######## design 1 ########
File: src/rtl/demux_bank.sv
// Registered 1-to-N demultiplexer with a one-entry holding buffer per output channel.
// The target channel comes from sel (addressed mode) or from an auto-incrementing scan pointer.
module demux_bank #(
  parameter int DATA_W = 8,
  parameter int N_OUT  = 8,
  localparam int SEL_W = $clog2(N_OUT)
) (
  input  logic                    clk,
  input  logic                    rst,
  input  logic                    mode,
  input  logic [SEL_W-1:0]        sel,
  input  logic                    in_valid,
  input  logic [DATA_W-1:0]       in_data,
  output logic                    in_ready,
  output logic [N_OUT-1:0]        out_valid,
  output logic [N_OUT*DATA_W-1:0] out_data,
  input  logic [N_OUT-1:0]        out_ready,
  output logic [SEL_W-1:0]        scan_ptr
);

  // Handshake: a word moves on any rising edge where valid && ready are both high.
  // The producer side uses in_valid/in_ready; each consumer k uses out_valid[k]/out_ready[k].
  // A full channel that is draining in the same cycle still accepts, so throughput is one word per cycle.

  logic [SEL_W-1:0]  tgt;
  logic              accept;
  logic [DATA_W-1:0] data_reg [N_OUT];

  assign tgt      = mode ? scan_ptr : sel;
  assign in_ready = !out_valid[tgt] || out_ready[tgt];
  assign accept   = in_valid && in_ready;

  for (genvar k = 0; k < N_OUT; k++) begin : g_chan
    logic hit;
    assign hit = accept && (tgt == SEL_W'(k));

    always_ff @(posedge clk or posedge rst) begin
      if (rst) begin
        out_valid[k] <= 1'b0;
        data_reg[k]  <= '0;
      end else if (hit) begin
        out_valid[k] <= 1'b1;
        data_reg[k]  <= in_data;
      end else if (out_ready[k]) begin
        // Data is kept after a drain so out_data stays stable while invalid.
        out_valid[k] <= 1'b0;
      end
    end

    assign out_data[k*DATA_W +: DATA_W] = data_reg[k];
  end

  // Scan never skips a busy channel: the pointer moves only on an accepted word.
  always_ff @(posedge clk or posedge rst) begin
    if (rst) begin
      scan_ptr <= '0;
    end else if (mode && accept) begin
      scan_ptr <= scan_ptr + SEL_W'(1);
    end
  end

endmodule

File: config.mk
export PLATFORM = sky130hd
export DESIGN_NAME = demux_bank
export DESIGN_NICKNAME = d
export VERILOG_FILES = /design/src/rtl/demux_bank.sv
export SDC_FILE = /design/constraint.sdc
export NUM_CORES = 1
export LEC_CHECK = 0
export CORE_ASPECT_RATIO = 0.75
export CORE_MARGIN = 4
export CORE_UTILIZATION = 40
export CTS_CLUSTER_DIAMETER = 100
export DETAILED_ROUTE_END_ITERATION = 8
export HOLD_SLACK_MARGIN = 0.03
export PLACE_DENSITY = 0.73
export SYNTH_ARGS = -nofsm -noshare
export SYNTH_HDL_FRONTEND = slang
export SYNTH_SLANG_ARGS = --single-unit
File: constraint.sdc
create_clock -name clk -period 2.6 [get_ports clk]
set_input_delay 0.65 -clock clk [delete_from_list [all_inputs] [get_ports clk]]
set_output_delay 0.65 -clock clk [all_outputs]
set_load 0.05 [all_outputs]
######## design 2 ########
==> src/rtl/riscv_pkg.sv <==
// Shared register-file types: data width, register address width and the
// writeback request carried through the multi-cycle result buffer.
package riscv_pkg;
  localparam int XLEN       = 32;
  localparam int REG_ADDR_W = 5;

  typedef struct packed {
    logic [REG_ADDR_W-1:0] rd;
    logic [XLEN-1:0]       data;
  } wb_req_t;
endpackage

==> src/rtl/wb_fifo.sv <==
// Synchronous FIFO of writeback requests; DEPTH must be a power of two so the
// pointers wrap by natural overflow.
module wb_fifo
  import riscv_pkg::*;
#(
  parameter int DEPTH = 4,
  localparam int AW = $clog2(DEPTH),
  localparam int CW = AW + 1
) (
  input  logic          clk,
  input  logic          rst_n,
  input  logic          i_push,
  input  wb_req_t       i_wdata,
  input  logic          i_pop,
  output wb_req_t       o_rdata,
  output logic          o_full,
  output logic          o_empty,
  output logic [CW-1:0] o_count
);
  wb_req_t       r_mem [DEPTH];
  logic [AW-1:0] r_wptr, r_rptr;
  logic [CW-1:0] r_count;

  always_ff @(posedge clk or negedge rst_n) begin
    if (!rst_n) begin
      r_wptr  <= '0;
      r_rptr  <= '0;
      r_count <= '0;
    end else begin
      if (i_push) r_wptr <= r_wptr + AW'(1);
      if (i_pop)  r_rptr <= r_rptr + AW'(1);
      case ({i_push, i_pop})
        2'b10:   r_count <= r_count + CW'(1);
        2'b01:   r_count <= r_count - CW'(1);
        default: r_count <= r_count;
      endcase
    end
  end

  // Payload storage needs no reset; occupancy alone decides validity.
  always_ff @(posedge clk) begin
    if (i_push) r_mem[r_wptr] <= i_wdata;
  end

  assign o_rdata = r_mem[r_rptr];
  assign o_full  = (r_count == CW'(DEPTH));
  assign o_empty = (r_count == '0);
  assign o_count = r_count;
endmodule

==> src/rtl/wb_arbiter.sv <==
// Writeback arbiter: merges ALU and multi-cycle results onto the regfile write port
// with anti-starvation of buffered results. WB_BYPASS_EN adds decode forwarding ports.
module wb_arbiter
  import riscv_pkg::*;
#(
  parameter int FIFO_DEPTH = 4,
  parameter int STARVE_MAX = 8,
  localparam int CW = $clog2(FIFO_DEPTH) + 1
) (
  input  logic                  clk,
  input  logic                  rst_n,
  input  logic                  i_alu_valid,
  output logic                  o_alu_ready,
  input  logic [REG_ADDR_W-1:0] i_alu_rd,
  input  logic [XLEN-1:0]       i_alu_data,
  input  logic                  i_ext_valid,
  output logic                  o_ext_ready,
  input  logic [REG_ADDR_W-1:0] i_ext_rd,
  input  logic [XLEN-1:0]       i_ext_data,
`ifdef WB_BYPASS_EN
  input  logic [REG_ADDR_W-1:0] i_rs1_addr,
  input  logic [REG_ADDR_W-1:0] i_rs2_addr,
  output logic                  o_rs1_fwd_hit,
  output logic                  o_rs2_fwd_hit,
  output logic [XLEN-1:0]       o_rs1_fwd_data,
  output logic [XLEN-1:0]       o_rs2_fwd_data,
`endif
  output logic                  o_rd_we,
  output logic [REG_ADDR_W-1:0] o_rd_addr,
  output logic [XLEN-1:0]       o_rd_data,
  output logic [CW-1:0]         o_fifo_count
);
  localparam int SW = $clog2(STARVE_MAX + 1);

  logic                  r_rd_we;
  logic [REG_ADDR_W-1:0] r_rd_addr;
  logic [XLEN-1:0]       r_rd_data;
  logic [SW-1:0]         r_starve;

  wb_req_t w_head, w_win;
  logic    w_full, w_empty, w_force, w_pop, w_pass, w_push, w_alu_win, w_win_vld;

  wb_fifo #(.DEPTH(FIFO_DEPTH)) u_fifo (
    .clk     (clk),
    .rst_n   (rst_n),
    .i_push  (w_push),
    .i_wdata ('{rd: i_ext_rd, data: i_ext_data}),
    .i_pop   (w_pop),
    .o_rdata (w_head),
    .o_full  (w_full),
    .o_empty (w_empty),
    .o_count (o_fifo_count)
  );

  assign w_force   = (r_starve == SW'(STARVE_MAX)) && !w_empty;
  assign w_alu_win = i_alu_valid && !w_force;
  assign w_pop     = !w_empty && (w_force || !i_alu_valid);
  // Pass-through only when nothing is buffered, so ordering is never violated.
  assign w_pass    = w_empty && !i_alu_valid && i_ext_valid;
  assign w_push    = i_ext_valid && !w_full && !w_pass;

  always_comb begin
    w_win     = '0;
    w_win_vld = 1'b0;
    if (w_pop) begin
      w_win     = w_head;
      w_win_vld = 1'b1;
    end else if (w_alu_win) begin
      w_win     = '{rd: i_alu_rd, data: i_alu_data};
      w_win_vld = 1'b1;
    end else if (w_pass) begin
      w_win     = '{rd: i_ext_rd, data: i_ext_data};
      w_win_vld = 1'b1;
    end
  end

  always_ff @(posedge clk or negedge rst_n) begin
    if (!rst_n) begin
      r_starve <= '0;
    end else if (w_empty || w_pop) begin
      r_starve <= '0;
    end else if (w_alu_win && r_starve != SW'(STARVE_MAX)) begin
      r_starve <= r_starve + SW'(1);
    end
  end

  // Address/data only move on real writes; x0 winners are consumed silently.
  always_ff @(posedge clk or negedge rst_n) begin
    if (!rst_n) begin
      r_rd_we   <= 1'b0;
      r_rd_addr <= '0;
      r_rd_data <= '0;
    end else begin
      r_rd_we <= w_win_vld && (w_win.rd != '0);
      if (w_win_vld && (w_win.rd != '0)) begin
        r_rd_addr <= w_win.rd;
        r_rd_data <= w_win.data;
      end
    end
  end

  assign o_alu_ready = !w_force;
  assign o_ext_ready = !w_full;
  assign o_rd_we     = r_rd_we;
  assign o_rd_addr   = r_rd_addr;
  assign o_rd_data   = r_rd_data;

`ifdef WB_BYPASS_EN
  assign o_rs1_fwd_hit  = r_rd_we && (r_rd_addr == i_rs1_addr) && (i_rs1_addr != '0);
  assign o_rs2_fwd_hit  = r_rd_we && (r_rd_addr == i_rs2_addr) && (i_rs2_addr != '0);
  assign o_rs1_fwd_data = r_rd_data;
  assign o_rs2_fwd_data = r_rd_data;
`endif
endmodule
==> config.mk <==
export PLATFORM = sky130hd
export DESIGN_NAME = wb_arbiter
export DESIGN_NICKNAME = d
export VERILOG_FILES = /design/src/rtl/riscv_pkg.sv /design/src/rtl/wb_fifo.sv /design/src/rtl/wb_arbiter.sv
export SDC_FILE = /design/constraint.sdc
export NUM_CORES = 1
export LEC_CHECK = 0
export CAP_MARGIN = 20
export CORE_UTILIZATION = 54
export DETAILED_ROUTE_END_ITERATION = 8
export PLACE_DENSITY = 0.79
export SETUP_SLACK_MARGIN = 0.2
export SLEW_MARGIN = 20
export SYNTH_ARGS = -nofsm -noshare
export SYNTH_HDL_FRONTEND = slang
export SYNTH_SLANG_ARGS = --single-unit
==> constraint.sdc <==
create_clock -name clk -period 3.2 [get_ports clk]
set_clock_uncertainty 0.05 [all_clocks]
set_input_delay 0.48 -clock clk [delete_from_list [all_inputs] [get_ports clk]]
set_output_delay 0.48 -clock clk [all_outputs]
set_load 0.05 [all_outputs]
Figure 1. Supply network (design 2).
Scale bar: 20 µm. Pins as bars on the die edge.
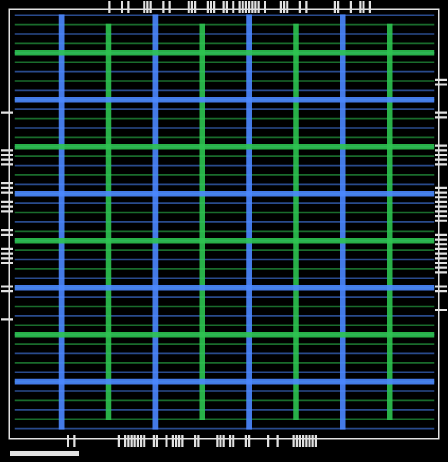
- VDD: green
- VSS: blue
- met1 rails: 45
- rows: 44
- signal pins: 121
- met5 straps: 8
- met4 straps: 8

==> flow_summary.ini, design 2 <==
; yosys + openroad results
[run_status]
status = completed

[finish]
drive_gt1_share_pct = 20.4
buffers_excl_clock = 134
largest_register_ffs = 148
n_clock_buffer = 23
fin_nets = 671
register_area_um2 = 5670
n_antenna_cell = 0
final_core_util_pct = 69.2
final_common_cell = edfxtp_1
final_cells = 782

[synth]
ys_ff = 197
yosys_area_um2 = 8030
ys_sh_adder_pct = 1.34
yosysMostFrequentCell = edfxtp_1
synth-async-reset-ratio_pct = 24.9
ys_sh_xor_pct = 0.873
synth_cell_type_count = 35
syn-num-nets = 541
muxShareOfSynthArea_pct = 15.8

[cts]
hold_buffers = 0
ctsHtreeMaxLevel = 4
cts_setup_buffers = 0
insertion_delay_ps = 430
clk_pin_slew_ps = 70

[detailed_routing]
vias_per_cell = 5.73
wl_mm = 16.7
drt-met1-wl_mm = 7.01
dr_total_vias = 4484
dr_wl_met2_mm = 8.69

[floorplanning]
ios = 121
rows = 44
die_area_um2 = 15400
initial_core_util_pct = 55.2

[final_timing]
fmax_mhz = 349
fin_crit_ps = 2870
fin_tns_setup_ps = 0
rsz0062_at_grt = false
worstMarginPinSlew_ps = 1060

[flow_run]
tool_warnings = 30

[grt]
use_met2_pct = 39.2
grt_pass1_wl_mm = 25.3
grt_busiest_layer = met2
grt_use_total_pct = 23.3
overflow = 0

[worst_setup_path]
crit_chain = or3_1, nand2b_1, clkdlybuf4s50_1
crit_end = o_alu_ready
path_depth = 3
crit_slowest_cell = clkdlybuf4s50_1
startpoint = u_fifo.o_count[2]
rrSetupSlack_ps = 390

[place]
place_ws_ps = 179
dpl.hpwl_mm = 10.7
placed_cell_area_um2 = 9450
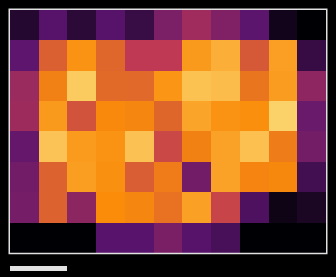
Figure 2: design 1, cell density map.
Scale bar: 20 µm. 11 x 8 tiles, from black (low) to pale yellow (high), 0 to 100% covered.
- fullest tile: 90%
- emptiest ninth of the die: lower right
- mean over tiles: 50%
- tiles over 75% full: 28%
- nearly empty tiles: 8.0%
Core Region: 7500 µm²
initial core utilization: 41.9%

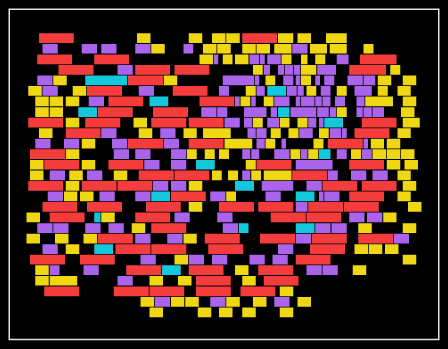
Figure 3: design 1, placed cells, one color a class.
- clock drivers and dummy loads: cyan (cells 16)
- remaining buffers and delay cells: yellow (cells 137)
- sequential cells: red (cells 75)
- combinational and other logic: purple (cells 133)

==> flow_summary.ini, design 1 <==
; yosys + openroad results
[worst_setup_path]
r2r-start = scan_ptr[0]
crit_required_ps = 1950

[hold_path]
min_path_cells = 1

[grt]
grt_use_met3_pct = 9.92

[flow_run]
tool_warnings = 28

[final_timing]
setup_ws_ps = -60.8
final-setup-viol-count = 1

[detailed_routing]
topRoutingLayerUsed = met4
route.met3.wl_um = 869

[cts]
insertion_delay_ps = 350
clk_pin_slew_ps = 80

[finish]
fillCellCount = 581

[run_status]
violations = setup timing
status = finished, violations left

[synth]
yosys_warnings = 0
ys_sh_simple_pct = 5.57

######## design 3 ########
Figure 4. Cell density map (design 3).
Scale bar: 20 µm. 9 x 9 tiles, from black (low) to pale yellow (high), 0 to 100% covered.
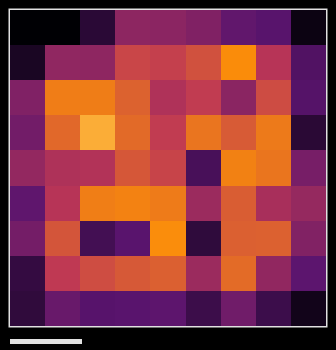

### src/rtl/reg_campo_bcd.sv
// Two-digit BCD field register with key stepping, auto-repeat, validated loads and a change strobe.
// Optional macro REG_CAMPO_LIMITE_DIN_EN adds a dynamic upper bound input MAX_in with clamping.
module reg_campo_bcd #(
  parameter int MIN_VAL       = 1,
  parameter int MAX_VAL       = 12,
  parameter int RESET_VAL     = 1,
  parameter int HOLD_CYCLES   = 25000000,
  parameter int REPEAT_CYCLES = 5000000
) (
  input  logic       CLK,
  input  logic       RST,
  input  logic       UP,
  input  logic       DOWN,
  input  logic       Modificando,
  input  logic       Actualizar,
  input  logic [7:0] DATA_in,
`ifdef REG_CAMPO_LIMITE_DIN_EN
  input  logic [7:0] MAX_in,
`endif
  output logic [7:0] DATA_out,
  output logic       Cambio,
  output logic       Error_in
);

  // state  | meaning
  // IDLE   | no key held, waiting for a key press edge
  // HOLD   | first step taken, timing the hold delay
  // REPEAT | auto-repeat, one step every REPEAT_CYCLES
  typedef enum logic [1:0] {IDLE, HOLD, REPEAT} state_t;

  localparam int CNT_MAX = (HOLD_CYCLES > REPEAT_CYCLES) ? HOLD_CYCLES : REPEAT_CYCLES;
  localparam int CW      = $clog2(CNT_MAX);
  localparam logic [CW-1:0] HOLD_TC   = CW'(HOLD_CYCLES - 1);
  localparam logic [CW-1:0] REPEAT_TC = CW'(REPEAT_CYCLES - 1);
  localparam logic [7:0] MIN_BCD   = 8'((MIN_VAL / 10) * 16 + MIN_VAL % 10);
  localparam logic [7:0] MAX_BCD   = 8'((MAX_VAL / 10) * 16 + MAX_VAL % 10);
  localparam logic [7:0] RESET_BCD = 8'((RESET_VAL / 10) * 16 + RESET_VAL % 10);
  localparam logic [7:0] MIN_BIN   = 8'(MIN_VAL);

  function automatic logic [7:0] bcd2bin(input logic [7:0] b);
    return ({4'd0, b[7:4]} * 8'd10) + {4'd0, b[3:0]};
  endfunction

  function automatic logic [7:0] bcd_inc(input logic [7:0] b);
    if (b[3:0] >= 4'd9) return {b[7:4] + 4'd1, 4'd0};
    else                return {b[7:4], b[3:0] + 4'd1};
  endfunction

  function automatic logic [7:0] bcd_dec(input logic [7:0] b);
    if (b[3:0] == 4'd0) return {b[7:4] - 4'd1, 4'd9};
    else                return {b[7:4], b[3:0] - 4'd1};
  endfunction

  state_t        state;
  logic [CW-1:0] cnt;
  logic          up_q, down_q, dir_up;

  logic       key_up, key_dn, press_up, press_dn, key_same;
  logic       step, step_up, load_req, in_ok;
  logic [7:0] max_bcd, max_bin, data_bin, in_bin, nxt_up, nxt_dn;

`ifdef REG_CAMPO_LIMITE_DIN_EN
  logic max_ok;
  // A malformed or too-small dynamic bound falls back to the static one.
  assign max_ok  = (MAX_in[7:4] <= 4'd9) && (MAX_in[3:0] <= 4'd9) && (bcd2bin(MAX_in) >= MIN_BIN);
  assign max_bcd = max_ok ? MAX_in : MAX_BCD;
`else
  assign max_bcd = MAX_BCD;
`endif

  assign max_bin  = bcd2bin(max_bcd);
  assign data_bin = bcd2bin(DATA_out);
  assign in_bin   = bcd2bin(DATA_in);
  assign in_ok    = (DATA_in[7:4] <= 4'd9) && (DATA_in[3:0] <= 4'd9) &&
                    (in_bin >= MIN_BIN) && (in_bin <= max_bin);
  assign load_req = ~Modificando & Actualizar;

  assign nxt_up = (data_bin >= max_bin) ? MIN_BCD : bcd_inc(DATA_out);
  assign nxt_dn = (data_bin <= MIN_BIN) ? max_bcd : bcd_dec(DATA_out);

  // Edges are taken on the decoded single-key signals so releasing one of two held keys counts as a press.
  assign key_up   = UP & ~DOWN;
  assign key_dn   = DOWN & ~UP;
  assign press_up = key_up & ~(up_q & ~down_q);
  assign press_dn = key_dn & ~(down_q & ~up_q);
  assign key_same = dir_up ? key_up : key_dn;

  always_comb begin
    step    = 1'b0;
    step_up = 1'b0;
    if (Modificando) begin
      case (state)
        IDLE: begin
          step    = press_up | press_dn;
          step_up = press_up;
        end
        HOLD: begin
          step    = key_same && (cnt == HOLD_TC);
          step_up = dir_up;
        end
        REPEAT: begin
          step    = key_same && (cnt == REPEAT_TC);
          step_up = dir_up;
        end
        default: ;
      endcase
    end
  end

  always_ff @(posedge CLK) begin
    if (!RST) begin
      DATA_out <= RESET_BCD;
      Cambio   <= 1'b0;
      Error_in <= 1'b0;
      state    <= IDLE;
      cnt      <= '0;
      up_q     <= 1'b0;
      down_q   <= 1'b0;
      dir_up   <= 1'b0;
    end else begin
      up_q     <= UP;
      down_q   <= DOWN;
      Cambio   <= 1'b0;
      Error_in <= 1'b0;

      if (load_req) begin
        if (in_ok) DATA_out <= DATA_in;
        else       Error_in <= 1'b1;
      end else if (step) begin
        DATA_out <= step_up ? nxt_up : nxt_dn;
        Cambio   <= 1'b1;
      end
`ifdef REG_CAMPO_LIMITE_DIN_EN
      else if (data_bin > max_bin) begin
        DATA_out <= max_bcd;
        Cambio   <= 1'b1;
      end
`endif

      if (!Modificando) begin
        state <= IDLE;
        cnt   <= '0;
      end else begin
        case (state)
          IDLE: begin
            if (press_up | press_dn) begin
              state  <= HOLD;
              cnt    <= '0;
              dir_up <= press_up;
            end
          end
          HOLD: begin
            if (!key_same) begin
              state <= IDLE;
              cnt   <= '0;
            end else if (cnt == HOLD_TC) begin
              state <= REPEAT;
              cnt   <= '0;
            end else if (cnt != {CW{1'b1}}) begin
              cnt <= cnt + 1'b1;
            end
          end
          REPEAT: begin
            if (!key_same) begin
              state <= IDLE;
              cnt   <= '0;
            end else if (cnt == REPEAT_TC) begin
              cnt <= '0;
            end else if (cnt != {CW{1'b1}}) begin
              cnt <= cnt + 1'b1;
            end
          end
          default: begin
            state <= IDLE;
            cnt   <= '0;
          end
        endcase
      end
    end
  end

endmodule
### config.mk
export PLATFORM = sky130hd
export DESIGN_NAME = reg_campo_bcd
export DESIGN_NICKNAME = d
export VERILOG_FILES = /design/src/rtl/reg_campo_bcd.sv
export SDC_FILE = /design/constraint.sdc
export NUM_CORES = 1
export LEC_CHECK = 0
export CAP_MARGIN = 15
export CORE_MARGIN = 3
export CORE_UTILIZATION = 45
export CTS_BUF_LIST = sky130_fd_sc_hd__clkbuf_4 sky130_fd_sc_hd__clkbuf_8
export DETAILED_ROUTE_END_ITERATION = 8
export REMOVE_ABC_BUFFERS = 1
export SLEW_MARGIN = 20
export SYNTH_ARGS = -nofsm -noshare
export SYNTH_HDL_FRONTEND = slang
export SYNTH_SLANG_ARGS = --single-unit
### constraint.sdc
create_clock -name CLK -period 12.67 [get_ports CLK]
set_clock_uncertainty 0.15 [all_clocks]
set_input_delay 3.1675 -clock CLK [delete_from_list [all_inputs] [get_ports CLK]]
set_output_delay 3.1675 -clock CLK [all_outputs]
set_load 0.1 [all_outputs]
######## design 4 ########
[config.mk]
export PLATFORM = sky130hd
export DESIGN_NAME = regfile_read_port
export DESIGN_NICKNAME = d
export VERILOG_FILES = /design/src/rtl/regfile_read_port.sv
export SDC_FILE = /design/constraint.sdc
export NUM_CORES = 1
export LEC_CHECK = 0
export ABC_AREA = 1
export CAP_MARGIN = 20
export CORE_UTILIZATION = 55
export DETAILED_ROUTE_END_ITERATION = 8
export GPL_TIMING_DRIVEN = 0
export PLACE_DENSITY = 0.76
export SETUP_SLACK_MARGIN = 0.15
export SYNTH_ARGS = -nofsm -noshare
export SYNTH_HDL_FRONTEND = slang
export SYNTH_SLANG_ARGS = --single-unit
[constraint.sdc]
create_clock -name clk -period 2.2 [get_ports clk]
set_input_delay 0.66 -clock clk [delete_from_list [all_inputs] [get_ports clk]]
set_output_delay 0.66 -clock clk [all_outputs]
set_load 0.05 [all_outputs]
[src/rtl/regfile_read_port.sv]
// 8-entry register bank with one write port and a handshaked, registered dual-operand read port.
// Entry 0 is hardwired to zero. Same-cycle writes bypass into captured operands.
module regfile_read_port #(
    parameter int W  = 32,
    parameter int AW = 3
) (
    input  logic          clk,
    input  logic          rst,
    input  logic          wr_en,
    input  logic [AW-1:0] wr_addr,
    input  logic [W:0]    wr_data,
    input  logic          req_valid,
    output logic          req_ready,
    input  logic [AW-1:0] rd_addr_a,
    input  logic [AW-1:0] rd_addr_b,
    output logic          rsp_valid,
    input  logic          rsp_ready,
    output logic [W:0]    rd_data_a,
    output logic [W:0]    rd_data_b
);

    localparam int DEPTH = 2 ** AW;

    logic [W:0] mem [DEPTH];
    logic       wr_act;
    logic       accept;
    logic [W:0] next_a;
    logic [W:0] next_b;

    assign wr_act    = wr_en && (wr_addr != '0);
    assign req_ready = !rsp_valid || rsp_ready;
    assign accept    = req_valid && req_ready;

    // Address 0 reads as zero even if a bypass would match it.
    always_comb begin
        next_a = '0;
        next_b = '0;
        if (rd_addr_a != '0) begin
            if (wr_act && (wr_addr == rd_addr_a)) begin
                next_a = wr_data;
            end else begin
                next_a = mem[rd_addr_a];
            end
        end
        if (rd_addr_b != '0) begin
            if (wr_act && (wr_addr == rd_addr_b)) begin
                next_b = wr_data;
            end else begin
                next_b = mem[rd_addr_b];
            end
        end
    end

    always_ff @(posedge clk) begin
        if (rst) begin
            mem <= '{default: '0};
        end else if (wr_act) begin
            mem[wr_addr] <= wr_data;
        end
    end

    always_ff @(posedge clk) begin
        if (rst) begin
            rsp_valid <= 1'b0;
            rd_data_a <= '0;
            rd_data_b <= '0;
        end else if (accept) begin
            rsp_valid <= 1'b1;
            rd_data_a <= next_a;
            rd_data_b <= next_b;
        end else if (rsp_ready) begin
            rsp_valid <= 1'b0;
        end
    end

endmodule

######## design 5 ########
===== src/rtl/imem_boot_loader_pkg.sv =====
// Shared definitions for the instruction-memory boot loader: FSM states, error codes
// and the framed byte-stream layout (LEN_HI, LEN_LO, N*4 big-endian payload bytes, XOR checksum).
package imem_boot_loader_pkg;

  typedef enum logic [2:0] {
    S_LEN_HI = 3'd0,
    S_LEN_LO = 3'd1,
    S_DATA   = 3'd2,
    S_CSUM   = 3'd3,
    S_DONE   = 3'd4,
    S_ERR    = 3'd5
  } boot_state_e;

  localparam logic [1:0] ERR_NONE    = 2'b00;
  localparam logic [1:0] ERR_LEN     = 2'b01;
  localparam logic [1:0] ERR_CSUM    = 2'b10;
  localparam logic [1:0] ERR_TIMEOUT = 2'b11;

  // Payload bytes arrive MSB first, so the fourth byte of a word is the least significant.
  localparam logic [1:0] LAST_BYTE_IDX = 2'd3;

  function automatic logic isReceiving(input boot_state_e s);
    return (s == S_LEN_HI) || (s == S_LEN_LO) || (s == S_DATA) || (s == S_CSUM);
  endfunction

  function automatic logic isTimed(input boot_state_e s);
    return (s == S_LEN_LO) || (s == S_DATA) || (s == S_CSUM);
  endfunction

endpackage


===== src/rtl/imem_boot_loader_word_assembler.sv =====
// Packs payload bytes into big-endian 32-bit words and keeps the running XOR checksum.
// o_wordValid is combinational: it marks the cycle in which the fourth byte is loaded.
module imem_boot_loader_word_assembler
  import imem_boot_loader_pkg::*;
(
  input  logic        i_clk,
  input  logic        i_reset,
  input  logic        i_clear,
  input  logic        i_load,
  input  logic [7:0]  i_byte,
  output logic [31:0] o_word,
  output logic        o_wordValid,
  output logic [7:0]  o_csum
);

  logic [23:0] r_shift;
  logic [1:0]  r_byteCnt;
  logic [7:0]  r_csum;

  assign o_word      = {r_shift, i_byte};
  assign o_wordValid = i_load & (r_byteCnt == LAST_BYTE_IDX);
  assign o_csum      = r_csum;

  always_ff @(posedge i_clk or posedge i_reset) begin
    if (i_reset) begin
      r_shift   <= 24'd0;
      r_byteCnt <= 2'd0;
      r_csum    <= 8'd0;
    end else if (i_clear) begin
      r_shift   <= 24'd0;
      r_byteCnt <= 2'd0;
      r_csum    <= 8'd0;
    end else if (i_load) begin
      r_shift   <= {r_shift[15:0], i_byte};
      r_byteCnt <= r_byteCnt + 2'd1;
      r_csum    <= r_csum ^ i_byte;
    end
  end

endmodule


===== src/rtl/imem_boot_loader.sv =====
// Loads a framed byte stream into instruction memory and holds the MIPS core in reset
// until a frame with a valid checksum has been written.
module imem_boot_loader
  import imem_boot_loader_pkg::*;
#(
  parameter int          ADDR_W         = 8,
  parameter logic [31:0] BASE_ADDR      = 32'h0,
  parameter logic [31:0] TIMEOUT_CYCLES = 32'd1000000
) (
  input  logic        i_clk,
  input  logic        i_reset,
  input  logic [7:0]  i_rx_data,
  input  logic        i_rx_valid,
  output logic        o_rx_ready,
  input  logic        i_restart,
  output logic        o_imem_we,
  output logic [31:0] o_imem_addr,
  output logic [31:0] o_imem_wdata,
  output logic        o_core_reset,
  output logic        o_done,
  output logic [1:0]  o_err_code
);

  localparam logic [16:0] MAX_WORDS = 17'd1 << ADDR_W;

  boot_state_e r_state;
  boot_state_e w_stateNext;
  logic [1:0]  r_err;
  logic [1:0]  w_errNext;

  logic [7:0]      r_lenHi;
  logic [15:0]     r_len;
  logic [ADDR_W:0] r_wordIdx;
  logic [31:0]     r_idle;
  logic            r_imemWe;
  logic [31:0]     r_imemAddr;
  logic [31:0]     r_imemWdata;

  logic        w_accept;
  logic [15:0] w_lenFull;
  logic        w_lenTooBig;
  logic        w_lastWord;
  logic        w_timeout;
  logic        w_asmLoad;
  logic [31:0] w_word;
  logic        w_wordValid;
  logic [7:0]  w_csum;

  assign o_rx_ready = isReceiving(r_state) & ~i_restart;
  assign w_accept   = i_rx_valid & o_rx_ready;
  assign w_lenFull  = {r_lenHi, i_rx_data};
  assign w_lenTooBig = {1'b0, w_lenFull} > MAX_WORDS;
  // word_idx carries one extra bit so a frame of exactly 2**ADDR_W words is representable.
  assign w_lastWord = (17'(r_wordIdx) + 17'd1) == {1'b0, r_len};
  assign w_timeout  = (TIMEOUT_CYCLES != 32'd0) && isTimed(r_state) && !w_accept &&
                      ((r_idle + 32'd1) == TIMEOUT_CYCLES);
  assign w_asmLoad  = w_accept && (r_state == S_DATA);

  imem_boot_loader_word_assembler u_asm (
    .i_clk       (i_clk),
    .i_reset     (i_reset),
    .i_clear     (i_restart),
    .i_load      (w_asmLoad),
    .i_byte      (i_rx_data),
    .o_word      (w_word),
    .o_wordValid (w_wordValid),
    .o_csum      (w_csum)
  );

  always_ff @(posedge i_clk or posedge i_reset) begin
    if (i_reset) begin
      r_state <= S_LEN_HI;
      r_err   <= ERR_NONE;
    end else begin
      r_state <= w_stateNext;
      r_err   <= w_errNext;
    end
  end

  always_comb begin
    w_stateNext = r_state;
    w_errNext   = r_err;
    if (i_restart) begin
      w_stateNext = S_LEN_HI;
      w_errNext   = ERR_NONE;
    end else begin
      case (r_state)
        S_LEN_HI: begin
          if (w_accept) w_stateNext = S_LEN_LO;
        end
        S_LEN_LO: begin
          if (w_accept) begin
            if (w_lenTooBig) begin
              w_stateNext = S_ERR;
              w_errNext   = ERR_LEN;
            end else if (w_lenFull == 16'd0) begin
              w_stateNext = S_CSUM;
            end else begin
              w_stateNext = S_DATA;
            end
          end else if (w_timeout) begin
            w_stateNext = S_ERR;
            w_errNext   = ERR_TIMEOUT;
          end
        end
        S_DATA: begin
          if (w_accept) begin
            if (w_wordValid && w_lastWord) w_stateNext = S_CSUM;
          end else if (w_timeout) begin
            w_stateNext = S_ERR;
            w_errNext   = ERR_TIMEOUT;
          end
        end
        S_CSUM: begin
          if (w_accept) begin
            if (i_rx_data == w_csum) begin
              w_stateNext = S_DONE;
            end else begin
              w_stateNext = S_ERR;
              w_errNext   = ERR_CSUM;
            end
          end else if (w_timeout) begin
            w_stateNext = S_ERR;
            w_errNext   = ERR_TIMEOUT;
          end
        end
        default: begin
          w_stateNext = r_state;
        end
      endcase
    end
  end

  // The write strobe is a registered one-cycle pulse following the edge that took byte four.
  always_ff @(posedge i_clk or posedge i_reset) begin
    if (i_reset) begin
      r_lenHi     <= 8'd0;
      r_len       <= 16'd0;
      r_wordIdx   <= '0;
      r_idle      <= 32'd0;
      r_imemWe    <= 1'b0;
      r_imemAddr  <= BASE_ADDR;
      r_imemWdata <= 32'd0;
    end else begin
      r_imemWe <= 1'b0;
      if (i_restart) begin
        r_lenHi   <= 8'd0;
        r_len     <= 16'd0;
        r_wordIdx <= '0;
        r_idle    <= 32'd0;
      end else begin
        if (w_accept || !isTimed(r_state)) r_idle <= 32'd0;
        else                               r_idle <= r_idle + 32'd1;
        if (w_accept && (r_state == S_LEN_HI)) r_lenHi <= i_rx_data;
        if (w_accept && (r_state == S_LEN_LO)) r_len   <= w_lenFull;
        if (w_wordValid) begin
          r_imemWe    <= 1'b1;
          r_imemWdata <= w_word;
          r_imemAddr  <= BASE_ADDR + (32'(r_wordIdx) << 2);
          r_wordIdx   <= r_wordIdx + 1'b1;
        end
      end
    end
  end

  assign o_imem_we    = r_imemWe;
  assign o_imem_addr  = r_imemAddr;
  assign o_imem_wdata = r_imemWdata;
  assign o_core_reset = (r_state != S_DONE);
  assign o_done       = (r_state == S_DONE);
  assign o_err_code   = r_err;

endmodule


===== config.mk =====
export PLATFORM = sky130hd
export DESIGN_NAME = imem_boot_loader
export DESIGN_NICKNAME = d
export VERILOG_FILES = /design/src/rtl/imem_boot_loader_pkg.sv /design/src/rtl/imem_boot_loader_word_assembler.sv /design/src/rtl/imem_boot_loader.sv
export SDC_FILE = /design/constraint.sdc
export NUM_CORES = 1
export LEC_CHECK = 0
export CAP_MARGIN = 20
export CORE_AREA = 2 2 155 127
export DETAILED_ROUTE_END_ITERATION = 12
export DIE_AREA = 0 0 157 129
export GPL_ROUTABILITY_DRIVEN = 0
export GPL_TIMING_DRIVEN = 0
export HOLD_SLACK_MARGIN = 0.08
export PLACE_DENSITY = 0.73
export SLEW_MARGIN = 30
export SYNTH_ARGS = -nofsm -noshare
export SYNTH_HDL_FRONTEND = slang
export SYNTH_SLANG_ARGS = --single-unit
export TNS_END_PERCENT = 10

===== constraint.sdc =====
create_clock -name i_clk -period 4.8 [get_ports i_clk]
set_input_delay 1.2 -clock i_clk [delete_from_list [all_inputs] [get_ports i_clk]]
set_output_delay 1.2 -clock i_clk [all_outputs]
set_load 0.05 [all_outputs]

######## design 6 ########
`src/rtl/ext_pipe.sv`:
```
// rtl/ext_pipe.sv - immediate/load-lane extension unit with one registered output stage
// Decodes op, extends imm or a selected ldata byte/half to DW bits, flags illegal or misaligned requests.
module ext_pipe #(
  parameter int DW         = 32,
  parameter int IW         = 16,
  parameter bit BIG_ENDIAN = 1'b1
) (
  input  logic                        clk,
  input  logic                        rst_n,
  input  logic                        in_valid,
  output logic                        in_ready,
  input  logic [2:0]                  op,
  input  logic [IW-1:0]               imm,
  input  logic [DW-1:0]               ldata,
  input  logic [$clog2(DW/8)-1:0]     addr_lo,
  output logic                        out_valid,
  input  logic                        out_ready,
  output logic [DW-1:0]               out_data,
  output logic                        out_err,
  output logic [7:0]                  err_cnt
);

  localparam int AW = $clog2(DW/8);
  localparam int NB = DW/8;

  logic [AW-1:0] byte_lane;
  logic [AW-1:0] half_lane;
  logic [7:0]    sel_byte;
  logic [15:0]   sel_half;
  logic [DW-1:0] res;
  logic          res_err;
  logic          accept;

  // Big-endian halves: the byte at addr_lo is the MSB and lands one lane above
  // the byte at addr_lo+1, so the pair base is NB-2-addr_lo. Bit 0 is forced
  // clear so a misaligned address never indexes past the word.
  always_comb begin
    byte_lane = BIG_ENDIAN ? (AW'(NB-1) - addr_lo) : addr_lo;
    half_lane = (BIG_ENDIAN ? (AW'(NB-2) - addr_lo) : addr_lo) & ~AW'(1);
    sel_byte  = ldata[{byte_lane, 3'b000} +: 8];
    sel_half  = ldata[{half_lane, 3'b000} +: 16];
  end

  always_comb begin
    res     = '0;
    res_err = 1'b0;
    case (op)
      3'b000: res = {{(DW-IW){imm[IW-1]}}, imm};
      3'b001: res = {{(DW-IW){1'b0}}, imm};
      3'b010: res = {imm, {(DW-IW){1'b0}}};
      3'b011: res = {{(DW-8){sel_byte[7]}}, sel_byte};
      3'b100: res = {{(DW-8){1'b0}}, sel_byte};
      3'b101: begin
        if (addr_lo[0]) res_err = 1'b1;
        else            res     = {{(DW-16){sel_half[15]}}, sel_half};
      end
      3'b110: begin
        if (addr_lo[0]) res_err = 1'b1;
        else            res     = {{(DW-16){1'b0}}, sel_half};
      end
      default: res_err = 1'b1;
    endcase
  end

  assign in_ready = !out_valid || out_ready;
  assign accept   = in_valid && in_ready;

  always_ff @(posedge clk or negedge rst_n) begin
    if (!rst_n) begin
      out_valid <= 1'b0;
      out_data  <= '0;
      out_err   <= 1'b0;
      err_cnt   <= 8'd0;
    end else begin
      if (accept) begin
        out_valid <= 1'b1;
        out_data  <= res;
        out_err   <= res_err;
        if (res_err && err_cnt != 8'hFF) err_cnt <= err_cnt + 8'd1;
      end else if (out_ready) begin
        out_valid <= 1'b0;
      end
    end
  end

endmodule

```
`config.mk`:
```
export PLATFORM = sky130hd
export DESIGN_NAME = ext_pipe
export DESIGN_NICKNAME = d
export VERILOG_FILES = /design/src/rtl/ext_pipe.sv
export SDC_FILE = /design/constraint.sdc
export NUM_CORES = 1
export LEC_CHECK = 0
export ABC_AREA = 1
export CAP_MARGIN = 10
export CORE_MARGIN = 2
export CORE_UTILIZATION = 50
export CTS_CLUSTER_SIZE = 28
export DETAILED_ROUTE_END_ITERATION = 6
export GPL_TIMING_DRIVEN = 0
export HOLD_SLACK_MARGIN = 0.05
export PLACE_DENSITY = 0.95
export SETUP_SLACK_MARGIN = 0.1
export SLEW_MARGIN = 15
export SYNTH_ARGS = -nofsm -noshare
export SYNTH_HDL_FRONTEND = slang
export SYNTH_SLANG_ARGS = --single-unit
```
`constraint.sdc`:
```
create_clock -name clk -period 2.2 [get_ports clk]
set_input_delay 0.22 -clock clk [delete_from_list [all_inputs] [get_ports clk]]
set_output_delay 0.22 -clock clk [all_outputs]
set_load 0.005 [all_outputs]
```
######## design 7 ########
<file path="config.mk">
export PLATFORM = sky130hd
export DESIGN_NAME = rom_loader
export DESIGN_NICKNAME = d
export VERILOG_FILES = /design/src/rtl/rom_loader.sv
export SDC_FILE = /design/constraint.sdc
export NUM_CORES = 1
export LEC_CHECK = 0
export CAP_MARGIN = 25
export CORE_MARGIN = 5
export CORE_UTILIZATION = 43
export DETAILED_ROUTE_END_ITERATION = 10
export PLACE_DENSITY = 0.85
export REMOVE_ABC_BUFFERS = 1
export SLEW_MARGIN = 20
export SYNTH_ARGS = -nofsm -noshare
export SYNTH_HDL_FRONTEND = slang
export SYNTH_SLANG_ARGS = --single-unit
</file>
<file path="constraint.sdc">
create_clock -name clk -period 1.97 [get_ports clk]
set_input_delay 0.591 -clock clk [delete_from_list [all_inputs] [get_ports clk]]
set_output_delay 0.591 -clock clk [all_outputs]
set_load 0.05 [all_outputs]
</file>
<file path="src/rtl/rom_loader.sv">
// rom_loader: on a rising edge of start, reads NUM_UNITS consecutive ROM words
// starting at BASE_ADDR and strobes each into data register `address`, then
// pulses start_network_controller once the whole set has been written.
// Optional feature macro: ROM_LOADER_CHECKSUM_EN -- reads one trailing word at
// BASE_ADDR+NUM_UNITS, compares it with the modulo-2^DATA_W sum of the loaded
// words, and reports a mismatch on checksum_err instead of pulsing the controller.
module rom_loader #(
  parameter int unsigned DATA_W      = 32,
  parameter int unsigned ROM_ADDR_W  = 10,
  parameter int unsigned NUM_UNITS   = 4,
  parameter int unsigned UNIT_ADDR_W = 2,
  parameter int unsigned BASE_ADDR   = 1,
  parameter int unsigned ROM_LATENCY = 1
) (
  input  logic                   clk,
  input  logic                   reset,
  input  logic                   start,
  output logic                   rom_en,
  output logic [ROM_ADDR_W-1:0]  rom_addr,
  input  logic [DATA_W-1:0]      rom_data,
  output logic [DATA_W-1:0]      rom_output,
  output logic [UNIT_ADDR_W-1:0] address,
  output logic                   writeData,
  output logic                   start_network_controller,
`ifdef ROM_LOADER_CHECKSUM_EN
  output logic                   checksum_err,
`endif
  output logic                   busy
);

  typedef enum logic [2:0] {IDLE, FETCH, WAIT, WRITE, DONE} state_t;

  localparam logic [UNIT_ADDR_W-1:0] LAST_IDX  = UNIT_ADDR_W'(NUM_UNITS - 1);
  localparam logic [1:0]             LAST_WAIT = 2'(ROM_LATENCY - 1);
  localparam logic [ROM_ADDR_W-1:0]  BASE      = ROM_ADDR_W'(BASE_ADDR);

  state_t                 state;
  state_t                 state_next;
  logic                   start_q;
  logic [UNIT_ADDR_W-1:0] idx;
  logic [1:0]             wcnt;
  logic                   start_edge;
  logic                   wait_last;
  logic                   last_unit;

`ifdef ROM_LOADER_CHECKSUM_EN
  // chk_phase marks the extra fetch of the stored checksum word.
  logic                   chk_phase;
  logic [DATA_W-1:0]      sum;
`endif

  assign start_edge = start && !start_q;
  assign wait_last  = (wcnt == LAST_WAIT);
  assign last_unit  = (idx == LAST_IDX);

  // State register; reset returns to IDLE from anywhere, mid-load included.
  always_ff @(posedge clk) begin
    // NOTE: sequential state uses non-blocking (<=) so every flop samples
    // pre-edge values regardless of statement order.
    if (reset) state <= IDLE;
    else       state <= state_next;
  end

  // Next-state logic.
  always_comb begin
    // NOTE: default first so no path leaves state_next unassigned (no latch).
    state_next = state;
    unique case (state)
      IDLE:  if (start_edge) state_next = FETCH;
      FETCH: state_next = WAIT;
      WAIT: begin
        if (wait_last) begin
`ifdef ROM_LOADER_CHECKSUM_EN
          state_next = chk_phase ? DONE : WRITE;
`else
          state_next = WRITE;
`endif
        end
      end
      WRITE: begin
        if (!last_unit) begin
          state_next = FETCH;
        end else begin
`ifdef ROM_LOADER_CHECKSUM_EN
          state_next = FETCH;
`else
          state_next = DONE;
`endif
        end
      end
      DONE:    state_next = IDLE;
      default: state_next = IDLE;
    endcase
  end

  // Decoded outputs; idx is 0 outside a load so rom_addr rests at BASE_ADDR.
  always_comb begin
    rom_en    = (state == FETCH);
    writeData = (state == WRITE);
    busy      = (state != IDLE);
`ifdef ROM_LOADER_CHECKSUM_EN
    rom_addr  = BASE + (chk_phase ? ROM_ADDR_W'(NUM_UNITS) : ROM_ADDR_W'(idx));
    start_network_controller = (state == DONE) && !checksum_err;
`else
    rom_addr  = BASE + ROM_ADDR_W'(idx);
    start_network_controller = (state == DONE);
`endif
  end

  // Datapath: start edge detect, unit/wait counters and the captured word.
  always_ff @(posedge clk) begin
    if (reset) begin
      start_q    <= 1'b0;
      idx        <= '0;
      wcnt       <= '0;
      rom_output <= '0;
      address    <= '0;
`ifdef ROM_LOADER_CHECKSUM_EN
      chk_phase    <= 1'b0;
      sum          <= '0;
      checksum_err <= 1'b0;
`endif
    end else begin
      start_q <= start;
      unique case (state)
        IDLE: begin
          if (start_edge) begin
            idx <= '0;
`ifdef ROM_LOADER_CHECKSUM_EN
            chk_phase    <= 1'b0;
            sum          <= '0;
            checksum_err <= 1'b0;
`endif
          end
        end
        FETCH: wcnt <= '0;
        WAIT: begin
          wcnt <= wcnt + 2'd1;
          if (wait_last) begin
`ifdef ROM_LOADER_CHECKSUM_EN
            if (chk_phase) begin
              checksum_err <= (rom_data != sum);
            end else begin
              rom_output <= rom_data;
              address    <= idx;
              sum        <= sum + rom_data;
            end
`else
            rom_output <= rom_data;
            address    <= idx;
`endif
          end
        end
        WRITE: begin
          if (!last_unit) idx <= idx + 1'b1;
`ifdef ROM_LOADER_CHECKSUM_EN
          else            chk_phase <= 1'b1;
`endif
        end
        DONE: begin
          idx <= '0;
`ifdef ROM_LOADER_CHECKSUM_EN
          chk_phase <= 1'b0;
`endif
        end
        default: ;
      endcase
    end
  end

endmodule

</file>
Figure 5. Cell density map (design 4).
Scale bar: 50 µm. 17 x 17 tiles, from black (low) to pale yellow (high), 0 to 100% covered.
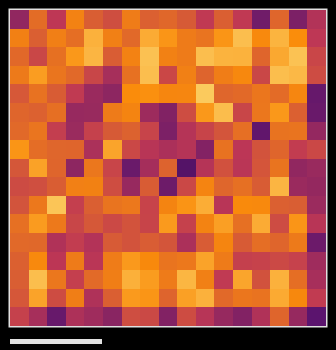
- mean over tiles: 62%
- tiles over 75% full: 18%
- fullest tile: 88%

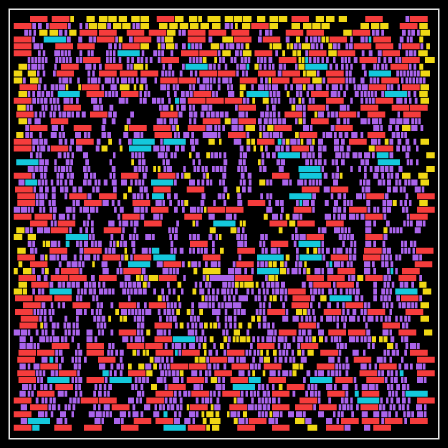
Figure 6: design 4, placed cells, one color a class.
- sequential cells: red (cells 298)
- combinational and other logic: purple (cells 1949)
- clock drivers and dummy loads: cyan (cells 60)
- remaining buffers and delay cells: yellow (cells 306)
Core Util, Final: 66.0%
Seq area share: 32.4%
FP Rows: 61
Core Region: 27900 µm²
Finished Cell Area: 18400 µm²

==> flow_summary.ini, design 4 <==
; yosys + openroad results
[finish]
reg.largest.list = mem (231), rd_data_a (33), rd_data_b (33)
logic_area_um2 = 8200
inverters = 170
fin_nets = 2636
n_clock_buffer = 49
seq_cells = 298
n_antenna_cell = 0
drive_gt1_share_pct = 9.49
buffers_excl_clock = 306

[place]
gp_congestion = 0.988
placed_cell_area_um2 = 17200
dpl.hpwl_mm = 49.4
port_buffers = 107
place_ws_ps = -742
dp_cells = 2926

[detailed_routing]
dr_total_vias = 18000
route.met3.wl_mm = 6.59
topRoutingLayerUsed = met4
dr_wl_met2_mm = 28.5
drtIter0Drc = 2203
drt-met1-wl_mm = 23.8

[worst_setup_path]
setup.worst_path.end_class = flip-flop
cp_num_buf_inv = 3
crit_required_ps = 2560

[hold_path]
min_to = rd_data_a[32]
min_path_cells = 2
hold_start = rd_data_a[32]

[synth]
synth_cell_type_count = 22
ys_seq_share_pct = 38.0
ys_sh_xor_pct = 0.159
aoi_share_pct = 16.0
top_cell_area_share_pct = 38.0
ys_ff = 298
ff_type = dfxtp_1
edf_count = 0

[floorplanning]
ios = 115
tap_cells = 378

[cts]
cts_buffers = 34
clk_pin_slew_ps = 60
cts_setup_buffers = 5

[power]
switching_share_pct = 30.9
p_clk_share_pct = 40.4
p_comb_mw = 2.60
power_density_nw_per_um2 = 760

[final_timing]
rsz0062_at_grt = false
setup_ws_ps = 102
fin_crit_ps = 2100
period_used_pct = 95.4
relSlewSlack_pct = 36.8

[run_status]
status = completed

[grt]
grt_pass1_wl_mm = 95.6

[flow_run]
maxCapViolCount = 0
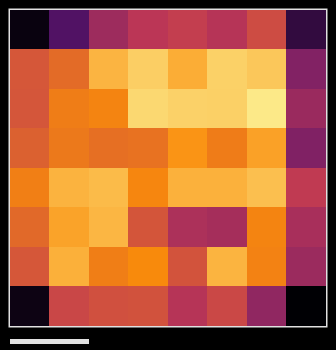
Figure 7: design 6, cell density map.
Scale bar: 20 µm. 8 x 8 tiles, from black (low) to pale yellow (high), 0 to 100% covered.
- nearly empty tiles: 1.6%
- tiles over 75% full: 31%
- mean over tiles: 62%
- fullest tile: 95%

==> flow_summary.ini, design 6 <==
; yosys + openroad results
[finish]
comb_cells = 367
final_core_util_pct = 73.8
final_cells = 668
sh_seq_area_pct = 25.5
inverters = 57
top_register = out_data
final_area_um2 = 4110
final_common_cell = nand2_1
logic_area_um2 = 1540

[floorplanning]
ios = 100

[synth]
ys_sh_adder_pct = 0.429
edf_count = 0
yosys_warnings = 0
synth.avg_cell_area_um2 = 5.99
ys_cells = 487
synthTopLogicFamily = simple AND/OR/NAND/NOR gates
aoi_share_pct = 1.20
synth_cell_type_count = 22
synth_area_um2 = 2920
muxShareOfSynthArea_pct = 0
yosysTopAreaCell = dfrtp_1

[detailed_routing]
vias_per_cell = 5.09
wl_per_cell_um = 13.1

[grt]
overflow = 0
grt_busiest_layer = met2
grt_max_degree = 32
grt_util_met1_pct = 36.0
antenna_found_initial = 0

[final_timing]
final-setup-viol-count = 0
hold_viol_final = 0
setup_ws_ps = 494

[worst_setup_path]
path_depth = 7
crit_slowest_cell = clkdlybuf4s50_1
startpoint = op[1]

[place]
dpl.hpwl_mm = 6.79

[power]
p_clk_mw = 0.521
p_int_mw = 1.56
switching_share_pct = 33.1
seqPwrFrac_pct = 42.1
powerSeq_mw = 0.985
combPwrFrac_pct = 35.6
power_density_nw_per_um2 = 569

[cts]
cts_setup_buffers = 0
cts_buffers = 5

[flow_run]
maxCapViolCount = 0

[run_status]
status = completed
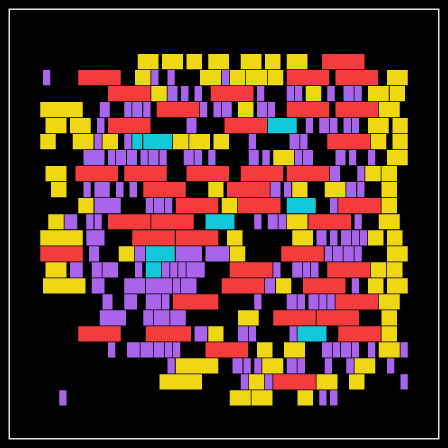
Figure 8: design 7, placed cells, one color a class.
- sequential cells: red (cells 42)
- combinational and other logic: purple (cells 151)
- clock drivers and dummy loads: cyan (cells 8)
- remaining buffers and delay cells: yellow (cells 81)
FP Rows: 22
Finished Cell Area: 2480 µm²
Core Region: 3740 µm²

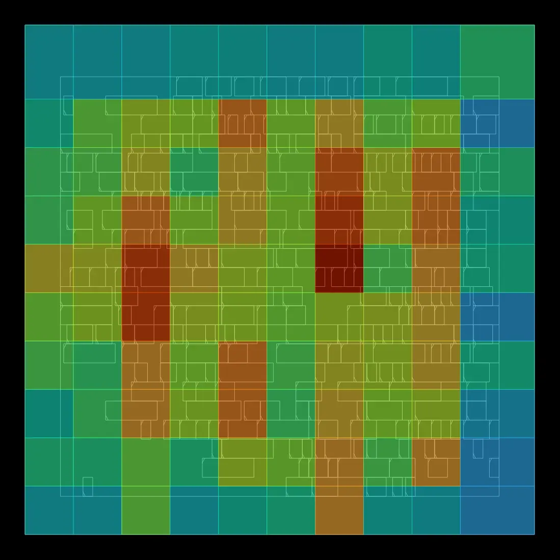
Figure 9: design 7, routing congestion.
Core Util, Final: 66.1%
DR WL/cell: 12.6 µm

==> flow_summary.ini, design 7 <==
; yosys + openroad results
[hold_path]
hold_start = rom_output[23]

[power]
powerSeq_mw = 0.908

[synth]
aoi_share_pct = 14.1
synth_cell_type_count = 28

[worst_setup_path]
crit_required_ps = 1380

[place]
gp_congestion = 0.770

[cts]
clk_pin_slew_ps = 80

[flow_run]
maxCapViolCount = 0

[finish]
nonClkBufAreaFrac_pct = 30.5
comb_share_pct = 28.5
largest_register_ffs = 32
inverters = 4

[grt]
grt_use_total_pct = 15.5
antenna_found_initial = 0

[final_timing]
drv_slew = 0

[run_status]
status = completed
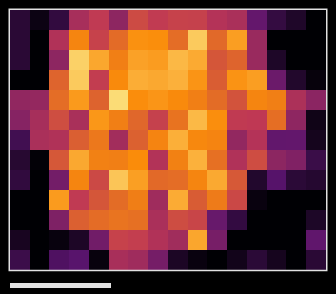
Figure 10: design 5, cell density map.
Scale bar: 50 µm. 16 x 13 tiles, from black (low) to pale yellow (high), 0 to 100% covered.
- nearly empty tiles: 15%
- fullest tile: 92%
- tiles over 75% full: 16%
- emptiest ninth of the die: lower right
- mean over tiles: 43%

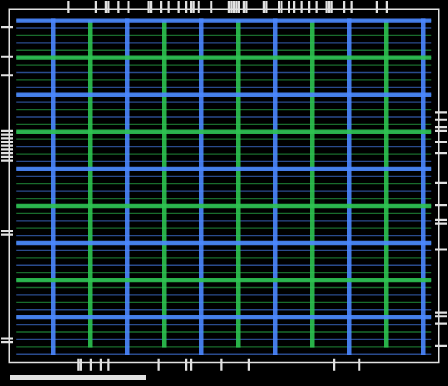
Figure 11: design 5, supply network.
Scale bar: 50 µm. Pins as bars on the die edge.
- VDD: green
- VSS: blue
- met5 straps: 9
- rows: 45
Core Region: 18600 µm²
Die Wd: 157 µm

==> flow_summary.ini, design 5 <==
; yosys + openroad results
[run_status]
status = completed

[power]
p_comb_mw = 0.269
p_clk_mw = 1.33
p_total_mw = 2.86
p_clk_share_pct = 46.6

[worst_setup_path]
reg2regPathDepth = 8
crit_path_max_incr_delay_ps = 860
crit_fanout = 6
crit_slowest_cell = clkdlybuf4s50_1
critical_path_class = input port to output pin

[detailed_routing]
drt-met1-wl_mm = 8.81
ant_nets = 0
topRoutingLayerUsed = met4
dr.pass1.iters = 5
route.detailed.drc = 0

[finish]
fin_nets = 942
final_cells = 1197
final_cell_mix = nand2_1 (194), dfrtp_1 (146), nor2_1 (70), clkdlybuf4s50_1 (52), a21oi_1 (47)

[synth]
synthTopLogicFamily = simple AND/OR/NAND/NOR gates
yosys_warnings = 0
edf_count = 0
synth_area_um2 = 7360

[cts]
cts_buffers = 17
insertion_delay_ps = 410
ctsHtreeMaxLevel = 4

[hold_path]
min_path_type = flip-flop to flip-flop

[flow_run]
maxCapViolCount = 0

[final_timing]
setup_ws_ps = 672
worstMarginPinSlew_ps = 929

[floorplanning]
ios = 82
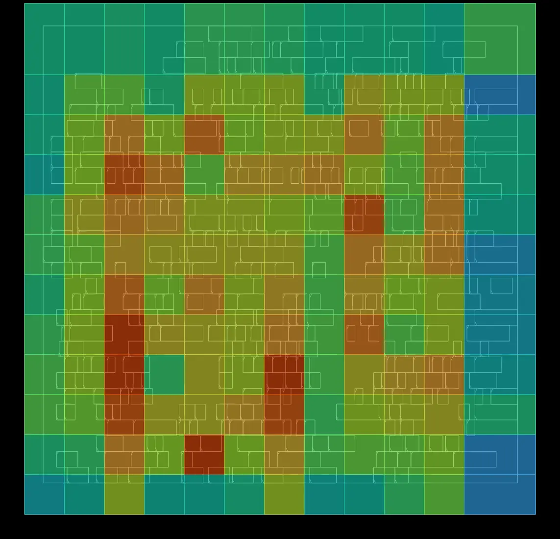
Figure 12: design 3, routing congestion.
All-Layer GR Usage: 19.7%
DR WL/cell: 15.1 µm

Notes on Figure 4 above:
- fullest tile: 82%
- densest ninth of the die: center
- tiles over 75% full: 2.5%
Core Region: 6460 µm²
Core Util, Final: 52.4%
initial core utilization: 47.1%

==> flow_summary.ini, design 3 <==
; yosys + openroad results
[floorplanning]
ios = 24
die_area_um2 = 7780

[hold_path]
min_to = cnt[1]

[finish]
fillCellCount = 637
largest_register_ffs = 25
n_clock_buffer = 6
biggestCellCategory = logic gates
final_cell_mix = nor2_1 (42), dfxtp_1 (40), nand2_1 (29), ha_1 (25), clkdlybuf4s50_1 (23)

[grt]
grt_use_met3_pct = 3.91
overflow = 0

[synth]
synthTopLogicFamily = simple AND/OR/NAND/NOR gates
yosysTopAreaCell = dfxtp_1
top_cell_area_share_pct = 26.3
synth.avg_cell_area_um2 = 8.00
edf_count = 0
ys_cells = 380

[place]
dpl.hpwl_mm = 5.52

[detailed_routing]
drtIter0Drc = 98
wl_mm = 7.21

[worst_setup_path]
crit_fanout = 5
r2r-start = DATA_out[4]
reg2regPathDepth = 11
crit_required_ps = 12690
startpoint_type = input port
crit_chain = clkdlybuf4s50_1, ha_1, ha_1, fa_1, nor2_1, mux2_2, or4b_1, or4b_4, o21a_1, o311ai_0, o31ai_1
setup.worst_path.end_class = flip-flop
cp_num_buf_inv = 1
r2r-end = DATA_out[0]

[cts]
ctsHtreeMaxLevel = 2
cts_tree = yes

[power]
p_comb_mw = 0.0990
power_density_nw_per_um2 = 94.2

[run_status]
status = completed

[final_timing]
hold_viol_final = 0

######## design 8 ########
Figure 13. Placed cells, one color a class (design 8).
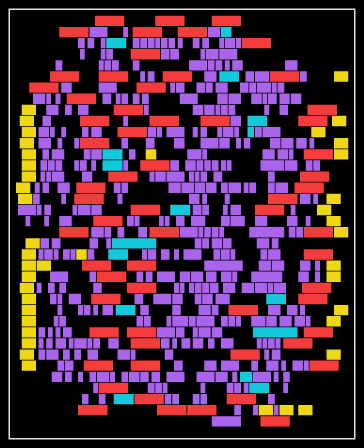

$ cat config.mk
export PLATFORM = sky130hd
export DESIGN_NAME = seq_mult_flat
export DESIGN_NICKNAME = d
export VERILOG_FILES = /design/src/rtl/mult_pkg.sv /design/src/rtl/seq_mult_if.sv /design/src/rtl/cond_negate.sv /design/src/rtl/seq_mult.sv /design/src/flat_wrapper.sv
export SDC_FILE = /design/constraint.sdc
export NUM_CORES = 1
export LEC_CHECK = 0
export CAP_MARGIN = 10
export CORE_ASPECT_RATIO = 1.25
export CORE_UTILIZATION = 45
export CTS_CLUSTER_DIAMETER = 150
export DETAILED_ROUTE_END_ITERATION = 7
export PLACE_DENSITY_LB_ADDON = 0.12
export SETUP_SLACK_MARGIN = 0.4
export SKIP_LAST_GASP = 1
export SLEW_MARGIN = 20
export SYNTH_ARGS = -nofsm -noshare
export SYNTH_HDL_FRONTEND = slang
export SYNTH_SLANG_ARGS = --single-unit
export TNS_END_PERCENT = 10
$ cat constraint.sdc
create_clock -name clk -period 5.14 [get_ports clk]
set_input_delay 1.028 -clock clk [delete_from_list [all_inputs] [get_ports clk]]
set_output_delay 1.028 -clock clk [all_outputs]
set_load 0.01 [all_outputs]
$ cat src/rtl/mult_pkg.sv
// ---------------------------------------------------------------------------
// mult_pkg : shared constants, state encoding and helpers for the multipliers
// Rev 1.0
// ---------------------------------------------------------------------------
`default_nettype none

package mult_pkg;

  localparam int MULT_N_DEFAULT = 8;

  typedef enum logic [1:0] {
    IDLE = 2'd0,
    BUSY = 2'd1,
    DONE = 2'd2
  } state_t;

  function automatic int clog2(input int value);
    int r;
    r = 0;
    while ((1 << r) < value) r++;
    return r;
  endfunction

endpackage

`default_nettype wire

$ cat src/rtl/seq_mult_if.sv
// ---------------------------------------------------------------------------
// seq_mult_if : operand/result handshake bundle for the sequential multiplier
// Rev 1.0
// ---------------------------------------------------------------------------
`default_nettype none

interface seq_mult_if #(
  parameter int N = mult_pkg::MULT_N_DEFAULT
) ();

  logic           in_valid;
  logic           in_ready;
  logic [N-1:0]   op1;
  logic [N-1:0]   op2;
  logic           op1_signed;
  logic           op2_signed;
  logic           out_valid;
  logic           out_ready;
  logic [2*N-1:0] out;

  modport master (
    output in_valid, op1, op2, op1_signed, op2_signed, out_ready,
    input  in_ready, out_valid, out
  );

  modport slave (
    input  in_valid, op1, op2, op1_signed, op2_signed, out_ready,
    output in_ready, out_valid, out
  );

endinterface

`default_nettype wire

$ cat src/rtl/cond_negate.sv
// ---------------------------------------------------------------------------
// cond_negate : combinational two's-complement negate when neg_i is set
// Rev 1.0
// ---------------------------------------------------------------------------
`default_nettype none

module cond_negate #(
  parameter int W = 8
) (
  input  logic         neg_i,
  input  logic [W-1:0] in_i,
  output logic [W-1:0] out_o
);

  assign out_o = neg_i ? (~in_i + W'(1)) : in_i;

endmodule

`default_nettype wire

$ cat src/rtl/seq_mult.sv
// ---------------------------------------------------------------------------
// seq_mult : N-cycle shift-add multiplier with per-operand signed/unsigned mode
// Rev 1.0
// ---------------------------------------------------------------------------
`default_nettype none

module seq_mult
  import mult_pkg::*;
#(
  parameter int N = MULT_N_DEFAULT
) (
  input  logic     clk,
  input  logic     rst_n,
  seq_mult_if.slave bus
);

  localparam int            CW   = clog2(N);
  localparam logic [CW-1:0] LAST = CW'(N - 1);

  state_t           state_q;
  logic [2*N-1:0]   mcand_q;
  logic [N-1:0]     mplier_q;
  logic             sign_q;
  logic [2*N-1:0]   acc_q;
  logic [2*N-1:0]   out_q;
  logic [CW-1:0]    cnt_q;

  logic             neg1_d;
  logic             neg2_d;
  logic [N-1:0]     mag1_d;
  logic [N-1:0]     mag2_d;
  logic [2*N-1:0]   acc_d;
  logic [2*N-1:0]   prod_d;

  assign neg1_d = bus.op1_signed & bus.op1[N-1];
  assign neg2_d = bus.op2_signed & bus.op2[N-1];

  cond_negate #(.W(N)) u_neg_op1 (
    .neg_i (neg1_d),
    .in_i  (bus.op1),
    .out_o (mag1_d)
  );

  cond_negate #(.W(N)) u_neg_op2 (
    .neg_i (neg2_d),
    .in_i  (bus.op2),
    .out_o (mag2_d)
  );

  // Shift-register form: multiplicand walks left, multiplier bits drain from bit 0.
  assign acc_d = acc_q + (mplier_q[0] ? mcand_q : '0);

  // Sign fix-up is applied to the final partial sum so DONE needs no extra cycle.
  cond_negate #(.W(2*N)) u_neg_res (
    .neg_i (sign_q),
    .in_i  (acc_d),
    .out_o (prod_d)
  );

  always_ff @(posedge clk) begin
    if (!rst_n) begin
      state_q  <= IDLE;
      mcand_q  <= '0;
      mplier_q <= '0;
      sign_q   <= 1'b0;
      acc_q    <= '0;
      out_q    <= '0;
      cnt_q    <= '0;
    end else begin
      case (state_q)
        IDLE: begin
          if (bus.in_valid) begin
            mcand_q  <= {{N{1'b0}}, mag1_d};
            mplier_q <= mag2_d;
            sign_q   <= neg1_d ^ neg2_d;
            acc_q    <= '0;
            cnt_q    <= '0;
            state_q  <= BUSY;
          end
        end
        BUSY: begin
          acc_q    <= acc_d;
          mcand_q  <= mcand_q << 1;
          mplier_q <= mplier_q >> 1;
          cnt_q    <= cnt_q + CW'(1);
          if (cnt_q == LAST) begin
            out_q   <= prod_d;
            state_q <= DONE;
          end
        end
        DONE: begin
          if (bus.out_ready) state_q <= IDLE;
        end
        default: state_q <= IDLE;
      endcase
    end
  end

  assign bus.in_ready  = (state_q == IDLE);
  assign bus.out_valid = (state_q == DONE);
  assign bus.out       = out_q;

endmodule

`default_nettype wire

$ cat src/flat_wrapper.sv
// flat-port wrapper written by rule: the top's interface ports become plain ports
module seq_mult_flat import mult_pkg::*;
#(
  parameter int N = MULT_N_DEFAULT
)
  (clk, rst_n, bus_in_valid, bus_op1, bus_op2, bus_op1_signed, bus_op2_signed, bus_out_ready, bus_in_ready, bus_out_valid, bus_out);
  seq_mult_if #(.N(N)) bus_i ();
  input  logic clk;
  input  logic rst_n;
  input wire logic [$bits(bus_i.in_valid)-1:0] bus_in_valid;
  input wire logic [$bits(bus_i.op1)-1:0] bus_op1;
  input wire logic [$bits(bus_i.op2)-1:0] bus_op2;
  input wire logic [$bits(bus_i.op1_signed)-1:0] bus_op1_signed;
  input wire logic [$bits(bus_i.op2_signed)-1:0] bus_op2_signed;
  input wire logic [$bits(bus_i.out_ready)-1:0] bus_out_ready;
  output wire logic [$bits(bus_i.in_ready)-1:0] bus_in_ready;
  output wire logic [$bits(bus_i.out_valid)-1:0] bus_out_valid;
  output wire logic [$bits(bus_i.out)-1:0] bus_out;
  assign bus_i.in_valid = bus_in_valid;
  assign bus_i.op1 = bus_op1;
  assign bus_i.op2 = bus_op2;
  assign bus_i.op1_signed = bus_op1_signed;
  assign bus_i.op2_signed = bus_op2_signed;
  assign bus_i.out_ready = bus_out_ready;
  assign bus_in_ready = bus_i.in_ready;
  assign bus_out_valid = bus_i.out_valid;
  assign bus_out = bus_i.out;
  seq_mult #(.N(N)) u_core (.clk(clk), .rst_n(rst_n), .bus(bus_i));
endmodule
######## design 9 ########
`src/rtl/prog_loader.sv`:
```
// prog_loader
//   UART-fed program loader driving the write port of the instruction memory.
//   A framed image (0xA5, N, 4*N data bytes MSB first, XOR checksum) is
//   received on rx and written word by word from address 0. The processor is
//   held in reset until a checksum-verified image has been loaded.
//
// Ports
//   clk        in   clock, rising edge
//   reset      in   synchronous, active-high reset
//   rx         in   UART serial input, idle high, asynchronous to clk
//   mem_we     out  instruction memory write strobe (one cycle per word)
//   mem_addr   out  word address of the write
//   mem_wd     out  instruction word of the write
//   cpu_reset  out  processor reset, high while no valid image is loaded
//   done       out  high after a successful load
//   error      out  high after a failed load
module prog_loader #(
    parameter int CLKS_PER_BIT = 868,
    parameter int ADDR_W       = 7
) (
    input  logic              clk,
    input  logic              reset,
    input  logic              rx,
    output logic              mem_we,
    output logic [ADDR_W-1:0] mem_addr,
    output logic [31:0]       mem_wd,
    output logic              cpu_reset,
    output logic              done,
    output logic              error
);

    localparam int          CNT_W     = $clog2(CLKS_PER_BIT);
    localparam int          HALF      = CLKS_PER_BIT / 2;
    localparam int          NW        = ADDR_W + 1;
    localparam int unsigned MAX_WORDS = 2 ** ADDR_W;
    localparam logic [7:0]  SYNC_BYTE = 8'hA5;

    typedef enum logic [1:0] {RX_IDLE, RX_START, RX_DATA, RX_STOP} rx_state_t;
    typedef enum logic [2:0] {IDLE, LEN, DATA, CSUM, DONE, ERR} fr_state_t;

    // ------------------------------------------------------------------
    // rx synchroniser; rx_prev gives the previous synchronised sample for
    // falling-edge detection of the start bit.
    // ------------------------------------------------------------------
    logic rx_meta, rx_sync, rx_prev;

    always_ff @(posedge clk) begin
        if (reset) begin
            rx_meta <= 1'b1;
            rx_sync <= 1'b1;
            rx_prev <= 1'b1;
        end else begin
            rx_meta <= rx;
            rx_sync <= rx_meta;
            rx_prev <= rx_sync;
        end
    end

    // ------------------------------------------------------------------
    // UART receiver
    // ------------------------------------------------------------------
    rx_state_t        rx_state, rx_state_n;
    logic [CNT_W-1:0] clk_cnt, clk_cnt_n;
    logic [2:0]       bit_idx, bit_idx_n;
    logic [7:0]       rx_shift, rx_shift_n;
    logic             byte_valid, byte_valid_n;
    logic [7:0]       byte_data, byte_data_n;
    logic             frame_err, frame_err_n;

    always_ff @(posedge clk) begin
        if (reset) begin
            rx_state   <= RX_IDLE;
            clk_cnt    <= '0;
            bit_idx    <= '0;
            rx_shift   <= '0;
            byte_valid <= 1'b0;
            byte_data  <= '0;
            frame_err  <= 1'b0;
        end else begin
            rx_state   <= rx_state_n;
            clk_cnt    <= clk_cnt_n;
            bit_idx    <= bit_idx_n;
            rx_shift   <= rx_shift_n;
            byte_valid <= byte_valid_n;
            byte_data  <= byte_data_n;
            frame_err  <= frame_err_n;
        end
    end

    always_comb begin
        rx_state_n   = rx_state;
        clk_cnt_n    = clk_cnt + CNT_W'(1);
        bit_idx_n    = bit_idx;
        rx_shift_n   = rx_shift;
        byte_valid_n = 1'b0;
        byte_data_n  = byte_data;
        frame_err_n  = 1'b0;

        case (rx_state)
            RX_IDLE: begin
                clk_cnt_n = '0;
                if (rx_prev && !rx_sync)
                    rx_state_n = RX_START;
            end
            RX_START: begin
                // Mid-bit check of the start bit; high here means a glitch.
                if (clk_cnt == CNT_W'(HALF - 1)) begin
                    clk_cnt_n = '0;
                    if (rx_sync) begin
                        rx_state_n = RX_IDLE;
                    end else begin
                        rx_state_n = RX_DATA;
                        bit_idx_n  = '0;
                    end
                end
            end
            RX_DATA: begin
                if (clk_cnt == CNT_W'(CLKS_PER_BIT - 1)) begin
                    clk_cnt_n  = '0;
                    rx_shift_n = {rx_sync, rx_shift[7:1]};
                    bit_idx_n  = bit_idx + 3'd1;
                    if (bit_idx == 3'd7)
                        rx_state_n = RX_STOP;
                end
            end
            RX_STOP: begin
                if (clk_cnt == CNT_W'(CLKS_PER_BIT - 1)) begin
                    clk_cnt_n  = '0;
                    rx_state_n = RX_IDLE;
                    if (rx_sync) begin
                        byte_valid_n = 1'b1;
                        byte_data_n  = rx_shift;
                    end else begin
                        frame_err_n = 1'b1;
                    end
                end
            end
            default: rx_state_n = RX_IDLE;
        endcase
    end

    // ------------------------------------------------------------------
    // Frame parser and memory write side
    // ------------------------------------------------------------------
    fr_state_t         f_state, f_state_n;
    logic [NW-1:0]     n_words, n_words_n;
    logic [ADDR_W-1:0] word_idx, word_idx_n;
    logic [1:0]        byte_cnt, byte_cnt_n;
    logic [31:0]       word_sr, word_sr_n;
    logic [7:0]        csum, csum_n;
    logic              mem_we_n;
    logic [ADDR_W-1:0] mem_addr_n;
    logic [31:0]       mem_wd_n;

    always_ff @(posedge clk) begin
        if (reset) begin
            f_state  <= IDLE;
            n_words  <= '0;
            word_idx <= '0;
            byte_cnt <= '0;
            word_sr  <= '0;
            csum     <= '0;
            mem_we   <= 1'b0;
            mem_addr <= '0;
            mem_wd   <= '0;
        end else begin
            f_state  <= f_state_n;
            n_words  <= n_words_n;
            word_idx <= word_idx_n;
            byte_cnt <= byte_cnt_n;
            word_sr  <= word_sr_n;
            csum     <= csum_n;
            mem_we   <= mem_we_n;
            mem_addr <= mem_addr_n;
            mem_wd   <= mem_wd_n;
        end
    end

    always_comb begin
        f_state_n  = f_state;
        n_words_n  = n_words;
        word_idx_n = word_idx;
        byte_cnt_n = byte_cnt;
        word_sr_n  = word_sr;
        csum_n     = csum;
        mem_we_n   = 1'b0;
        mem_addr_n = mem_addr;
        mem_wd_n   = mem_wd;

        case (f_state)
            IDLE: begin
                if (byte_valid && byte_data == SYNC_BYTE)
                    f_state_n = LEN;
            end
            LEN: begin
                if (frame_err) begin
                    f_state_n = ERR;
                end else if (byte_valid) begin
                    if (byte_data == 8'd0 || 32'(byte_data) > MAX_WORDS) begin
                        f_state_n = ERR;
                    end else begin
                        n_words_n  = NW'(byte_data);
                        word_idx_n = '0;
                        byte_cnt_n = '0;
                        word_sr_n  = '0;
                        csum_n     = '0;
                        f_state_n  = DATA;
                    end
                end
            end
            DATA: begin
                if (frame_err) begin
                    f_state_n = ERR;
                end else if (byte_valid) begin
                    word_sr_n  = {word_sr[23:0], byte_data};
                    csum_n     = csum ^ byte_data;
                    byte_cnt_n = byte_cnt + 2'd1;
                    if (byte_cnt == 2'd3) begin
                        mem_we_n   = 1'b1;
                        mem_addr_n = word_idx;
                        mem_wd_n   = {word_sr[23:0], byte_data};
                        word_idx_n = word_idx + ADDR_W'(1);
                        if ({1'b0, word_idx} == n_words - NW'(1))
                            f_state_n = CSUM;
                    end
                end
            end
            CSUM: begin
                if (frame_err)
                    f_state_n = ERR;
                else if (byte_valid)
                    f_state_n = (byte_data == csum) ? DONE : ERR;
            end
            DONE, ERR: begin
                if (byte_valid && byte_data == SYNC_BYTE)
                    f_state_n = LEN;
            end
            default: f_state_n = IDLE;
        endcase
    end

    assign done      = (f_state == DONE);
    assign error     = (f_state == ERR);
    assign cpu_reset = (f_state != DONE);

endmodule
```
`config.mk`:
```
export PLATFORM = sky130hd
export DESIGN_NAME = prog_loader
export DESIGN_NICKNAME = d
export VERILOG_FILES = /design/src/rtl/prog_loader.sv
export SDC_FILE = /design/constraint.sdc
export NUM_CORES = 1
export LEC_CHECK = 0
export CAP_MARGIN = 20
export CORE_ASPECT_RATIO = 0.7
export CORE_MARGIN = 8
export CORE_UTILIZATION = 55
export CTS_BUF_LIST = sky130_fd_sc_hd__clkbuf_2 sky130_fd_sc_hd__clkbuf_4 sky130_fd_sc_hd__clkbuf_8
export DETAILED_ROUTE_END_ITERATION = 6
export PLACE_DENSITY = 0.79
export SLEW_MARGIN = 20
export SYNTH_ARGS = -nofsm -noshare
export SYNTH_HDL_FRONTEND = slang
export SYNTH_SLANG_ARGS = --single-unit
```
`constraint.sdc`:
```
create_clock -name clk -period 3.82 [get_ports clk]
set_input_delay 0.382 -clock clk [delete_from_list [all_inputs] [get_ports clk]]
set_output_delay 0.382 -clock clk [all_outputs]
set_load 0.03 [all_outputs]
```
Figure 14. Cell density map (design 9).
Scale bar: 50 µm. 13 x 10 tiles, from black (low) to pale yellow (high), 0 to 100% covered.
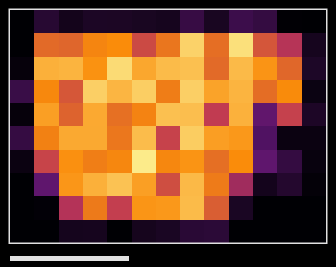
- tiles over 75% full: 30%
- fullest tile: 96%
- nearly empty tiles: 15%
- mean over tiles: 46%
initial core utilization: 55.5%
Core Util, Final: 64.7%
Core Region: 9500 µm²

==> flow_summary.ini, design 9 <==
; yosys + openroad results
[final_timing]
fmax_mhz = 356
fin_crit_ps = 2810
setup_ws_ps = 1010

[hold_path]
min_path_type = input port to flip-flop

[worst_setup_path]
critical_path_class = flip-flop to flip-flop
crit_slowest_cell = or2_1
r2r-end = csum[6]
r2r-start = byte_data[1]
reg2regPathDepth = 6

[synth]
yosys_warnings = 0
synthTopLogicFamily = simple AND/OR/NAND/NOR gates
synth_area_um2 = 5270
aoi_share_pct = 13.6

[detailed_routing]
route.met3.wl_um = 892
drt-met1-wl_mm = 5.72
wl_per_cell_um = 15.4
wl_mm = 12.0

[power]
p_int_mw = 2.03
vdd_drop_max_mv = 0.274
p_clk_share_pct = 46.9

[grt]
grt_util_met1_pct = 24.2

[finish]
seq_cells = 128
buffers_excl_clock = 49

[cts]
cts_tree = yes
hold_buffers = 0
cts_buffer_depth = 2

[place]
dp_cells = 747

[run_status]
status = completed

[floorplanning]
rows = 30
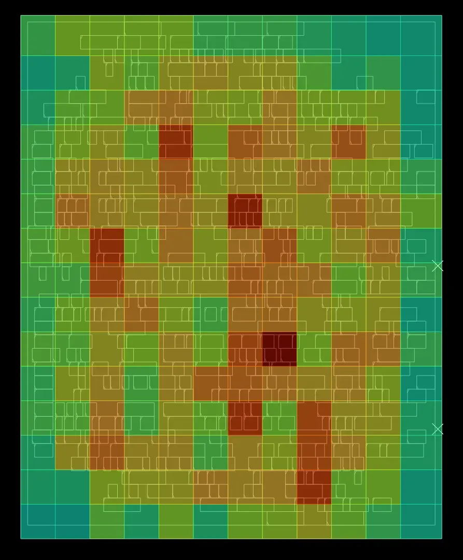
Figure 15: design 8, routing congestion.
routing usage on met2: 36.5%
All-Layer GR Usage: 21.4%
met3 usage: 4.27%
Core Util, Final: 54.4%
Top Usage Layer GRT: met2

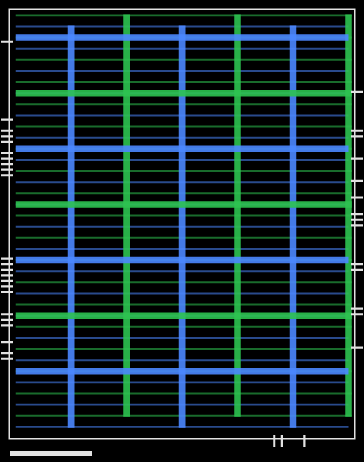
Figure 16: design 8, supply network.
Scale bar: 20 µm. Pins as bars on the die edge.
- VDD: green
- VSS: blue
- rows: 37
- signal pins: 40
- met1 rails: 38
Die Wd: 84.1 µm
Core Region: 8190 µm²
worst vdd ir: 0.143 mV

## Picture notes: Figure 13
- sequential cells: red (cells 62)
- clock drivers and dummy loads: cyan (cells 16)
- combinational and other logic: purple (cells 394)
- remaining buffers and delay cells: yellow (cells 41)
Finished Cell Area: 4460 µm²
Seq area share: 27.8%
FP Rows: 37

==> flow_summary.ini, design 8 <==
; yosys + openroad results
[detailed_routing]
route.detailed.drc = 4
drtIter0Drc = 248
dr_wl_met2_mm = 4.26
route.met3.wl_um = 293
topRoutingLayerUsed = met4
wl_per_cell_um = 14.5

[synth]
ys_ff = 62
muxShareOfSynthArea_pct = 0.791
ys_sh_simple_pct = 23.7
ys_sh_adder_pct = 7.12
aoi_share_pct = 24.5
ys_sh_xor_pct = 7.15
synth-async-reset-ratio_pct = 0
ys_cells = 480
synth.avg_cell_area_um2 = 7.91

[run_status]
violations = DRC
status = finished, violations left

[finish]
final_cell_mix = dfxtp_1 (62), a21oi_1 (58), nand2_1 (54), nor2_1 (43), clkdlybuf4s50_1 (39)
clk_share_pct = 5.22
nonClkBufAreaFrac_pct = 9.09
final_common_cell = dfxtp_1

[power]
p_clk_share_pct = 44.0
p_sw_mw = 0.298
power-top-group = sequential cells
p_clk_mw = 0.503
combPwrFrac_pct = 11.8
p_total_mw = 1.14
p_int_mw = 0.845

[worst_setup_path]
crit_chain = and2_1, ha_1, fa_1, a21o_1, a221oi_4, xnor2_1, nor4_4, nand4b_4, o41ai_2, xor2_1, a211oi_1
r2r-end = u_core.bus.out[12]
path_depth = 11
crit_path_max_incr_delay_ps = 440
rrSetupSlack_ps = 1690
startpoint = u_core.mplier_q[0]
cp_top_family = AND-OR/OR-AND gates
setup.worst_path.end_class = flip-flop

[hold_path]
min_to = u_core.bus.out[2]
hold_start = u_core.bus.out[2]
min_path_type = flip-flop to flip-flop

[floorplanning]
die_area_um2 = 8810
initial_core_util_pct = 46.3
tap_cells = 97

[final_timing]
period_used_pct = 67.1
rsz0062_at_grt = false
relSlewSlack_pct = 27.7

[cts]
cts_repair_resize_count = 0
cts_root_buf = clkbuf_8
cts_tree = yes

[grt]
grt_pass1_wl_mm = 15.0

[flow_run]
tool_warnings = 26

######## design 10 ########
### src/rtl/apb_slv_pkg.sv
// rtl/apb_slv_pkg.sv - shared types and constants for the APB register-bank slave
package apb_slv_pkg;

    // Transfer sequencing states
    typedef enum logic [1:0] {
        IDLE = 2'd0,
        WAIT = 2'd1,
        DONE = 2'd2
    } state_t;

    // Width of the wait-state counter (supports 0..15 wait cycles)
    localparam int CNT_W = 4;

    // Default identification word returned by the read-only ID register
    localparam logic [31:0] DEF_ID_VAL = 32'h0A5B_0001;

    // Low bit index of element idx in a flattened vector of width-bit elements
    function automatic int slice_lo(input int idx, input int width);
        return idx * width;
    endfunction

endpackage

### src/rtl/apb_slv_wait_ctr.sv
// rtl/apb_slv_wait_ctr.sv - loadable wait-state down-counter with last/zero flags
module apb_slv_wait_ctr
    import apb_slv_pkg::*;
(
    input  logic             clk,
    input  logic             rst,
    input  logic             load,
    input  logic [CNT_W-1:0] load_val,
    input  logic             dec,
    output logic             last,
    output logic             zero
);

    logic [CNT_W-1:0] cnt;

    // Load on transfer setup, otherwise count down once per wait cycle and hold at zero
    always_ff @(posedge clk) begin
        if (rst) begin
            cnt <= '0;
        end else if (load) begin
            cnt <= load_val;
        end else if (dec && (cnt != '0)) begin
            cnt <= cnt - 1'b1;
        end
    end

    assign last = (cnt == CNT_W'(1));
    assign zero = (cnt == '0);

endmodule

### src/rtl/apb_slv_regfile.sv
// rtl/apb_slv_regfile.sv - APB slave register bank with wait states; byte strobes under APB_SLV_PSTRB_EN
module apb_slv_regfile
    import apb_slv_pkg::*;
#(
    parameter int                    ADDR_WIDTH = 16,
    parameter int                    DATA_WIDTH = 32,
    parameter int                    OFS_WIDTH  = 8,
    parameter int                    NUM_REGS   = 4,
    parameter int                    WAIT_CYC   = 1,
    parameter logic [DATA_WIDTH-1:0] ID_VAL     = DATA_WIDTH'(DEF_ID_VAL)
) (
    input  logic                           pclk,
    input  logic                           preset,
    input  logic                           psel,
    input  logic                           penable,
    input  logic                           pwrite,
    input  logic [ADDR_WIDTH-1:0]          paddr,
    input  logic [DATA_WIDTH-1:0]          pwdata,
`ifdef APB_SLV_PSTRB_EN
    input  logic [DATA_WIDTH/8-1:0]        pstrb,
`endif
    output logic [DATA_WIDTH-1:0]          prdata,
    output logic                           pready,
    output logic                           pslverr,
    output logic [NUM_REGS*DATA_WIDTH-1:0] reg_q,
    output logic [NUM_REGS-1:0]            wr_pulse
);

    localparam int                 NB     = DATA_WIDTH / 8;
    localparam int                 NRW    = NUM_REGS - 1;
    localparam logic [OFS_WIDTH:0] ID_OFS = (OFS_WIDTH + 1)'(NUM_REGS - 1);

    state_t                  state;
    state_t                  state_nxt;
    logic                    setup;
    logic                    ctr_load;
    logic                    ctr_dec;
    logic                    ctr_last;
    logic                    ctr_zero_unused;

    logic                    cap_write;
    logic [OFS_WIDTH-1:0]    cap_ofs;
    logic [DATA_WIDTH-1:0]   cap_wdata;
    logic [NB-1:0]           cap_strb;
    logic [NB-1:0]           live_strb;

    logic                    txn_write;
    logic [OFS_WIDTH-1:0]    txn_ofs;
    logic [DATA_WIDTH-1:0]   txn_wdata;
    logic [NB-1:0]           txn_strb;
    logic [OFS_WIDTH:0]      ofs_ext;
    logic                    txn_err;
    logic                    commit;
    logic                    do_write;
    logic [DATA_WIDTH-1:0]   wmask;
    logic [DATA_WIDTH-1:0]   rd_val;
    logic [NUM_REGS-1:0]     wr_sel;

    logic [DATA_WIDTH-1:0]   regs [NRW];

`ifdef APB_SLV_PSTRB_EN
    assign live_strb = pstrb;
`else
    assign live_strb = '1;
`endif

    // Upper address bits are decoded upstream and intentionally ignored here
    if (ADDR_WIDTH > OFS_WIDTH) begin : g_hi_addr
        logic paddr_hi_unused;
        assign paddr_hi_unused = ^paddr[ADDR_WIDTH-1:OFS_WIDTH];
    end

    assign setup = psel && !penable;

    apb_slv_wait_ctr u_wait_ctr (
        .clk      (pclk),
        .rst      (preset),
        .load     (ctr_load),
        .load_val (CNT_W'(WAIT_CYC)),
        .dec      (ctr_dec),
        .last     (ctr_last),
        .zero     (ctr_zero_unused)
    );

    // Next-state logic: setup starts a transfer, psel drop in WAIT aborts it
    always_comb begin
        state_nxt = state;
        ctr_load  = 1'b0;
        ctr_dec   = 1'b0;
        case (state)
            IDLE: begin
                if (setup) begin
                    ctr_load  = 1'b1;
                    state_nxt = (WAIT_CYC == 0) ? DONE : WAIT;
                end
            end
            WAIT: begin
                if (!psel) begin
                    state_nxt = IDLE;
                end else if (ctr_last) begin
                    state_nxt = DONE;
                end else begin
                    ctr_dec = 1'b1;
                end
            end
            DONE:    state_nxt = IDLE;
            default: state_nxt = IDLE;
        endcase
    end

    // With zero wait states the transfer completes on the setup edge, so use live bus fields then
    always_comb begin
        if (state == IDLE) begin
            txn_write = pwrite;
            txn_ofs   = paddr[OFS_WIDTH-1:0];
            txn_wdata = pwdata;
            txn_strb  = live_strb;
        end else begin
            txn_write = cap_write;
            txn_ofs   = cap_ofs;
            txn_wdata = cap_wdata;
            txn_strb  = cap_strb;
        end
    end

    assign ofs_ext  = {1'b0, txn_ofs};
    assign txn_err  = (ofs_ext > ID_OFS) || (txn_write && (ofs_ext == ID_OFS));
    assign commit   = (state_nxt == DONE);
    assign do_write = commit && txn_write && !txn_err;

    // Byte-lane write mask and read/write register decode
    always_comb begin
        wmask  = '0;
        rd_val = '0;
        wr_sel = '0;
        for (int b = 0; b < NB; b++) begin
            wmask[b*8 +: 8] = {8{txn_strb[b]}};
        end
        for (int i = 0; i < NRW; i++) begin
            if (ofs_ext == (OFS_WIDTH + 1)'(i)) begin
                rd_val    = regs[i];
                wr_sel[i] = do_write;
            end
        end
        if (ofs_ext == ID_OFS) begin
            rd_val = ID_VAL;
        end
    end

    // Freeze transfer fields at setup so later bus changes are ignored
    always_ff @(posedge pclk) begin
        if (state == IDLE && setup) begin
            cap_write <= pwrite;
            cap_ofs   <= paddr[OFS_WIDTH-1:0];
            cap_wdata <= pwdata;
            cap_strb  <= live_strb;
        end
    end

    // Register array: commit selected bytes on the edge entering DONE
    always_ff @(posedge pclk) begin
        if (preset) begin
            for (int i = 0; i < NRW; i++) begin
                regs[i] <= '0;
            end
        end else begin
            for (int i = 0; i < NRW; i++) begin
                if (wr_sel[i]) begin
                    regs[i] <= (regs[i] & ~wmask) | (txn_wdata & wmask);
                end
            end
        end
    end

    // State and registered bus response outputs
    always_ff @(posedge pclk) begin
        if (preset) begin
            state    <= IDLE;
            pready   <= 1'b0;
            pslverr  <= 1'b0;
            prdata   <= '0;
            wr_pulse <= '0;
        end else begin
            state    <= state_nxt;
            pready   <= commit;
            pslverr  <= commit && txn_err;
            prdata   <= (commit && !txn_write && !txn_err) ? rd_val : '0;
            wr_pulse <= wr_sel;
        end
    end

    // Flattened register view for fabric logic, ID word in the top slice
    always_comb begin
        reg_q = '0;
        for (int i = 0; i < NRW; i++) begin
            reg_q[slice_lo(i, DATA_WIDTH) +: DATA_WIDTH] = regs[i];
        end
        reg_q[slice_lo(NRW, DATA_WIDTH) +: DATA_WIDTH] = ID_VAL;
    end

endmodule

### config.mk
export PLATFORM = sky130hd
export DESIGN_NAME = apb_slv_regfile
export DESIGN_NICKNAME = d
export VERILOG_FILES = /design/src/rtl/apb_slv_pkg.sv /design/src/rtl/apb_slv_wait_ctr.sv /design/src/rtl/apb_slv_regfile.sv
export SDC_FILE = /design/constraint.sdc
export NUM_CORES = 1
export LEC_CHECK = 0
export ABC_AREA = 0
export ABC_CLOCK_PERIOD_IN_PS = 6200
export CAP_MARGIN = 15
export CORE_MARGIN = 8
export CORE_UTILIZATION = 40
export DETAILED_ROUTE_END_ITERATION = 10
export HOLD_SLACK_MARGIN = 0.05
export MAX_ROUTING_LAYER = met4
export PLACE_DENSITY = 0.73
export SETUP_SLACK_MARGIN = 0.3
export SLEW_MARGIN = 20
export SYNTH_ARGS = -nofsm -noshare
export SYNTH_HDL_FRONTEND = slang
export SYNTH_HIERARCHICAL = 1
export SYNTH_SLANG_ARGS = --single-unit
### constraint.sdc
create_clock -name pclk -period 6.2 [get_ports pclk]
set_input_delay 0.93 -clock pclk [delete_from_list [all_inputs] [get_ports pclk]]
set_output_delay 0.93 -clock pclk [all_outputs]
set_load 0.02 [all_outputs]
######## design 11 ########
### src/rtl/icache_direct.sv
// Direct-mapped instruction cache with one word per line and flip-flop storage.
// A hit returns data in the same cycle. A miss stalls fetch while the FETCH state fills the line.
module icache_direct #(
    parameter int SETS = 16
) (
    input  logic        CLK,
    input  logic        RST,
    input  logic        imemREN,
    input  logic [31:0] imemaddr,
    input  logic        iflush,
    output logic        ihit,
    output logic [31:0] imemload,
    output logic        iREN,
    output logic [31:0] iaddr,
    input  logic        iwait,
    input  logic [31:0] iload
);
    localparam int IDXW = $clog2(SETS);
    localparam int TAGW = 30 - IDXW;

    typedef enum logic {IDLE, FETCH} state_t;

    state_t            state_q, state_d;
    logic [31:0]       miss_addr_q, miss_addr_d;
    logic [SETS-1:0]   valid_q;
    logic [TAGW-1:0]   tag_q  [SETS];
    logic [31:0]       data_q [SETS];

    logic [IDXW-1:0]   req_idx;
    logic [TAGW-1:0]   req_tag;
    logic [IDXW-1:0]   fill_idx;
    logic [TAGW-1:0]   fill_tag;
    logic              hit;
    logic              fill_en;

    assign req_idx  = imemaddr[IDXW+1:2];
    assign req_tag  = imemaddr[31:IDXW+2];
    assign fill_idx = miss_addr_q[IDXW+1:2];
    assign fill_tag = miss_addr_q[31:IDXW+2];

    assign hit      = imemREN && valid_q[req_idx] && (tag_q[req_idx] == req_tag)
                      && (state_q == IDLE);
    assign ihit     = hit;
    assign imemload = data_q[req_idx];
    // iREN depends only on state, so an asynchronous reset drops it at once.
    assign iREN     = (state_q == FETCH);
    assign iaddr    = miss_addr_q;

    always_comb begin
        state_d     = state_q;
        miss_addr_d = miss_addr_q;
        fill_en     = 1'b0;
        case (state_q)
            IDLE: begin
                if (imemREN && !hit) begin
                    state_d     = FETCH;
                    miss_addr_d = {imemaddr[31:2], 2'b00};
                end
            end
            FETCH: begin
                if (!iwait) begin
                    fill_en = 1'b1;
                    state_d = IDLE;
                end
            end
            default: state_d = IDLE;
        endcase
    end

    always_ff @(posedge CLK or posedge RST) begin
        if (RST) begin
            state_q     <= IDLE;
            miss_addr_q <= '0;
            valid_q     <= '0;
            for (int i = 0; i < SETS; i++) begin
                tag_q[i]  <= '0;
                data_q[i] <= '0;
            end
        end else begin
            state_q     <= state_d;
            miss_addr_q <= miss_addr_d;
            if (iflush) begin
                valid_q <= '0;
            end
            // The fill is written after the flush, so a line filled during a flush stays valid.
            if (fill_en) begin
                valid_q[fill_idx] <= 1'b1;
                tag_q[fill_idx]   <= fill_tag;
                data_q[fill_idx]  <= iload;
            end
        end
    end
endmodule
### config.mk
export PLATFORM = sky130hd
export DESIGN_NAME = icache_direct
export DESIGN_NICKNAME = d
export VERILOG_FILES = /design/src/rtl/icache_direct.sv
export SDC_FILE = /design/constraint.sdc
export NUM_CORES = 2
export LEC_CHECK = 0
export ABC_AREA = 1
export CELL_PAD_IN_SITES_DETAIL_PLACEMENT = 0
export CELL_PAD_IN_SITES_GLOBAL_PLACEMENT = 1
export CORE_AREA = 2 2 308 310
export CTS_BUF_LIST = sky130_fd_sc_hd__clkbuf_8
export DETAILED_ROUTE_END_ITERATION = 6
export DIE_AREA = 0 0 310 312
export PLACE_DENSITY = 0.82
export SLEW_MARGIN = 20
export SYNTH_ARGS = -nofsm -noshare
export SYNTH_HDL_FRONTEND = slang
export SYNTH_SLANG_ARGS = --single-unit
### constraint.sdc
create_clock -name CLK -period 72.9 [get_ports CLK]
set_input_delay 21.87 -clock CLK [delete_from_list [all_inputs] [get_ports CLK]]
set_output_delay 21.87 -clock CLK [all_outputs]
set_load 0.02 [all_outputs]
######## design 12 ########
**src/rtl/uart_pkg.sv**
```systemverilog
// Shared definitions for the UART frame transmitter.
//   tx_state_t      : transmitter FSM state encoding
//   STOP_SEL_*      : encodings of the stop_sel configuration input
//   STOP_TICKS_*    : stop-phase lengths in oversampling ticks
//   SB_TICK         : oversampling ticks per start/data/parity bit
//   stop_last_tick  : terminal tick-counter value for a stop_sel setting
package uart_pkg;

    localparam int SB_TICK = 16;

    typedef enum logic [2:0] {
        ST_IDLE,
        ST_START,
        ST_DATA,
        ST_PARITY,
        ST_STOP
    } tx_state_t;

    localparam logic [1:0] STOP_SEL_1     = 2'b00;
    localparam logic [1:0] STOP_SEL_1P5   = 2'b01;
    localparam logic [1:0] STOP_SEL_2     = 2'b10;
    localparam logic [1:0] STOP_SEL_2_ALT = 2'b11;

    localparam int STOP_TICKS_1   = 16;
    localparam int STOP_TICKS_1P5 = 24;
    localparam int STOP_TICKS_2   = 32;

    // Both 1x encodings select two stop bits.
    function automatic logic [4:0] stop_last_tick(input logic [1:0] sel);
        case (sel)
            STOP_SEL_1:   return 5'(STOP_TICKS_1 - 1);
            STOP_SEL_1P5: return 5'(STOP_TICKS_1P5 - 1);
            default:      return 5'(STOP_TICKS_2 - 1);
        endcase
    endfunction

endpackage

```
**src/rtl/uart_baud_gen.sv**
```systemverilog
// Baud tick generator: one-cycle tick every dvsr+1 clocks.
//   clk   : system clock
//   reset : synchronous, active-high reset
//   clr   : restart the count so the first tick lands dvsr clocks later
//   dvsr  : divisor (0 = tick every clock)
//   tick  : one-cycle oversampling tick
module uart_baud_gen
    import uart_pkg::*;
#(
    parameter int DVSR_W = 11
) (
    input  logic              clk,
    input  logic              reset,
    input  logic              clr,
    input  logic [DVSR_W-1:0] dvsr,
    output logic              tick
);

    logic [DVSR_W-1:0] r_cnt;

    assign tick = (r_cnt == dvsr);

    always_ff @(posedge clk) begin
        if (reset || clr || tick) begin
            r_cnt <= '0;
        end else begin
            r_cnt <= r_cnt + 1'b1;
        end
    end

endmodule

```
**src/rtl/uart_frame_tx.sv**
```systemverilog
// UART frame transmitter: start bit, 7/8 data bits LSB first, optional
// even/odd parity, 1 / 1.5 / 2 stop bits. Configuration is captured when a
// request is accepted, so input changes never disturb a frame in flight.
//   clk, reset    : system clock, synchronous active-high reset
//   dvsr          : baud divisor (tick every dvsr+1 clocks)
//   data_bits_7   : 1 = 7 data bits, 0 = 8
//   parity_en     : append parity bit
//   parity_even   : 1 = even, 0 = odd parity
//   stop_sel      : 00 = 1, 01 = 1.5, 1x = 2 stop bits
//   tx_start, din : send request and byte
//   tx_busy       : frame in progress (through the done cycle)
//   tx_done_tick  : one-cycle pulse after the last stop tick
//   tx            : registered serial line, idle high
//
// state     | meaning
// ----------+------------------------------------------
// ST_IDLE   | line high, waiting for tx_start
// ST_START  | start bit (0) for SB_TICK ticks
// ST_DATA   | shifting data bits out LSB first
// ST_PARITY | parity bit for SB_TICK ticks
// ST_STOP   | line high for 16/24/32 ticks
module uart_frame_tx
    import uart_pkg::*;
#(
    parameter int DBIT_MAX = 8,
    parameter int DVSR_W   = 11,
    parameter int SB_TICK  = uart_pkg::SB_TICK
) (
    input  logic              clk,
    input  logic              reset,
    input  logic [DVSR_W-1:0] dvsr,
    input  logic              data_bits_7,
    input  logic              parity_en,
    input  logic              parity_even,
    input  logic [1:0]        stop_sel,
    input  logic              tx_start,
    input  logic [7:0]        din,
    output logic              tx_busy,
    output logic              tx_done_tick,
    output logic              tx
);

    localparam int BCNT_W = (DBIT_MAX > 1) ? $clog2(DBIT_MAX) : 1;

    tx_state_t           r_state, w_state_next;
    logic [4:0]          r_tick_cnt, w_tick_cnt_next;
    logic [BCNT_W-1:0]   r_bit_cnt, w_bit_cnt_next;
    logic [DBIT_MAX-1:0] r_shift, w_shift_next;
    logic                r_parity, w_parity_next;
    logic                r_tx, w_tx_next;
    logic                r_done, w_done_next;

    logic [DVSR_W-1:0]   r_dvsr;
    logic                r_bits7;
    logic                r_par_en;
    logic                r_par_even;
    logic [1:0]          r_stop_sel;

    logic                w_tick;
    logic                w_accept;
    logic                w_bit_end;
    logic                w_stop_end;
    logic [BCNT_W-1:0]   w_last_bit;

    // The done cycle is already in IDLE; a request seen then is dropped.
    assign w_accept   = (r_state == ST_IDLE) && !r_done && tx_start;
    assign w_bit_end  = w_tick && (r_tick_cnt == 5'(SB_TICK - 1));
    assign w_stop_end = w_tick && (r_tick_cnt == stop_last_tick(r_stop_sel));
    assign w_last_bit = r_bits7 ? BCNT_W'(DBIT_MAX - 2) : BCNT_W'(DBIT_MAX - 1);

    uart_baud_gen #(
        .DVSR_W (DVSR_W)
    ) u_baud_gen (
        .clk   (clk),
        .reset (reset),
        .clr   (w_accept),
        .dvsr  (r_dvsr),
        .tick  (w_tick)
    );

    always_comb begin
        w_state_next    = r_state;
        w_tick_cnt_next = r_tick_cnt;
        w_bit_cnt_next  = r_bit_cnt;
        w_shift_next    = r_shift;
        w_parity_next   = r_parity;
        w_done_next     = 1'b0;
        w_tx_next       = 1'b1;

        case (r_state)
            ST_IDLE: begin
                if (w_accept) begin
                    w_state_next    = ST_START;
                    w_tick_cnt_next = '0;
                    w_bit_cnt_next  = '0;
                    w_shift_next    = DBIT_MAX'(din);
                    w_parity_next   = 1'b0;
                end
            end
            ST_START: begin
                if (w_bit_end) begin
                    w_state_next    = ST_DATA;
                    w_tick_cnt_next = '0;
                end else if (w_tick) begin
                    w_tick_cnt_next = r_tick_cnt + 5'd1;
                end
            end
            ST_DATA: begin
                if (w_bit_end) begin
                    w_tick_cnt_next = '0;
                    w_parity_next   = r_parity ^ r_shift[0];
                    w_shift_next    = r_shift >> 1;
                    if (r_bit_cnt == w_last_bit) begin
                        w_bit_cnt_next = '0;
                        w_state_next   = r_par_en ? ST_PARITY : ST_STOP;
                    end else begin
                        w_bit_cnt_next = r_bit_cnt + 1'b1;
                    end
                end else if (w_tick) begin
                    w_tick_cnt_next = r_tick_cnt + 5'd1;
                end
            end
            ST_PARITY: begin
                if (w_bit_end) begin
                    w_state_next    = ST_STOP;
                    w_tick_cnt_next = '0;
                end else if (w_tick) begin
                    w_tick_cnt_next = r_tick_cnt + 5'd1;
                end
            end
            ST_STOP: begin
                if (w_stop_end) begin
                    w_state_next    = ST_IDLE;
                    w_tick_cnt_next = '0;
                    w_done_next     = 1'b1;
                end else if (w_tick) begin
                    w_tick_cnt_next = r_tick_cnt + 5'd1;
                end
            end
            default: begin
                w_state_next = ST_IDLE;
            end
        endcase

        // Line value is derived from the state being entered so tx can be
        // a plain register without a cycle of lag.
        case (w_state_next)
            ST_START:  w_tx_next = 1'b0;
            ST_DATA:   w_tx_next = w_shift_next[0];
            ST_PARITY: w_tx_next = w_parity_next ^ ~r_par_even;
            default:   w_tx_next = 1'b1;
        endcase
    end

    always_ff @(posedge clk) begin
        if (reset) begin
            r_state    <= ST_IDLE;
            r_tick_cnt <= '0;
            r_bit_cnt  <= '0;
            r_shift    <= '0;
            r_parity   <= 1'b0;
            r_tx       <= 1'b1;
            r_done     <= 1'b0;
            r_dvsr     <= '0;
            r_bits7    <= 1'b0;
            r_par_en   <= 1'b0;
            r_par_even <= 1'b0;
            r_stop_sel <= '0;
        end else begin
            r_state    <= w_state_next;
            r_tick_cnt <= w_tick_cnt_next;
            r_bit_cnt  <= w_bit_cnt_next;
            r_shift    <= w_shift_next;
            r_parity   <= w_parity_next;
            r_tx       <= w_tx_next;
            r_done     <= w_done_next;
            if (w_accept) begin
                r_dvsr     <= dvsr;
                r_bits7    <= data_bits_7;
                r_par_en   <= parity_en;
                r_par_even <= parity_even;
                r_stop_sel <= stop_sel;
            end
        end
    end

    assign tx           = r_tx;
    assign tx_done_tick = r_done;
    assign tx_busy      = (r_state != ST_IDLE) || r_done;

endmodule
```
**config.mk**
```make
export PLATFORM = sky130hd
export DESIGN_NAME = uart_frame_tx
export DESIGN_NICKNAME = d
export VERILOG_FILES = /design/src/rtl/uart_pkg.sv /design/src/rtl/uart_baud_gen.sv /design/src/rtl/uart_frame_tx.sv
export SDC_FILE = /design/constraint.sdc
export NUM_CORES = 1
export LEC_CHECK = 0
export CAP_MARGIN = 20
export CELL_PAD_IN_SITES_DETAIL_PLACEMENT = 2
export CELL_PAD_IN_SITES_GLOBAL_PLACEMENT = 2
export CORE_MARGIN = 4
export CORE_UTILIZATION = 35
export CTS_CLUSTER_DIAMETER = 100
export DETAILED_ROUTE_END_ITERATION = 6
export PLACE_DENSITY_LB_ADDON = 0.3
export SETUP_SLACK_MARGIN = 0.05
export SYNTH_ARGS = -nofsm -noshare
export SYNTH_HDL_FRONTEND = slang
export SYNTH_SLANG_ARGS = --single-unit
```
**constraint.sdc**
```tcl
create_clock -name clk -period 4.95 [get_ports clk]
set_clock_uncertainty 0.2 [all_clocks]
set_input_delay 0.99 -clock clk [delete_from_list [all_inputs] [get_ports clk]]
set_output_delay 0.99 -clock clk [all_outputs]
set_load 0.02 [all_outputs]
```
######## design 13 ########
File: src/rtl/fetch_pkg.sv
// Shared types and defaults for the instruction-fetch stage and IF/ID register.
package fetch_pkg;

  localparam int PC_W_DEF = 16;
  localparam int INSTR_W  = 16;
  localparam logic [INSTR_W-1:0] NOP_INSTR_DEF = 16'h0000;

  typedef enum logic [1:0] {
    IDLE    = 2'd0,
    FETCH   = 2'd1,
    HOLD    = 2'd2,
    DISCARD = 2'd3
  } fetch_state_t;

endpackage

File: src/rtl/fetch_if_id_stage_if.sv
// Instruction-memory request/ready handshake between the fetch stage (master) and memory (slave).
interface fetch_if_id_stage_if #(
  parameter int PC_W = 16
);
  import fetch_pkg::*;

  logic               req;
  logic [PC_W-1:0]    addr;
  logic               ready;
  logic [INSTR_W-1:0] rdata;

  modport master (output req, output addr, input ready, input rdata);
  modport slave  (input req, input addr, output ready, output rdata);

endinterface

File: src/rtl/if_id_reg.sv
// IF/ID pipeline register: flush loads a bubble, hold freezes, load captures a fetched word.
module if_id_reg
  import fetch_pkg::*;
#(
  parameter int                 PC_W      = PC_W_DEF,
  parameter logic [INSTR_W-1:0] NOP_INSTR = NOP_INSTR_DEF
) (
  input  logic               clk,
  input  logic               reset_n,
  input  logic               load,
  input  logic               hold,
  input  logic               flush,
  input  logic [INSTR_W-1:0] instr_in,
  input  logic [PC_W-1:0]    pc_in,
  output logic [INSTR_W-1:0] instruction,
  output logic [PC_W-1:0]    pc,
  output logic               valid
);

  // A bubble keeps the previous pc; valid=0 marks it as meaningless to decode.
  always_ff @(posedge clk or negedge reset_n) begin
    if (!reset_n) begin
      instruction <= NOP_INSTR;
      pc          <= '0;
      valid       <= 1'b0;
    end else if (flush) begin
      instruction <= NOP_INSTR;
      valid       <= 1'b0;
    end else if (!hold && load) begin
      instruction <= instr_in;
      pc          <= pc_in;
      valid       <= 1'b1;
    end
  end

endmodule

File: src/rtl/fetch_if_id_stage.sv
// Fetch stage: PC, fetch FSM and hold buffer feeding the IF/ID register.
// Optional FETCH_STALL_CNT_EN adds a saturating stall_count output.
module fetch_if_id_stage
  import fetch_pkg::*;
#(
  parameter int                 PC_W      = PC_W_DEF,
  parameter logic [PC_W-1:0]    RESET_PC  = '0,
  parameter logic [INSTR_W-1:0] NOP_INSTR = NOP_INSTR_DEF
) (
  input  logic                       clk,
  input  logic                       reset_n,
  input  logic                       halt,
  input  logic                       branch_taken,
  input  logic [PC_W-1:0]            branch_target,
  fetch_if_id_stage_if.master        imem,
  output logic [INSTR_W-1:0]         instruction_ID,
  output logic [PC_W-1:0]            pc_ID,
  output logic                       valid_ID
`ifdef FETCH_STALL_CNT_EN
  ,
  output logic [15:0]                stall_count
`endif
);

  fetch_state_t       state;
  logic [PC_W-1:0]    pc;
  logic [PC_W-1:0]    addr;
  logic               req;
  logic [INSTR_W-1:0] buf_instr;
  logic [PC_W-1:0]    buf_pc;
  logic               buf_valid;

  logic               in_fetch;
  logic               in_hold;
  logic               in_discard;
  logic               redirect;
  logic               empty_slot;
  logic               ifid_load;
  logic               ifid_hold;
  logic               ifid_flush;
  logic [INSTR_W-1:0] ld_instr;
  logic [PC_W-1:0]    ld_pc;
  logic [PC_W-1:0]    pc_plus1;

  assign in_fetch   = (state == FETCH);
  assign in_hold    = (state == HOLD);
  assign in_discard = (state == DISCARD);
  assign pc_plus1   = pc + 1'b1;

  assign imem.req  = req;
  assign imem.addr = addr;

  // Redirect beats a halt: the slot is flushed anyway, so there is nothing to hold.
  assign redirect   = branch_taken && (state != IDLE);
  assign empty_slot = (in_fetch && !imem.ready) || in_discard;
  assign ifid_flush = redirect || (empty_slot && halt);
  assign ifid_hold  = !halt;
  assign ifid_load  = (in_fetch && imem.ready) || (in_hold && buf_valid);
  assign ld_instr   = in_hold ? buf_instr : imem.rdata;
  assign ld_pc      = in_hold ? buf_pc : pc;

  // addr is separate from pc so an open request keeps its address after a redirect.
  always_ff @(posedge clk or negedge reset_n) begin
    if (!reset_n) begin
      state     <= IDLE;
      pc        <= RESET_PC;
      addr      <= RESET_PC;
      req       <= 1'b0;
      buf_instr <= NOP_INSTR;
      buf_pc    <= '0;
      buf_valid <= 1'b0;
    end else begin
      case (state)
        IDLE: begin
          state <= FETCH;
          req   <= 1'b1;
          addr  <= pc;
        end
        FETCH: begin
          if (branch_taken) begin
            pc        <= branch_target;
            buf_valid <= 1'b0;
            if (imem.ready) begin
              addr <= branch_target;
            end else begin
              state <= DISCARD;
            end
          end else if (imem.ready) begin
            if (halt) begin
              pc   <= pc_plus1;
              addr <= pc_plus1;
            end else begin
              buf_instr <= imem.rdata;
              buf_pc    <= pc;
              buf_valid <= 1'b1;
              state     <= HOLD;
              req       <= 1'b0;
            end
          end
        end
        HOLD: begin
          if (branch_taken) begin
            pc        <= branch_target;
            addr      <= branch_target;
            buf_valid <= 1'b0;
            state     <= FETCH;
            req       <= 1'b1;
          end else if (halt) begin
            pc        <= pc_plus1;
            addr      <= pc_plus1;
            buf_valid <= 1'b0;
            state     <= FETCH;
            req       <= 1'b1;
          end
        end
        DISCARD: begin
          if (branch_taken) begin
            pc <= branch_target;
          end
          if (imem.ready) begin
            addr  <= branch_taken ? branch_target : pc;
            state <= FETCH;
          end
        end
        default: begin
          state <= IDLE;
          req   <= 1'b0;
        end
      endcase
    end
  end

  if_id_reg #(
    .PC_W      (PC_W),
    .NOP_INSTR (NOP_INSTR)
  ) u_if_id_reg (
    .clk         (clk),
    .reset_n     (reset_n),
    .load        (ifid_load),
    .hold        (ifid_hold),
    .flush       (ifid_flush),
    .instr_in    (ld_instr),
    .pc_in       (ld_pc),
    .instruction (instruction_ID),
    .pc          (pc_ID),
    .valid       (valid_ID)
  );

`ifdef FETCH_STALL_CNT_EN
  logic [15:0] stall_cnt;

  always_ff @(posedge clk or negedge reset_n) begin
    if (!reset_n) begin
      stall_cnt <= 16'h0000;
    end else if (!halt && (in_fetch || in_hold) && (stall_cnt != 16'hFFFF)) begin
      stall_cnt <= stall_cnt + 16'd1;
    end
  end

  assign stall_count = stall_cnt;
`endif

endmodule

File: src/flat_wrapper.sv
// flat-port wrapper written by rule: the top's interface ports become plain ports
module fetch_if_id_stage_flat import fetch_pkg::*;
#(
  parameter int                 PC_W      = PC_W_DEF,
  parameter logic [PC_W-1:0]    RESET_PC  = '0,
  parameter logic [INSTR_W-1:0] NOP_INSTR = NOP_INSTR_DEF
)
  (clk, reset_n, halt, branch_taken, branch_target, instruction_ID, pc_ID, valid_ID, imem_req, imem_addr, imem_ready, imem_rdata);
  fetch_if_id_stage_if #(.PC_W(PC_W)) imem_i ();
  input  logic clk;
  input  logic reset_n;
  input  logic halt;
  input  logic branch_taken;
  input  logic [PC_W-1:0] branch_target;
  output logic [INSTR_W-1:0] instruction_ID;
  output logic [PC_W-1:0] pc_ID;
  output logic valid_ID;
  output wire logic [$bits(imem_i.req)-1:0] imem_req;
  output wire logic [$bits(imem_i.addr)-1:0] imem_addr;
  input wire logic [$bits(imem_i.ready)-1:0] imem_ready;
  input wire logic [$bits(imem_i.rdata)-1:0] imem_rdata;
  assign imem_req = imem_i.req;
  assign imem_addr = imem_i.addr;
  assign imem_i.ready = imem_ready;
  assign imem_i.rdata = imem_rdata;
  fetch_if_id_stage #(.PC_W(PC_W), .RESET_PC(RESET_PC), .NOP_INSTR(NOP_INSTR)) u_core (.clk(clk), .reset_n(reset_n), .halt(halt), .branch_taken(branch_taken), .branch_target(branch_target), .imem(imem_i), .instruction_ID(instruction_ID), .pc_ID(pc_ID), .valid_ID(valid_ID));
endmodule
File: config.mk
export PLATFORM = sky130hd
export DESIGN_NAME = fetch_if_id_stage_flat
export DESIGN_NICKNAME = d
export VERILOG_FILES = /design/src/rtl/fetch_pkg.sv /design/src/rtl/fetch_if_id_stage_if.sv /design/src/rtl/if_id_reg.sv /design/src/rtl/fetch_if_id_stage.sv /design/src/flat_wrapper.sv
export SDC_FILE = /design/constraint.sdc
export NUM_CORES = 1
export LEC_CHECK = 0
export CAP_MARGIN = 5
export CELL_PAD_IN_SITES_DETAIL_PLACEMENT = 0
export CELL_PAD_IN_SITES_GLOBAL_PLACEMENT = 2
export CORE_MARGIN = 5
export CORE_UTILIZATION = 36
export DETAILED_ROUTE_END_ITERATION = 10
export DONT_BUFFER_PORTS = 1
export PLACE_DENSITY_LB_ADDON = 0.1
export SLEW_MARGIN = 20
export SYNTH_ARGS = -nofsm -noshare
export SYNTH_HDL_FRONTEND = slang
export SYNTH_SLANG_ARGS = --single-unit
export TNS_END_PERCENT = 30
File: constraint.sdc
create_clock -name clk -period 2.1 [get_ports clk]
set_clock_uncertainty 0.2 [all_clocks]
set_input_delay 0.42 -clock clk [delete_from_list [all_inputs] [get_ports clk]]
set_output_delay 0.42 -clock clk [all_outputs]
set_load 0.005 [all_outputs]
Figure 17. Placed cells, one color a class (design 12).
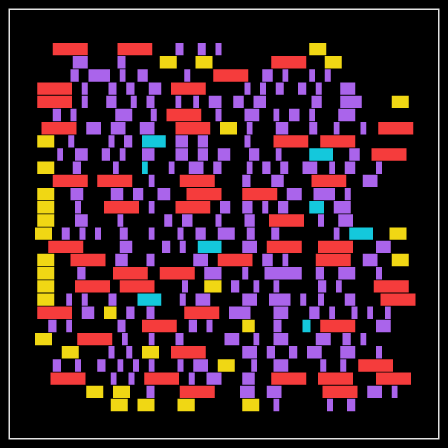
- remaining buffers and delay cells: yellow (cells 31)
- clock drivers and dummy loads: cyan (cells 8)
- sequential cells: red (cells 49)
- combinational and other logic: purple (cells 212)

==> flow_summary.ini, design 12 <==
; yosys + openroad results
[floorplanning]
die_width_um = 88.3
ios = 30
die_area_um2 = 7800

[finish]
fin_nets = 330
logic_area_um2 = 1210
final_area_um2 = 2690
inverters = 3
final_core_util_pct = 44.2
final_cell_mix = nand2_1 (49), dfxtp_1 (49), nor2_1 (34), clkdlybuf4s50_1 (29), a21oi_1 (27)
n_clock_buffer = 6
biggestCellCategory = logic gates

[detailed_routing]
vias_per_cell = 5.29
drtIter0Drc = 72
ant_nets = 0
wl_mm = 6.33
dr_wl_met2_mm = 3.18
dr_total_vias = 1984

[grt]
grt_use_total_pct = 18.0
grt_max_degree = 31
overflow = 0

[flow_run]
tool_warnings = 26

[run_status]
status = completed

[cts]
cts_buffers = 5
hold_buffers = 0
cts_tree = yes
cts_setup_buffers = 0
cts_root_buf = clkbuf_8
cts_repair_resize_count = 0

[place]
gp_congestion = 0.789
dp_cells = 367

[synth]
yosys_area_um2 = 2260
ys_sh_xor_pct = 9.70
synthTopLogicFamily = simple AND/OR/NAND/NOR gates
ys_seq_share_pct = 43.5
syn-num-nets = 305
synth_area_um2 = 2260
common_cells = dfxtp_1 (49), nand2_1 (49), nor2_1 (34), a21oi_1 (27), xor2_1 (21)
ys_sh_adder_pct = 2.22

[worst_setup_path]
crit_chain = xor2_1, nor4_4, nand4_1, nor2_2, nor2_1, or4b_1, a21oi_1
r2r-end = r_bit_cnt[2]

[final_timing]
fmax_mhz = 315

[power]
powerSeq_mw = 0.425
p_sw_mw = 0.211
combPwrFrac_pct = 14.2

[hold_path]
min_path_type = flip-flop to flip-flop
min_path_cells = 2
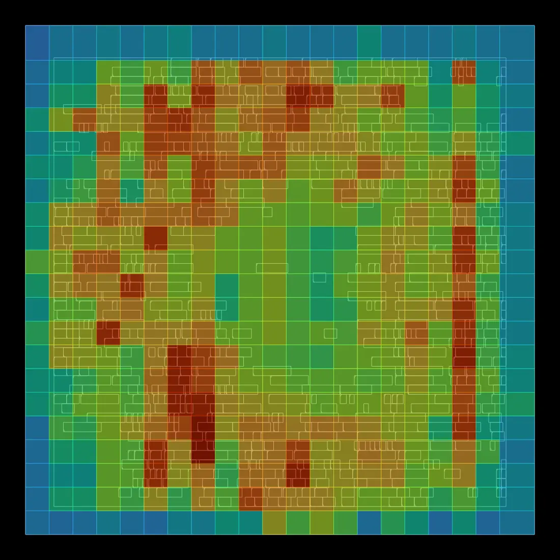
Figure 18: design 10, routing congestion.
All-Layer GR Usage: 17.2%
Top Usage Layer GRT: met2

==> flow_summary.ini, design 10 <==
; yosys + openroad results
[grt]
antenna_found_initial = 1
use_met2_pct = 28.7
grt_pass1_vias = 5016
grt_max_degree = 39

[finish]
biggestCellCategory = flip-flops and latches
logic_area_um2 = 1770
clk_share_pct = 6.04
register_area_um2 = 4970
fin_nets = 734
buffers_excl_clock = 186
n_clock_buffer = 18
final_area_um2 = 9510
comb_share_pct = 18.6
seq_cells = 180
final_cell_mix = clkdlybuf4s50_1 (177), edfxtp_1 (137), nand2_1 (68), dfxtp_1 (43), conb_1 (37)
largest_register_ffs = 96
reg.largest.list = regs (96), cap_wdata (32), prdata (32)

[detailed_routing]
topRoutingLayerUsed = met4
drt-met1-wl_mm = 7.07
ant_nets = 0
route.met3.wl_mm = 1.70
vias_per_cell = 5.19
route.detailed.drc = 0
dr_total_vias = 4769
wl_mm = 18.4

[worst_setup_path]
r2r-end = regs[0][36]
worstPathArrival_ps = 3660
cp_top_family = simple AND/OR/NAND/NOR gates
crit_required_ps = 6240
critical_path_class = input port to flip-flop
startpoint = paddr[7]
path_depth = 5
crit_slowest_cell = a31o_2
r2r-start = state[1]
cp_num_buf_inv = 1

[place]
placed_cell_area_um2 = 8900
gp_congestion = 0.809
place_ws_ps = 2120

[power]
p_sw_mw = 0.626
seqPwrFrac_pct = 51.0
power_density_nw_per_um2 = 279
p_leak_nw = 3.35
p_comb_mw = 0.250
p_int_mw = 2.03
p_clk_mw = 1.05

[hold_path]
min_path_cells = 2
hold_start = regs[0][86]

[floorplanning]
die_y_um = 148
core_area_um2 = 17200
rows = 48
initial_core_util_pct = 40.7
ios = 219

[final_timing]
worstMarginPinSlew_ps = 1040
fin_tns_setup_ps = 0
fmax_mhz = 276
final-setup-viol-count = 0
hold_viol_final = 0
rsz0062_at_grt = false
fin_skew_ps = 10.7
setup_ws_ps = 2580

[run_status]
status = completed

[cts]
ctsHtreeMaxLevel = 4
clock-sinks = 180
cts_root_buf = clkbuf_16
cts_repair_resize_count = 0
clk_pin_slew_ps = 60
insertion_delay_ps = 420

[synth]
yosys_warnings = 6
synth.avg_cell_area_um2 = 14.0
synth_cells = 499
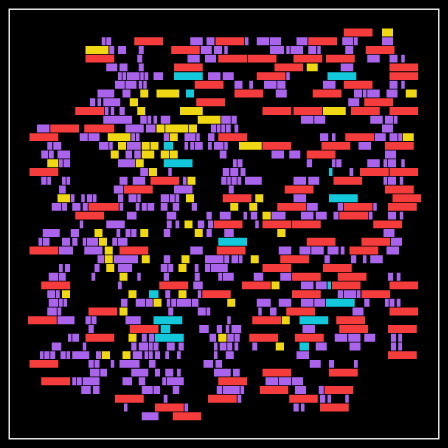
Figure 19: design 13, placed cells, one color a class.
- sequential cells: red (cells 101)
- clock drivers and dummy loads: cyan (cells 16)
- combinational and other logic: purple (cells 406)
- remaining buffers and delay cells: yellow (cells 62)

==> flow_summary.ini, design 13 <==
; yosys + openroad results
[synth]
aoi_share_pct = 19.6
syn-num-nets = 594
top_cell_area_share_pct = 46.0
ys_sh_simple_pct = 13.9
yosys_area_um2 = 5490
synth_area_um2 = 5490
muxShareOfSynthArea_pct = 13.4

[cts]
cts_tree = yes
cts_buffers = 9
cts_root_buf = clkbuf_16
clock-sinks = 101

[worst_setup_path]
crit_end = u_core.imem.addr[3]
cp_num_buf_inv = 2
worstPathArrival_ps = 2120
crit_slowest_cell = dfrtp_2
crit_path_max_incr_delay_ps = 440

[finish]
fin_nets = 622
final_area_um2 = 6480
final_cell_mix = dfrtp_1 (99), nor2_1 (66), buf_4 (47), nand2_1 (40), mux2i_1 (35)
logic_area_um2 = 2810
comb_cells = 394
final_cells = 773
clk_share_pct = 4.24
comb_share_pct = 43.4
drive_gt1_share_pct = 26.0
fillCellCount = 1509
sh_seq_area_pct = 39.0

[final_timing]
final-setup-viol-count = 0
hold_ws_ps = -437
period_used_pct = 98.4
fin_crit_ps = 2070
hold_viol_final = 101

[hold_path]
min_path_type = input port to asynchronous set/reset pin

[detailed_routing]
topRoutingLayerUsed = met4
dr.pass1.iters = 5
dr_total_vias = 4383
ant_nets = 0

[power]
p_clk_mw = 1.62
p_clk_share_pct = 17.7
p_int_mw = 5.51
switching_share_pct = 39.9
p_total_mw = 9.17
power_density_nw_per_um2 = 1410
p_sw_mw = 3.66

[place]
placed_cell_area_um2 = 6020
dpl.hpwl_mm = 11.0
port_buffers = 0
place_ws_ps = 7.09

[run_status]
violations = hold timing
status = finished, violations left

[floorplanning]
ios = 87
core_area_um2 = 15100
die_y_um = 133
die_area_um2 = 17800

[grt]
grt_busiest_layer = met2
grt_pass1_vias = 4167
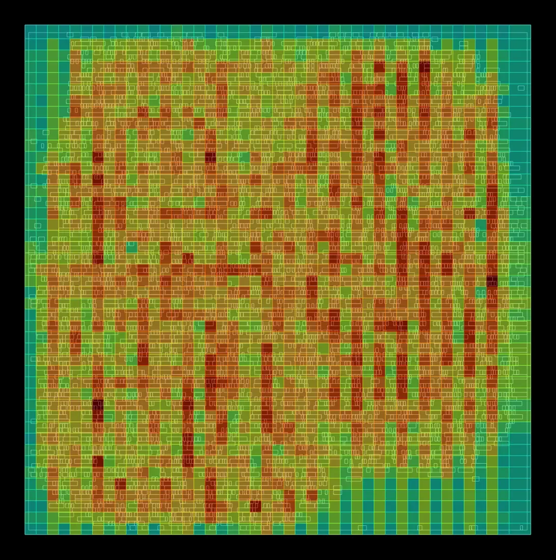
Figure 20: design 11, routing congestion.
routing usage on met2: 43.5%
grt met1 use: 39.8%

==> flow_summary.ini, design 11 <==
; yosys + openroad results
[power]
p_leak_nw = 23.6
p_total_mw = 1.75
p_clk_share_pct = 28.6
power_density_nw_per_um2 = 35.4
p_int_mw = 1.18
p_sw_mw = 0.568
combPwrFrac_pct = 21.9

[finish]
sh_seq_area_pct = 49.4
final_core_util_pct = 53.0
top_register = data_q
n_clock_buffer = 215
final_common_cell = nand2_1
biggestCellCategory = flip-flops and latches
largest_register_ffs = 512
comb_share_pct = 34.7
register_area_um2 = 24400
n_antenna_cell = 1
buffers_excl_clock = 190
final_cell_mix = nand2_1 (1667), o21ai_0 (1212), dfrtp_1 (975), nor2_1 (348), nand3_1 (339)
final_area_um2 = 49400

[synth]
synthTopLogicFamily = simple AND/OR/NAND/NOR gates
synth_cell_type_count = 25
yosysTopAreaCell = dfrtp_1
yosys_area_um2 = 44500
yosys_warnings = 0
ys_cells = 5512
common_cells = nand2_1 (1673), o21ai_0 (1212), dfrtp_1 (975), nor2_1 (350), nand3_1 (341)
yosysMostFrequentCell = nand2_1
ys_sh_simple_pct = 21.2

[final_timing]
rsz0062_at_grt = false
fmax_mhz = 20.5
worstMarginPinSlew_ps = 1170
fin_tns_setup_ps = 0
final-setup-viol-count = 0

[grt]
grt_pass1_vias = 35200
grt_busiest_layer = met2
grt_use_total_pct = 27.7
grt_use_met3_pct = 4.16

[worst_setup_path]
critical_path_class = input port to output pin
crit_top_cell = nand2_1
crit_chain = buf_8, inv_16, buf_4, buf_4, nand2_1, nand2_1, nand2_1, nand3_1, nand3_1, nand3_1, nand2_1, nor2_1, nand2_1, nor2_1, nand2_1, nor2_1, clkdlybuf4s50_1
startpoint_type = input port
setup.worst_path.end_class = output pin
path_depth = 17
worstPathArrival_ps = 26890
reg2regPathDepth = 7
r2r-end = tag_q[61]
cp_num_buf_inv = 5

[detailed_routing]
ant_nets = 0

[place]
gp_congestion = 0.799
place_ws_ps = 24230
dpl.hpwl_mm = 67.7

[cts]
hold_buffers = 0
clock-sinks = 975
cts_tree = yes
insertion_delay_ps = 860
cts_buffer_depth = 3

[floorplanning]
core_area_um2 = 93000
die_area_um2 = 96700

[run_status]
status = completed

[hold_path]
min_path_cells = 2
hold_start = data_q[465]

[flow_run]
maxCapViolCount = 0

==> screenshots <==
I/O nets highlighted.
shot_01.png
Scale bar: 20 µm.
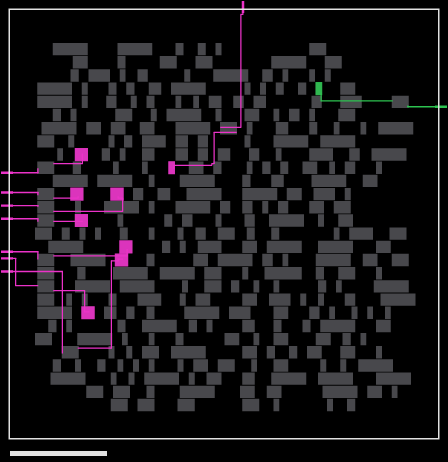
shot_02.png
Scale bar: 50 µm.
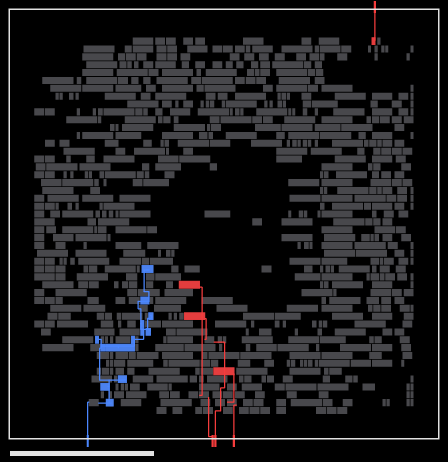
shot_03.png
Scale bar: 100 µm.
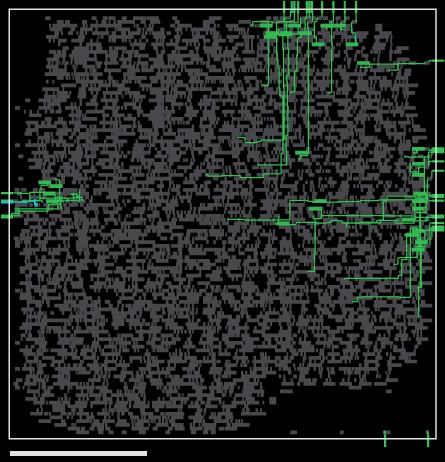
shot_04.png
Scale bar: 50 µm.
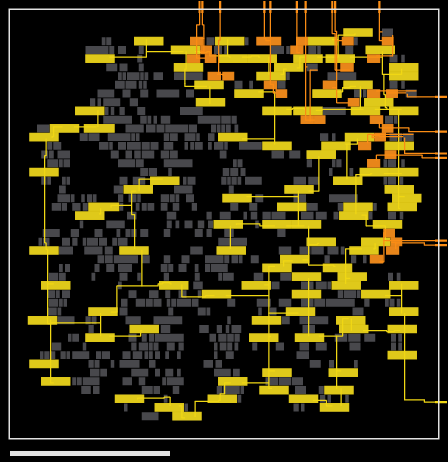
shot_04.png -> design 13
shot_01.png -> design 12
shot_03.png -> design 11
shot_02.png -> design 10
- most cells: shot_03.png



==> notes/layouts.md <==
Pictures saved along the way, in no particular order.

I/O nets highlighted.
image #1
Scale bar: 50 µm.
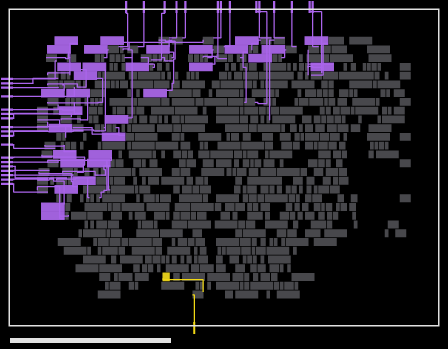
image #2
Scale bar: 20 µm.
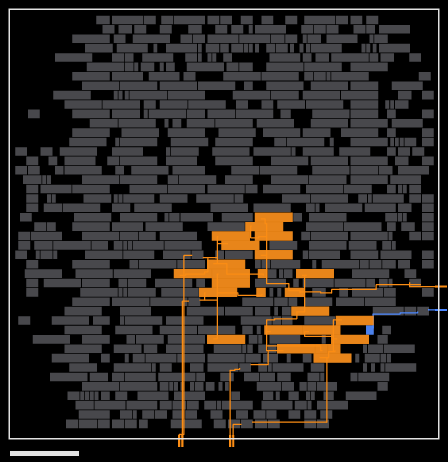
image #3
Scale bar: 20 µm.
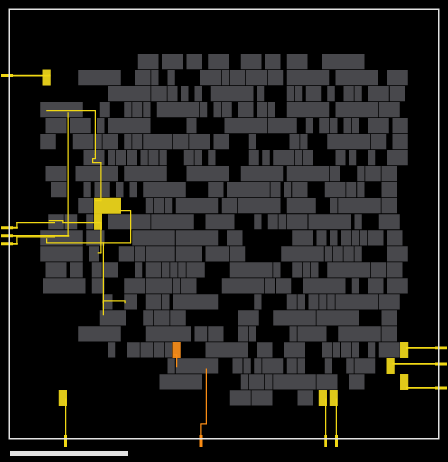
image #4
Scale bar: 20 µm.
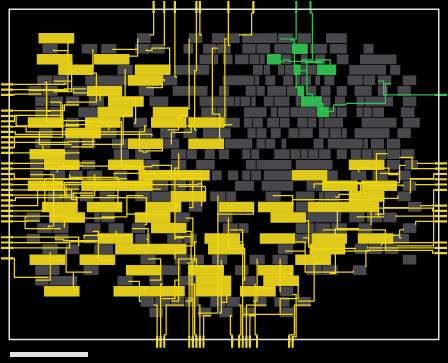
image #5
Scale bar: 20 µm.
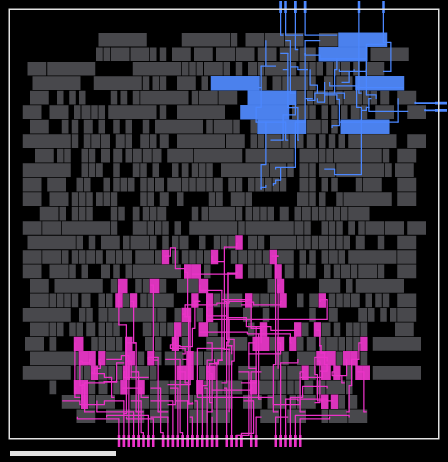
image #6
Scale bar: 20 µm.
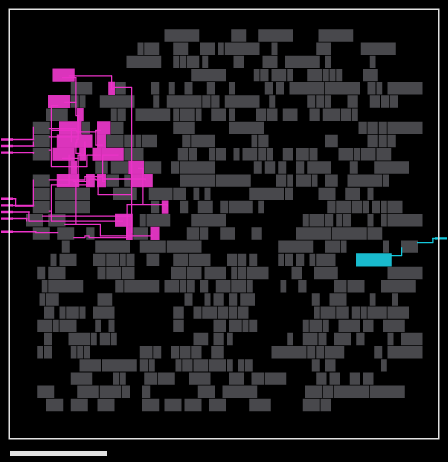
design 6 -> image #5
design 2 -> image #2
design 3 -> image #6
design 7 -> image #3
design 1 -> image #4
design 9 -> image #1
The one with the smallest die is image #3.

Key to image #5:
- err_cnt: blue (bits 8; direction output; edge 6 top, 2 right; end cells 8; buffers 8; wire 341 µm)
- ldata: magenta (bits 32; direction input; edge bottom; end cells 63; buffers 32; wire 1080 µm)


==> layout pictures side by side <==
Cell density map.
panel A
Scale bar: 100 µm. 31 x 31 tiles, from black (low) to pale yellow (high), 0 to 100% covered.
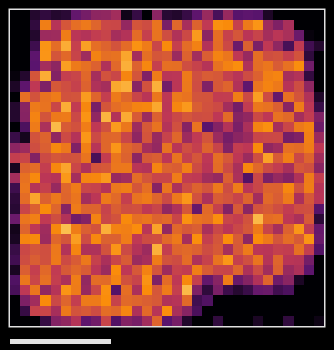
panel B
Scale bar: 20 µm. 8 x 10 tiles, from black (low) to pale yellow (high), 0 to 100% covered.
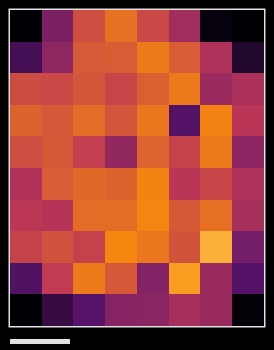
panel C
Scale bar: 20 µm. 9 x 9 tiles, from black (low) to pale yellow (high), 0 to 100% covered.
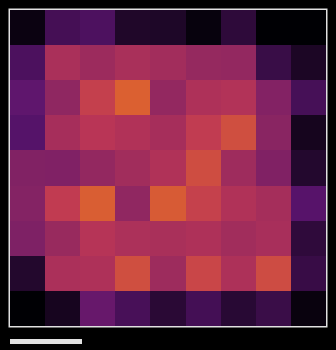
panel D
Scale bar: 50 µm. 15 x 15 tiles, from black (low) to pale yellow (high), 0 to 100% covered.
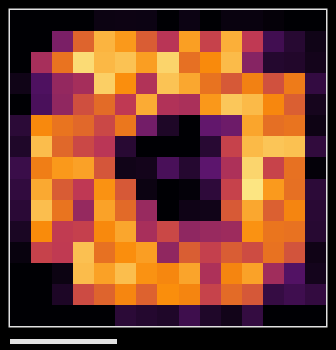
panel E
Scale bar: 50 µm. 13 x 13 tiles, from black (low) to pale yellow (high), 0 to 100% covered.
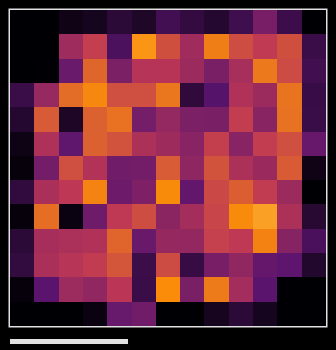
panel F
Scale bar: 20 µm. 7 x 7 tiles, from black (low) to pale yellow (high), 0 to 100% covered.
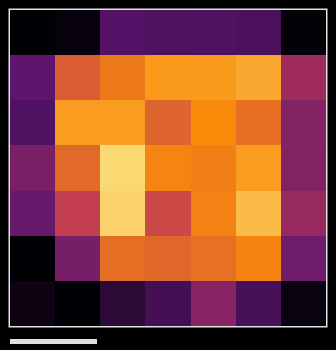
- panel C = design 12
- panel F = design 7
- panel D = design 10
- panel A = design 11
- panel B = design 8
- panel E = design 13
- largest die: panel A

Power figures rest on the tool's default switching activity, not on a simulated workload.
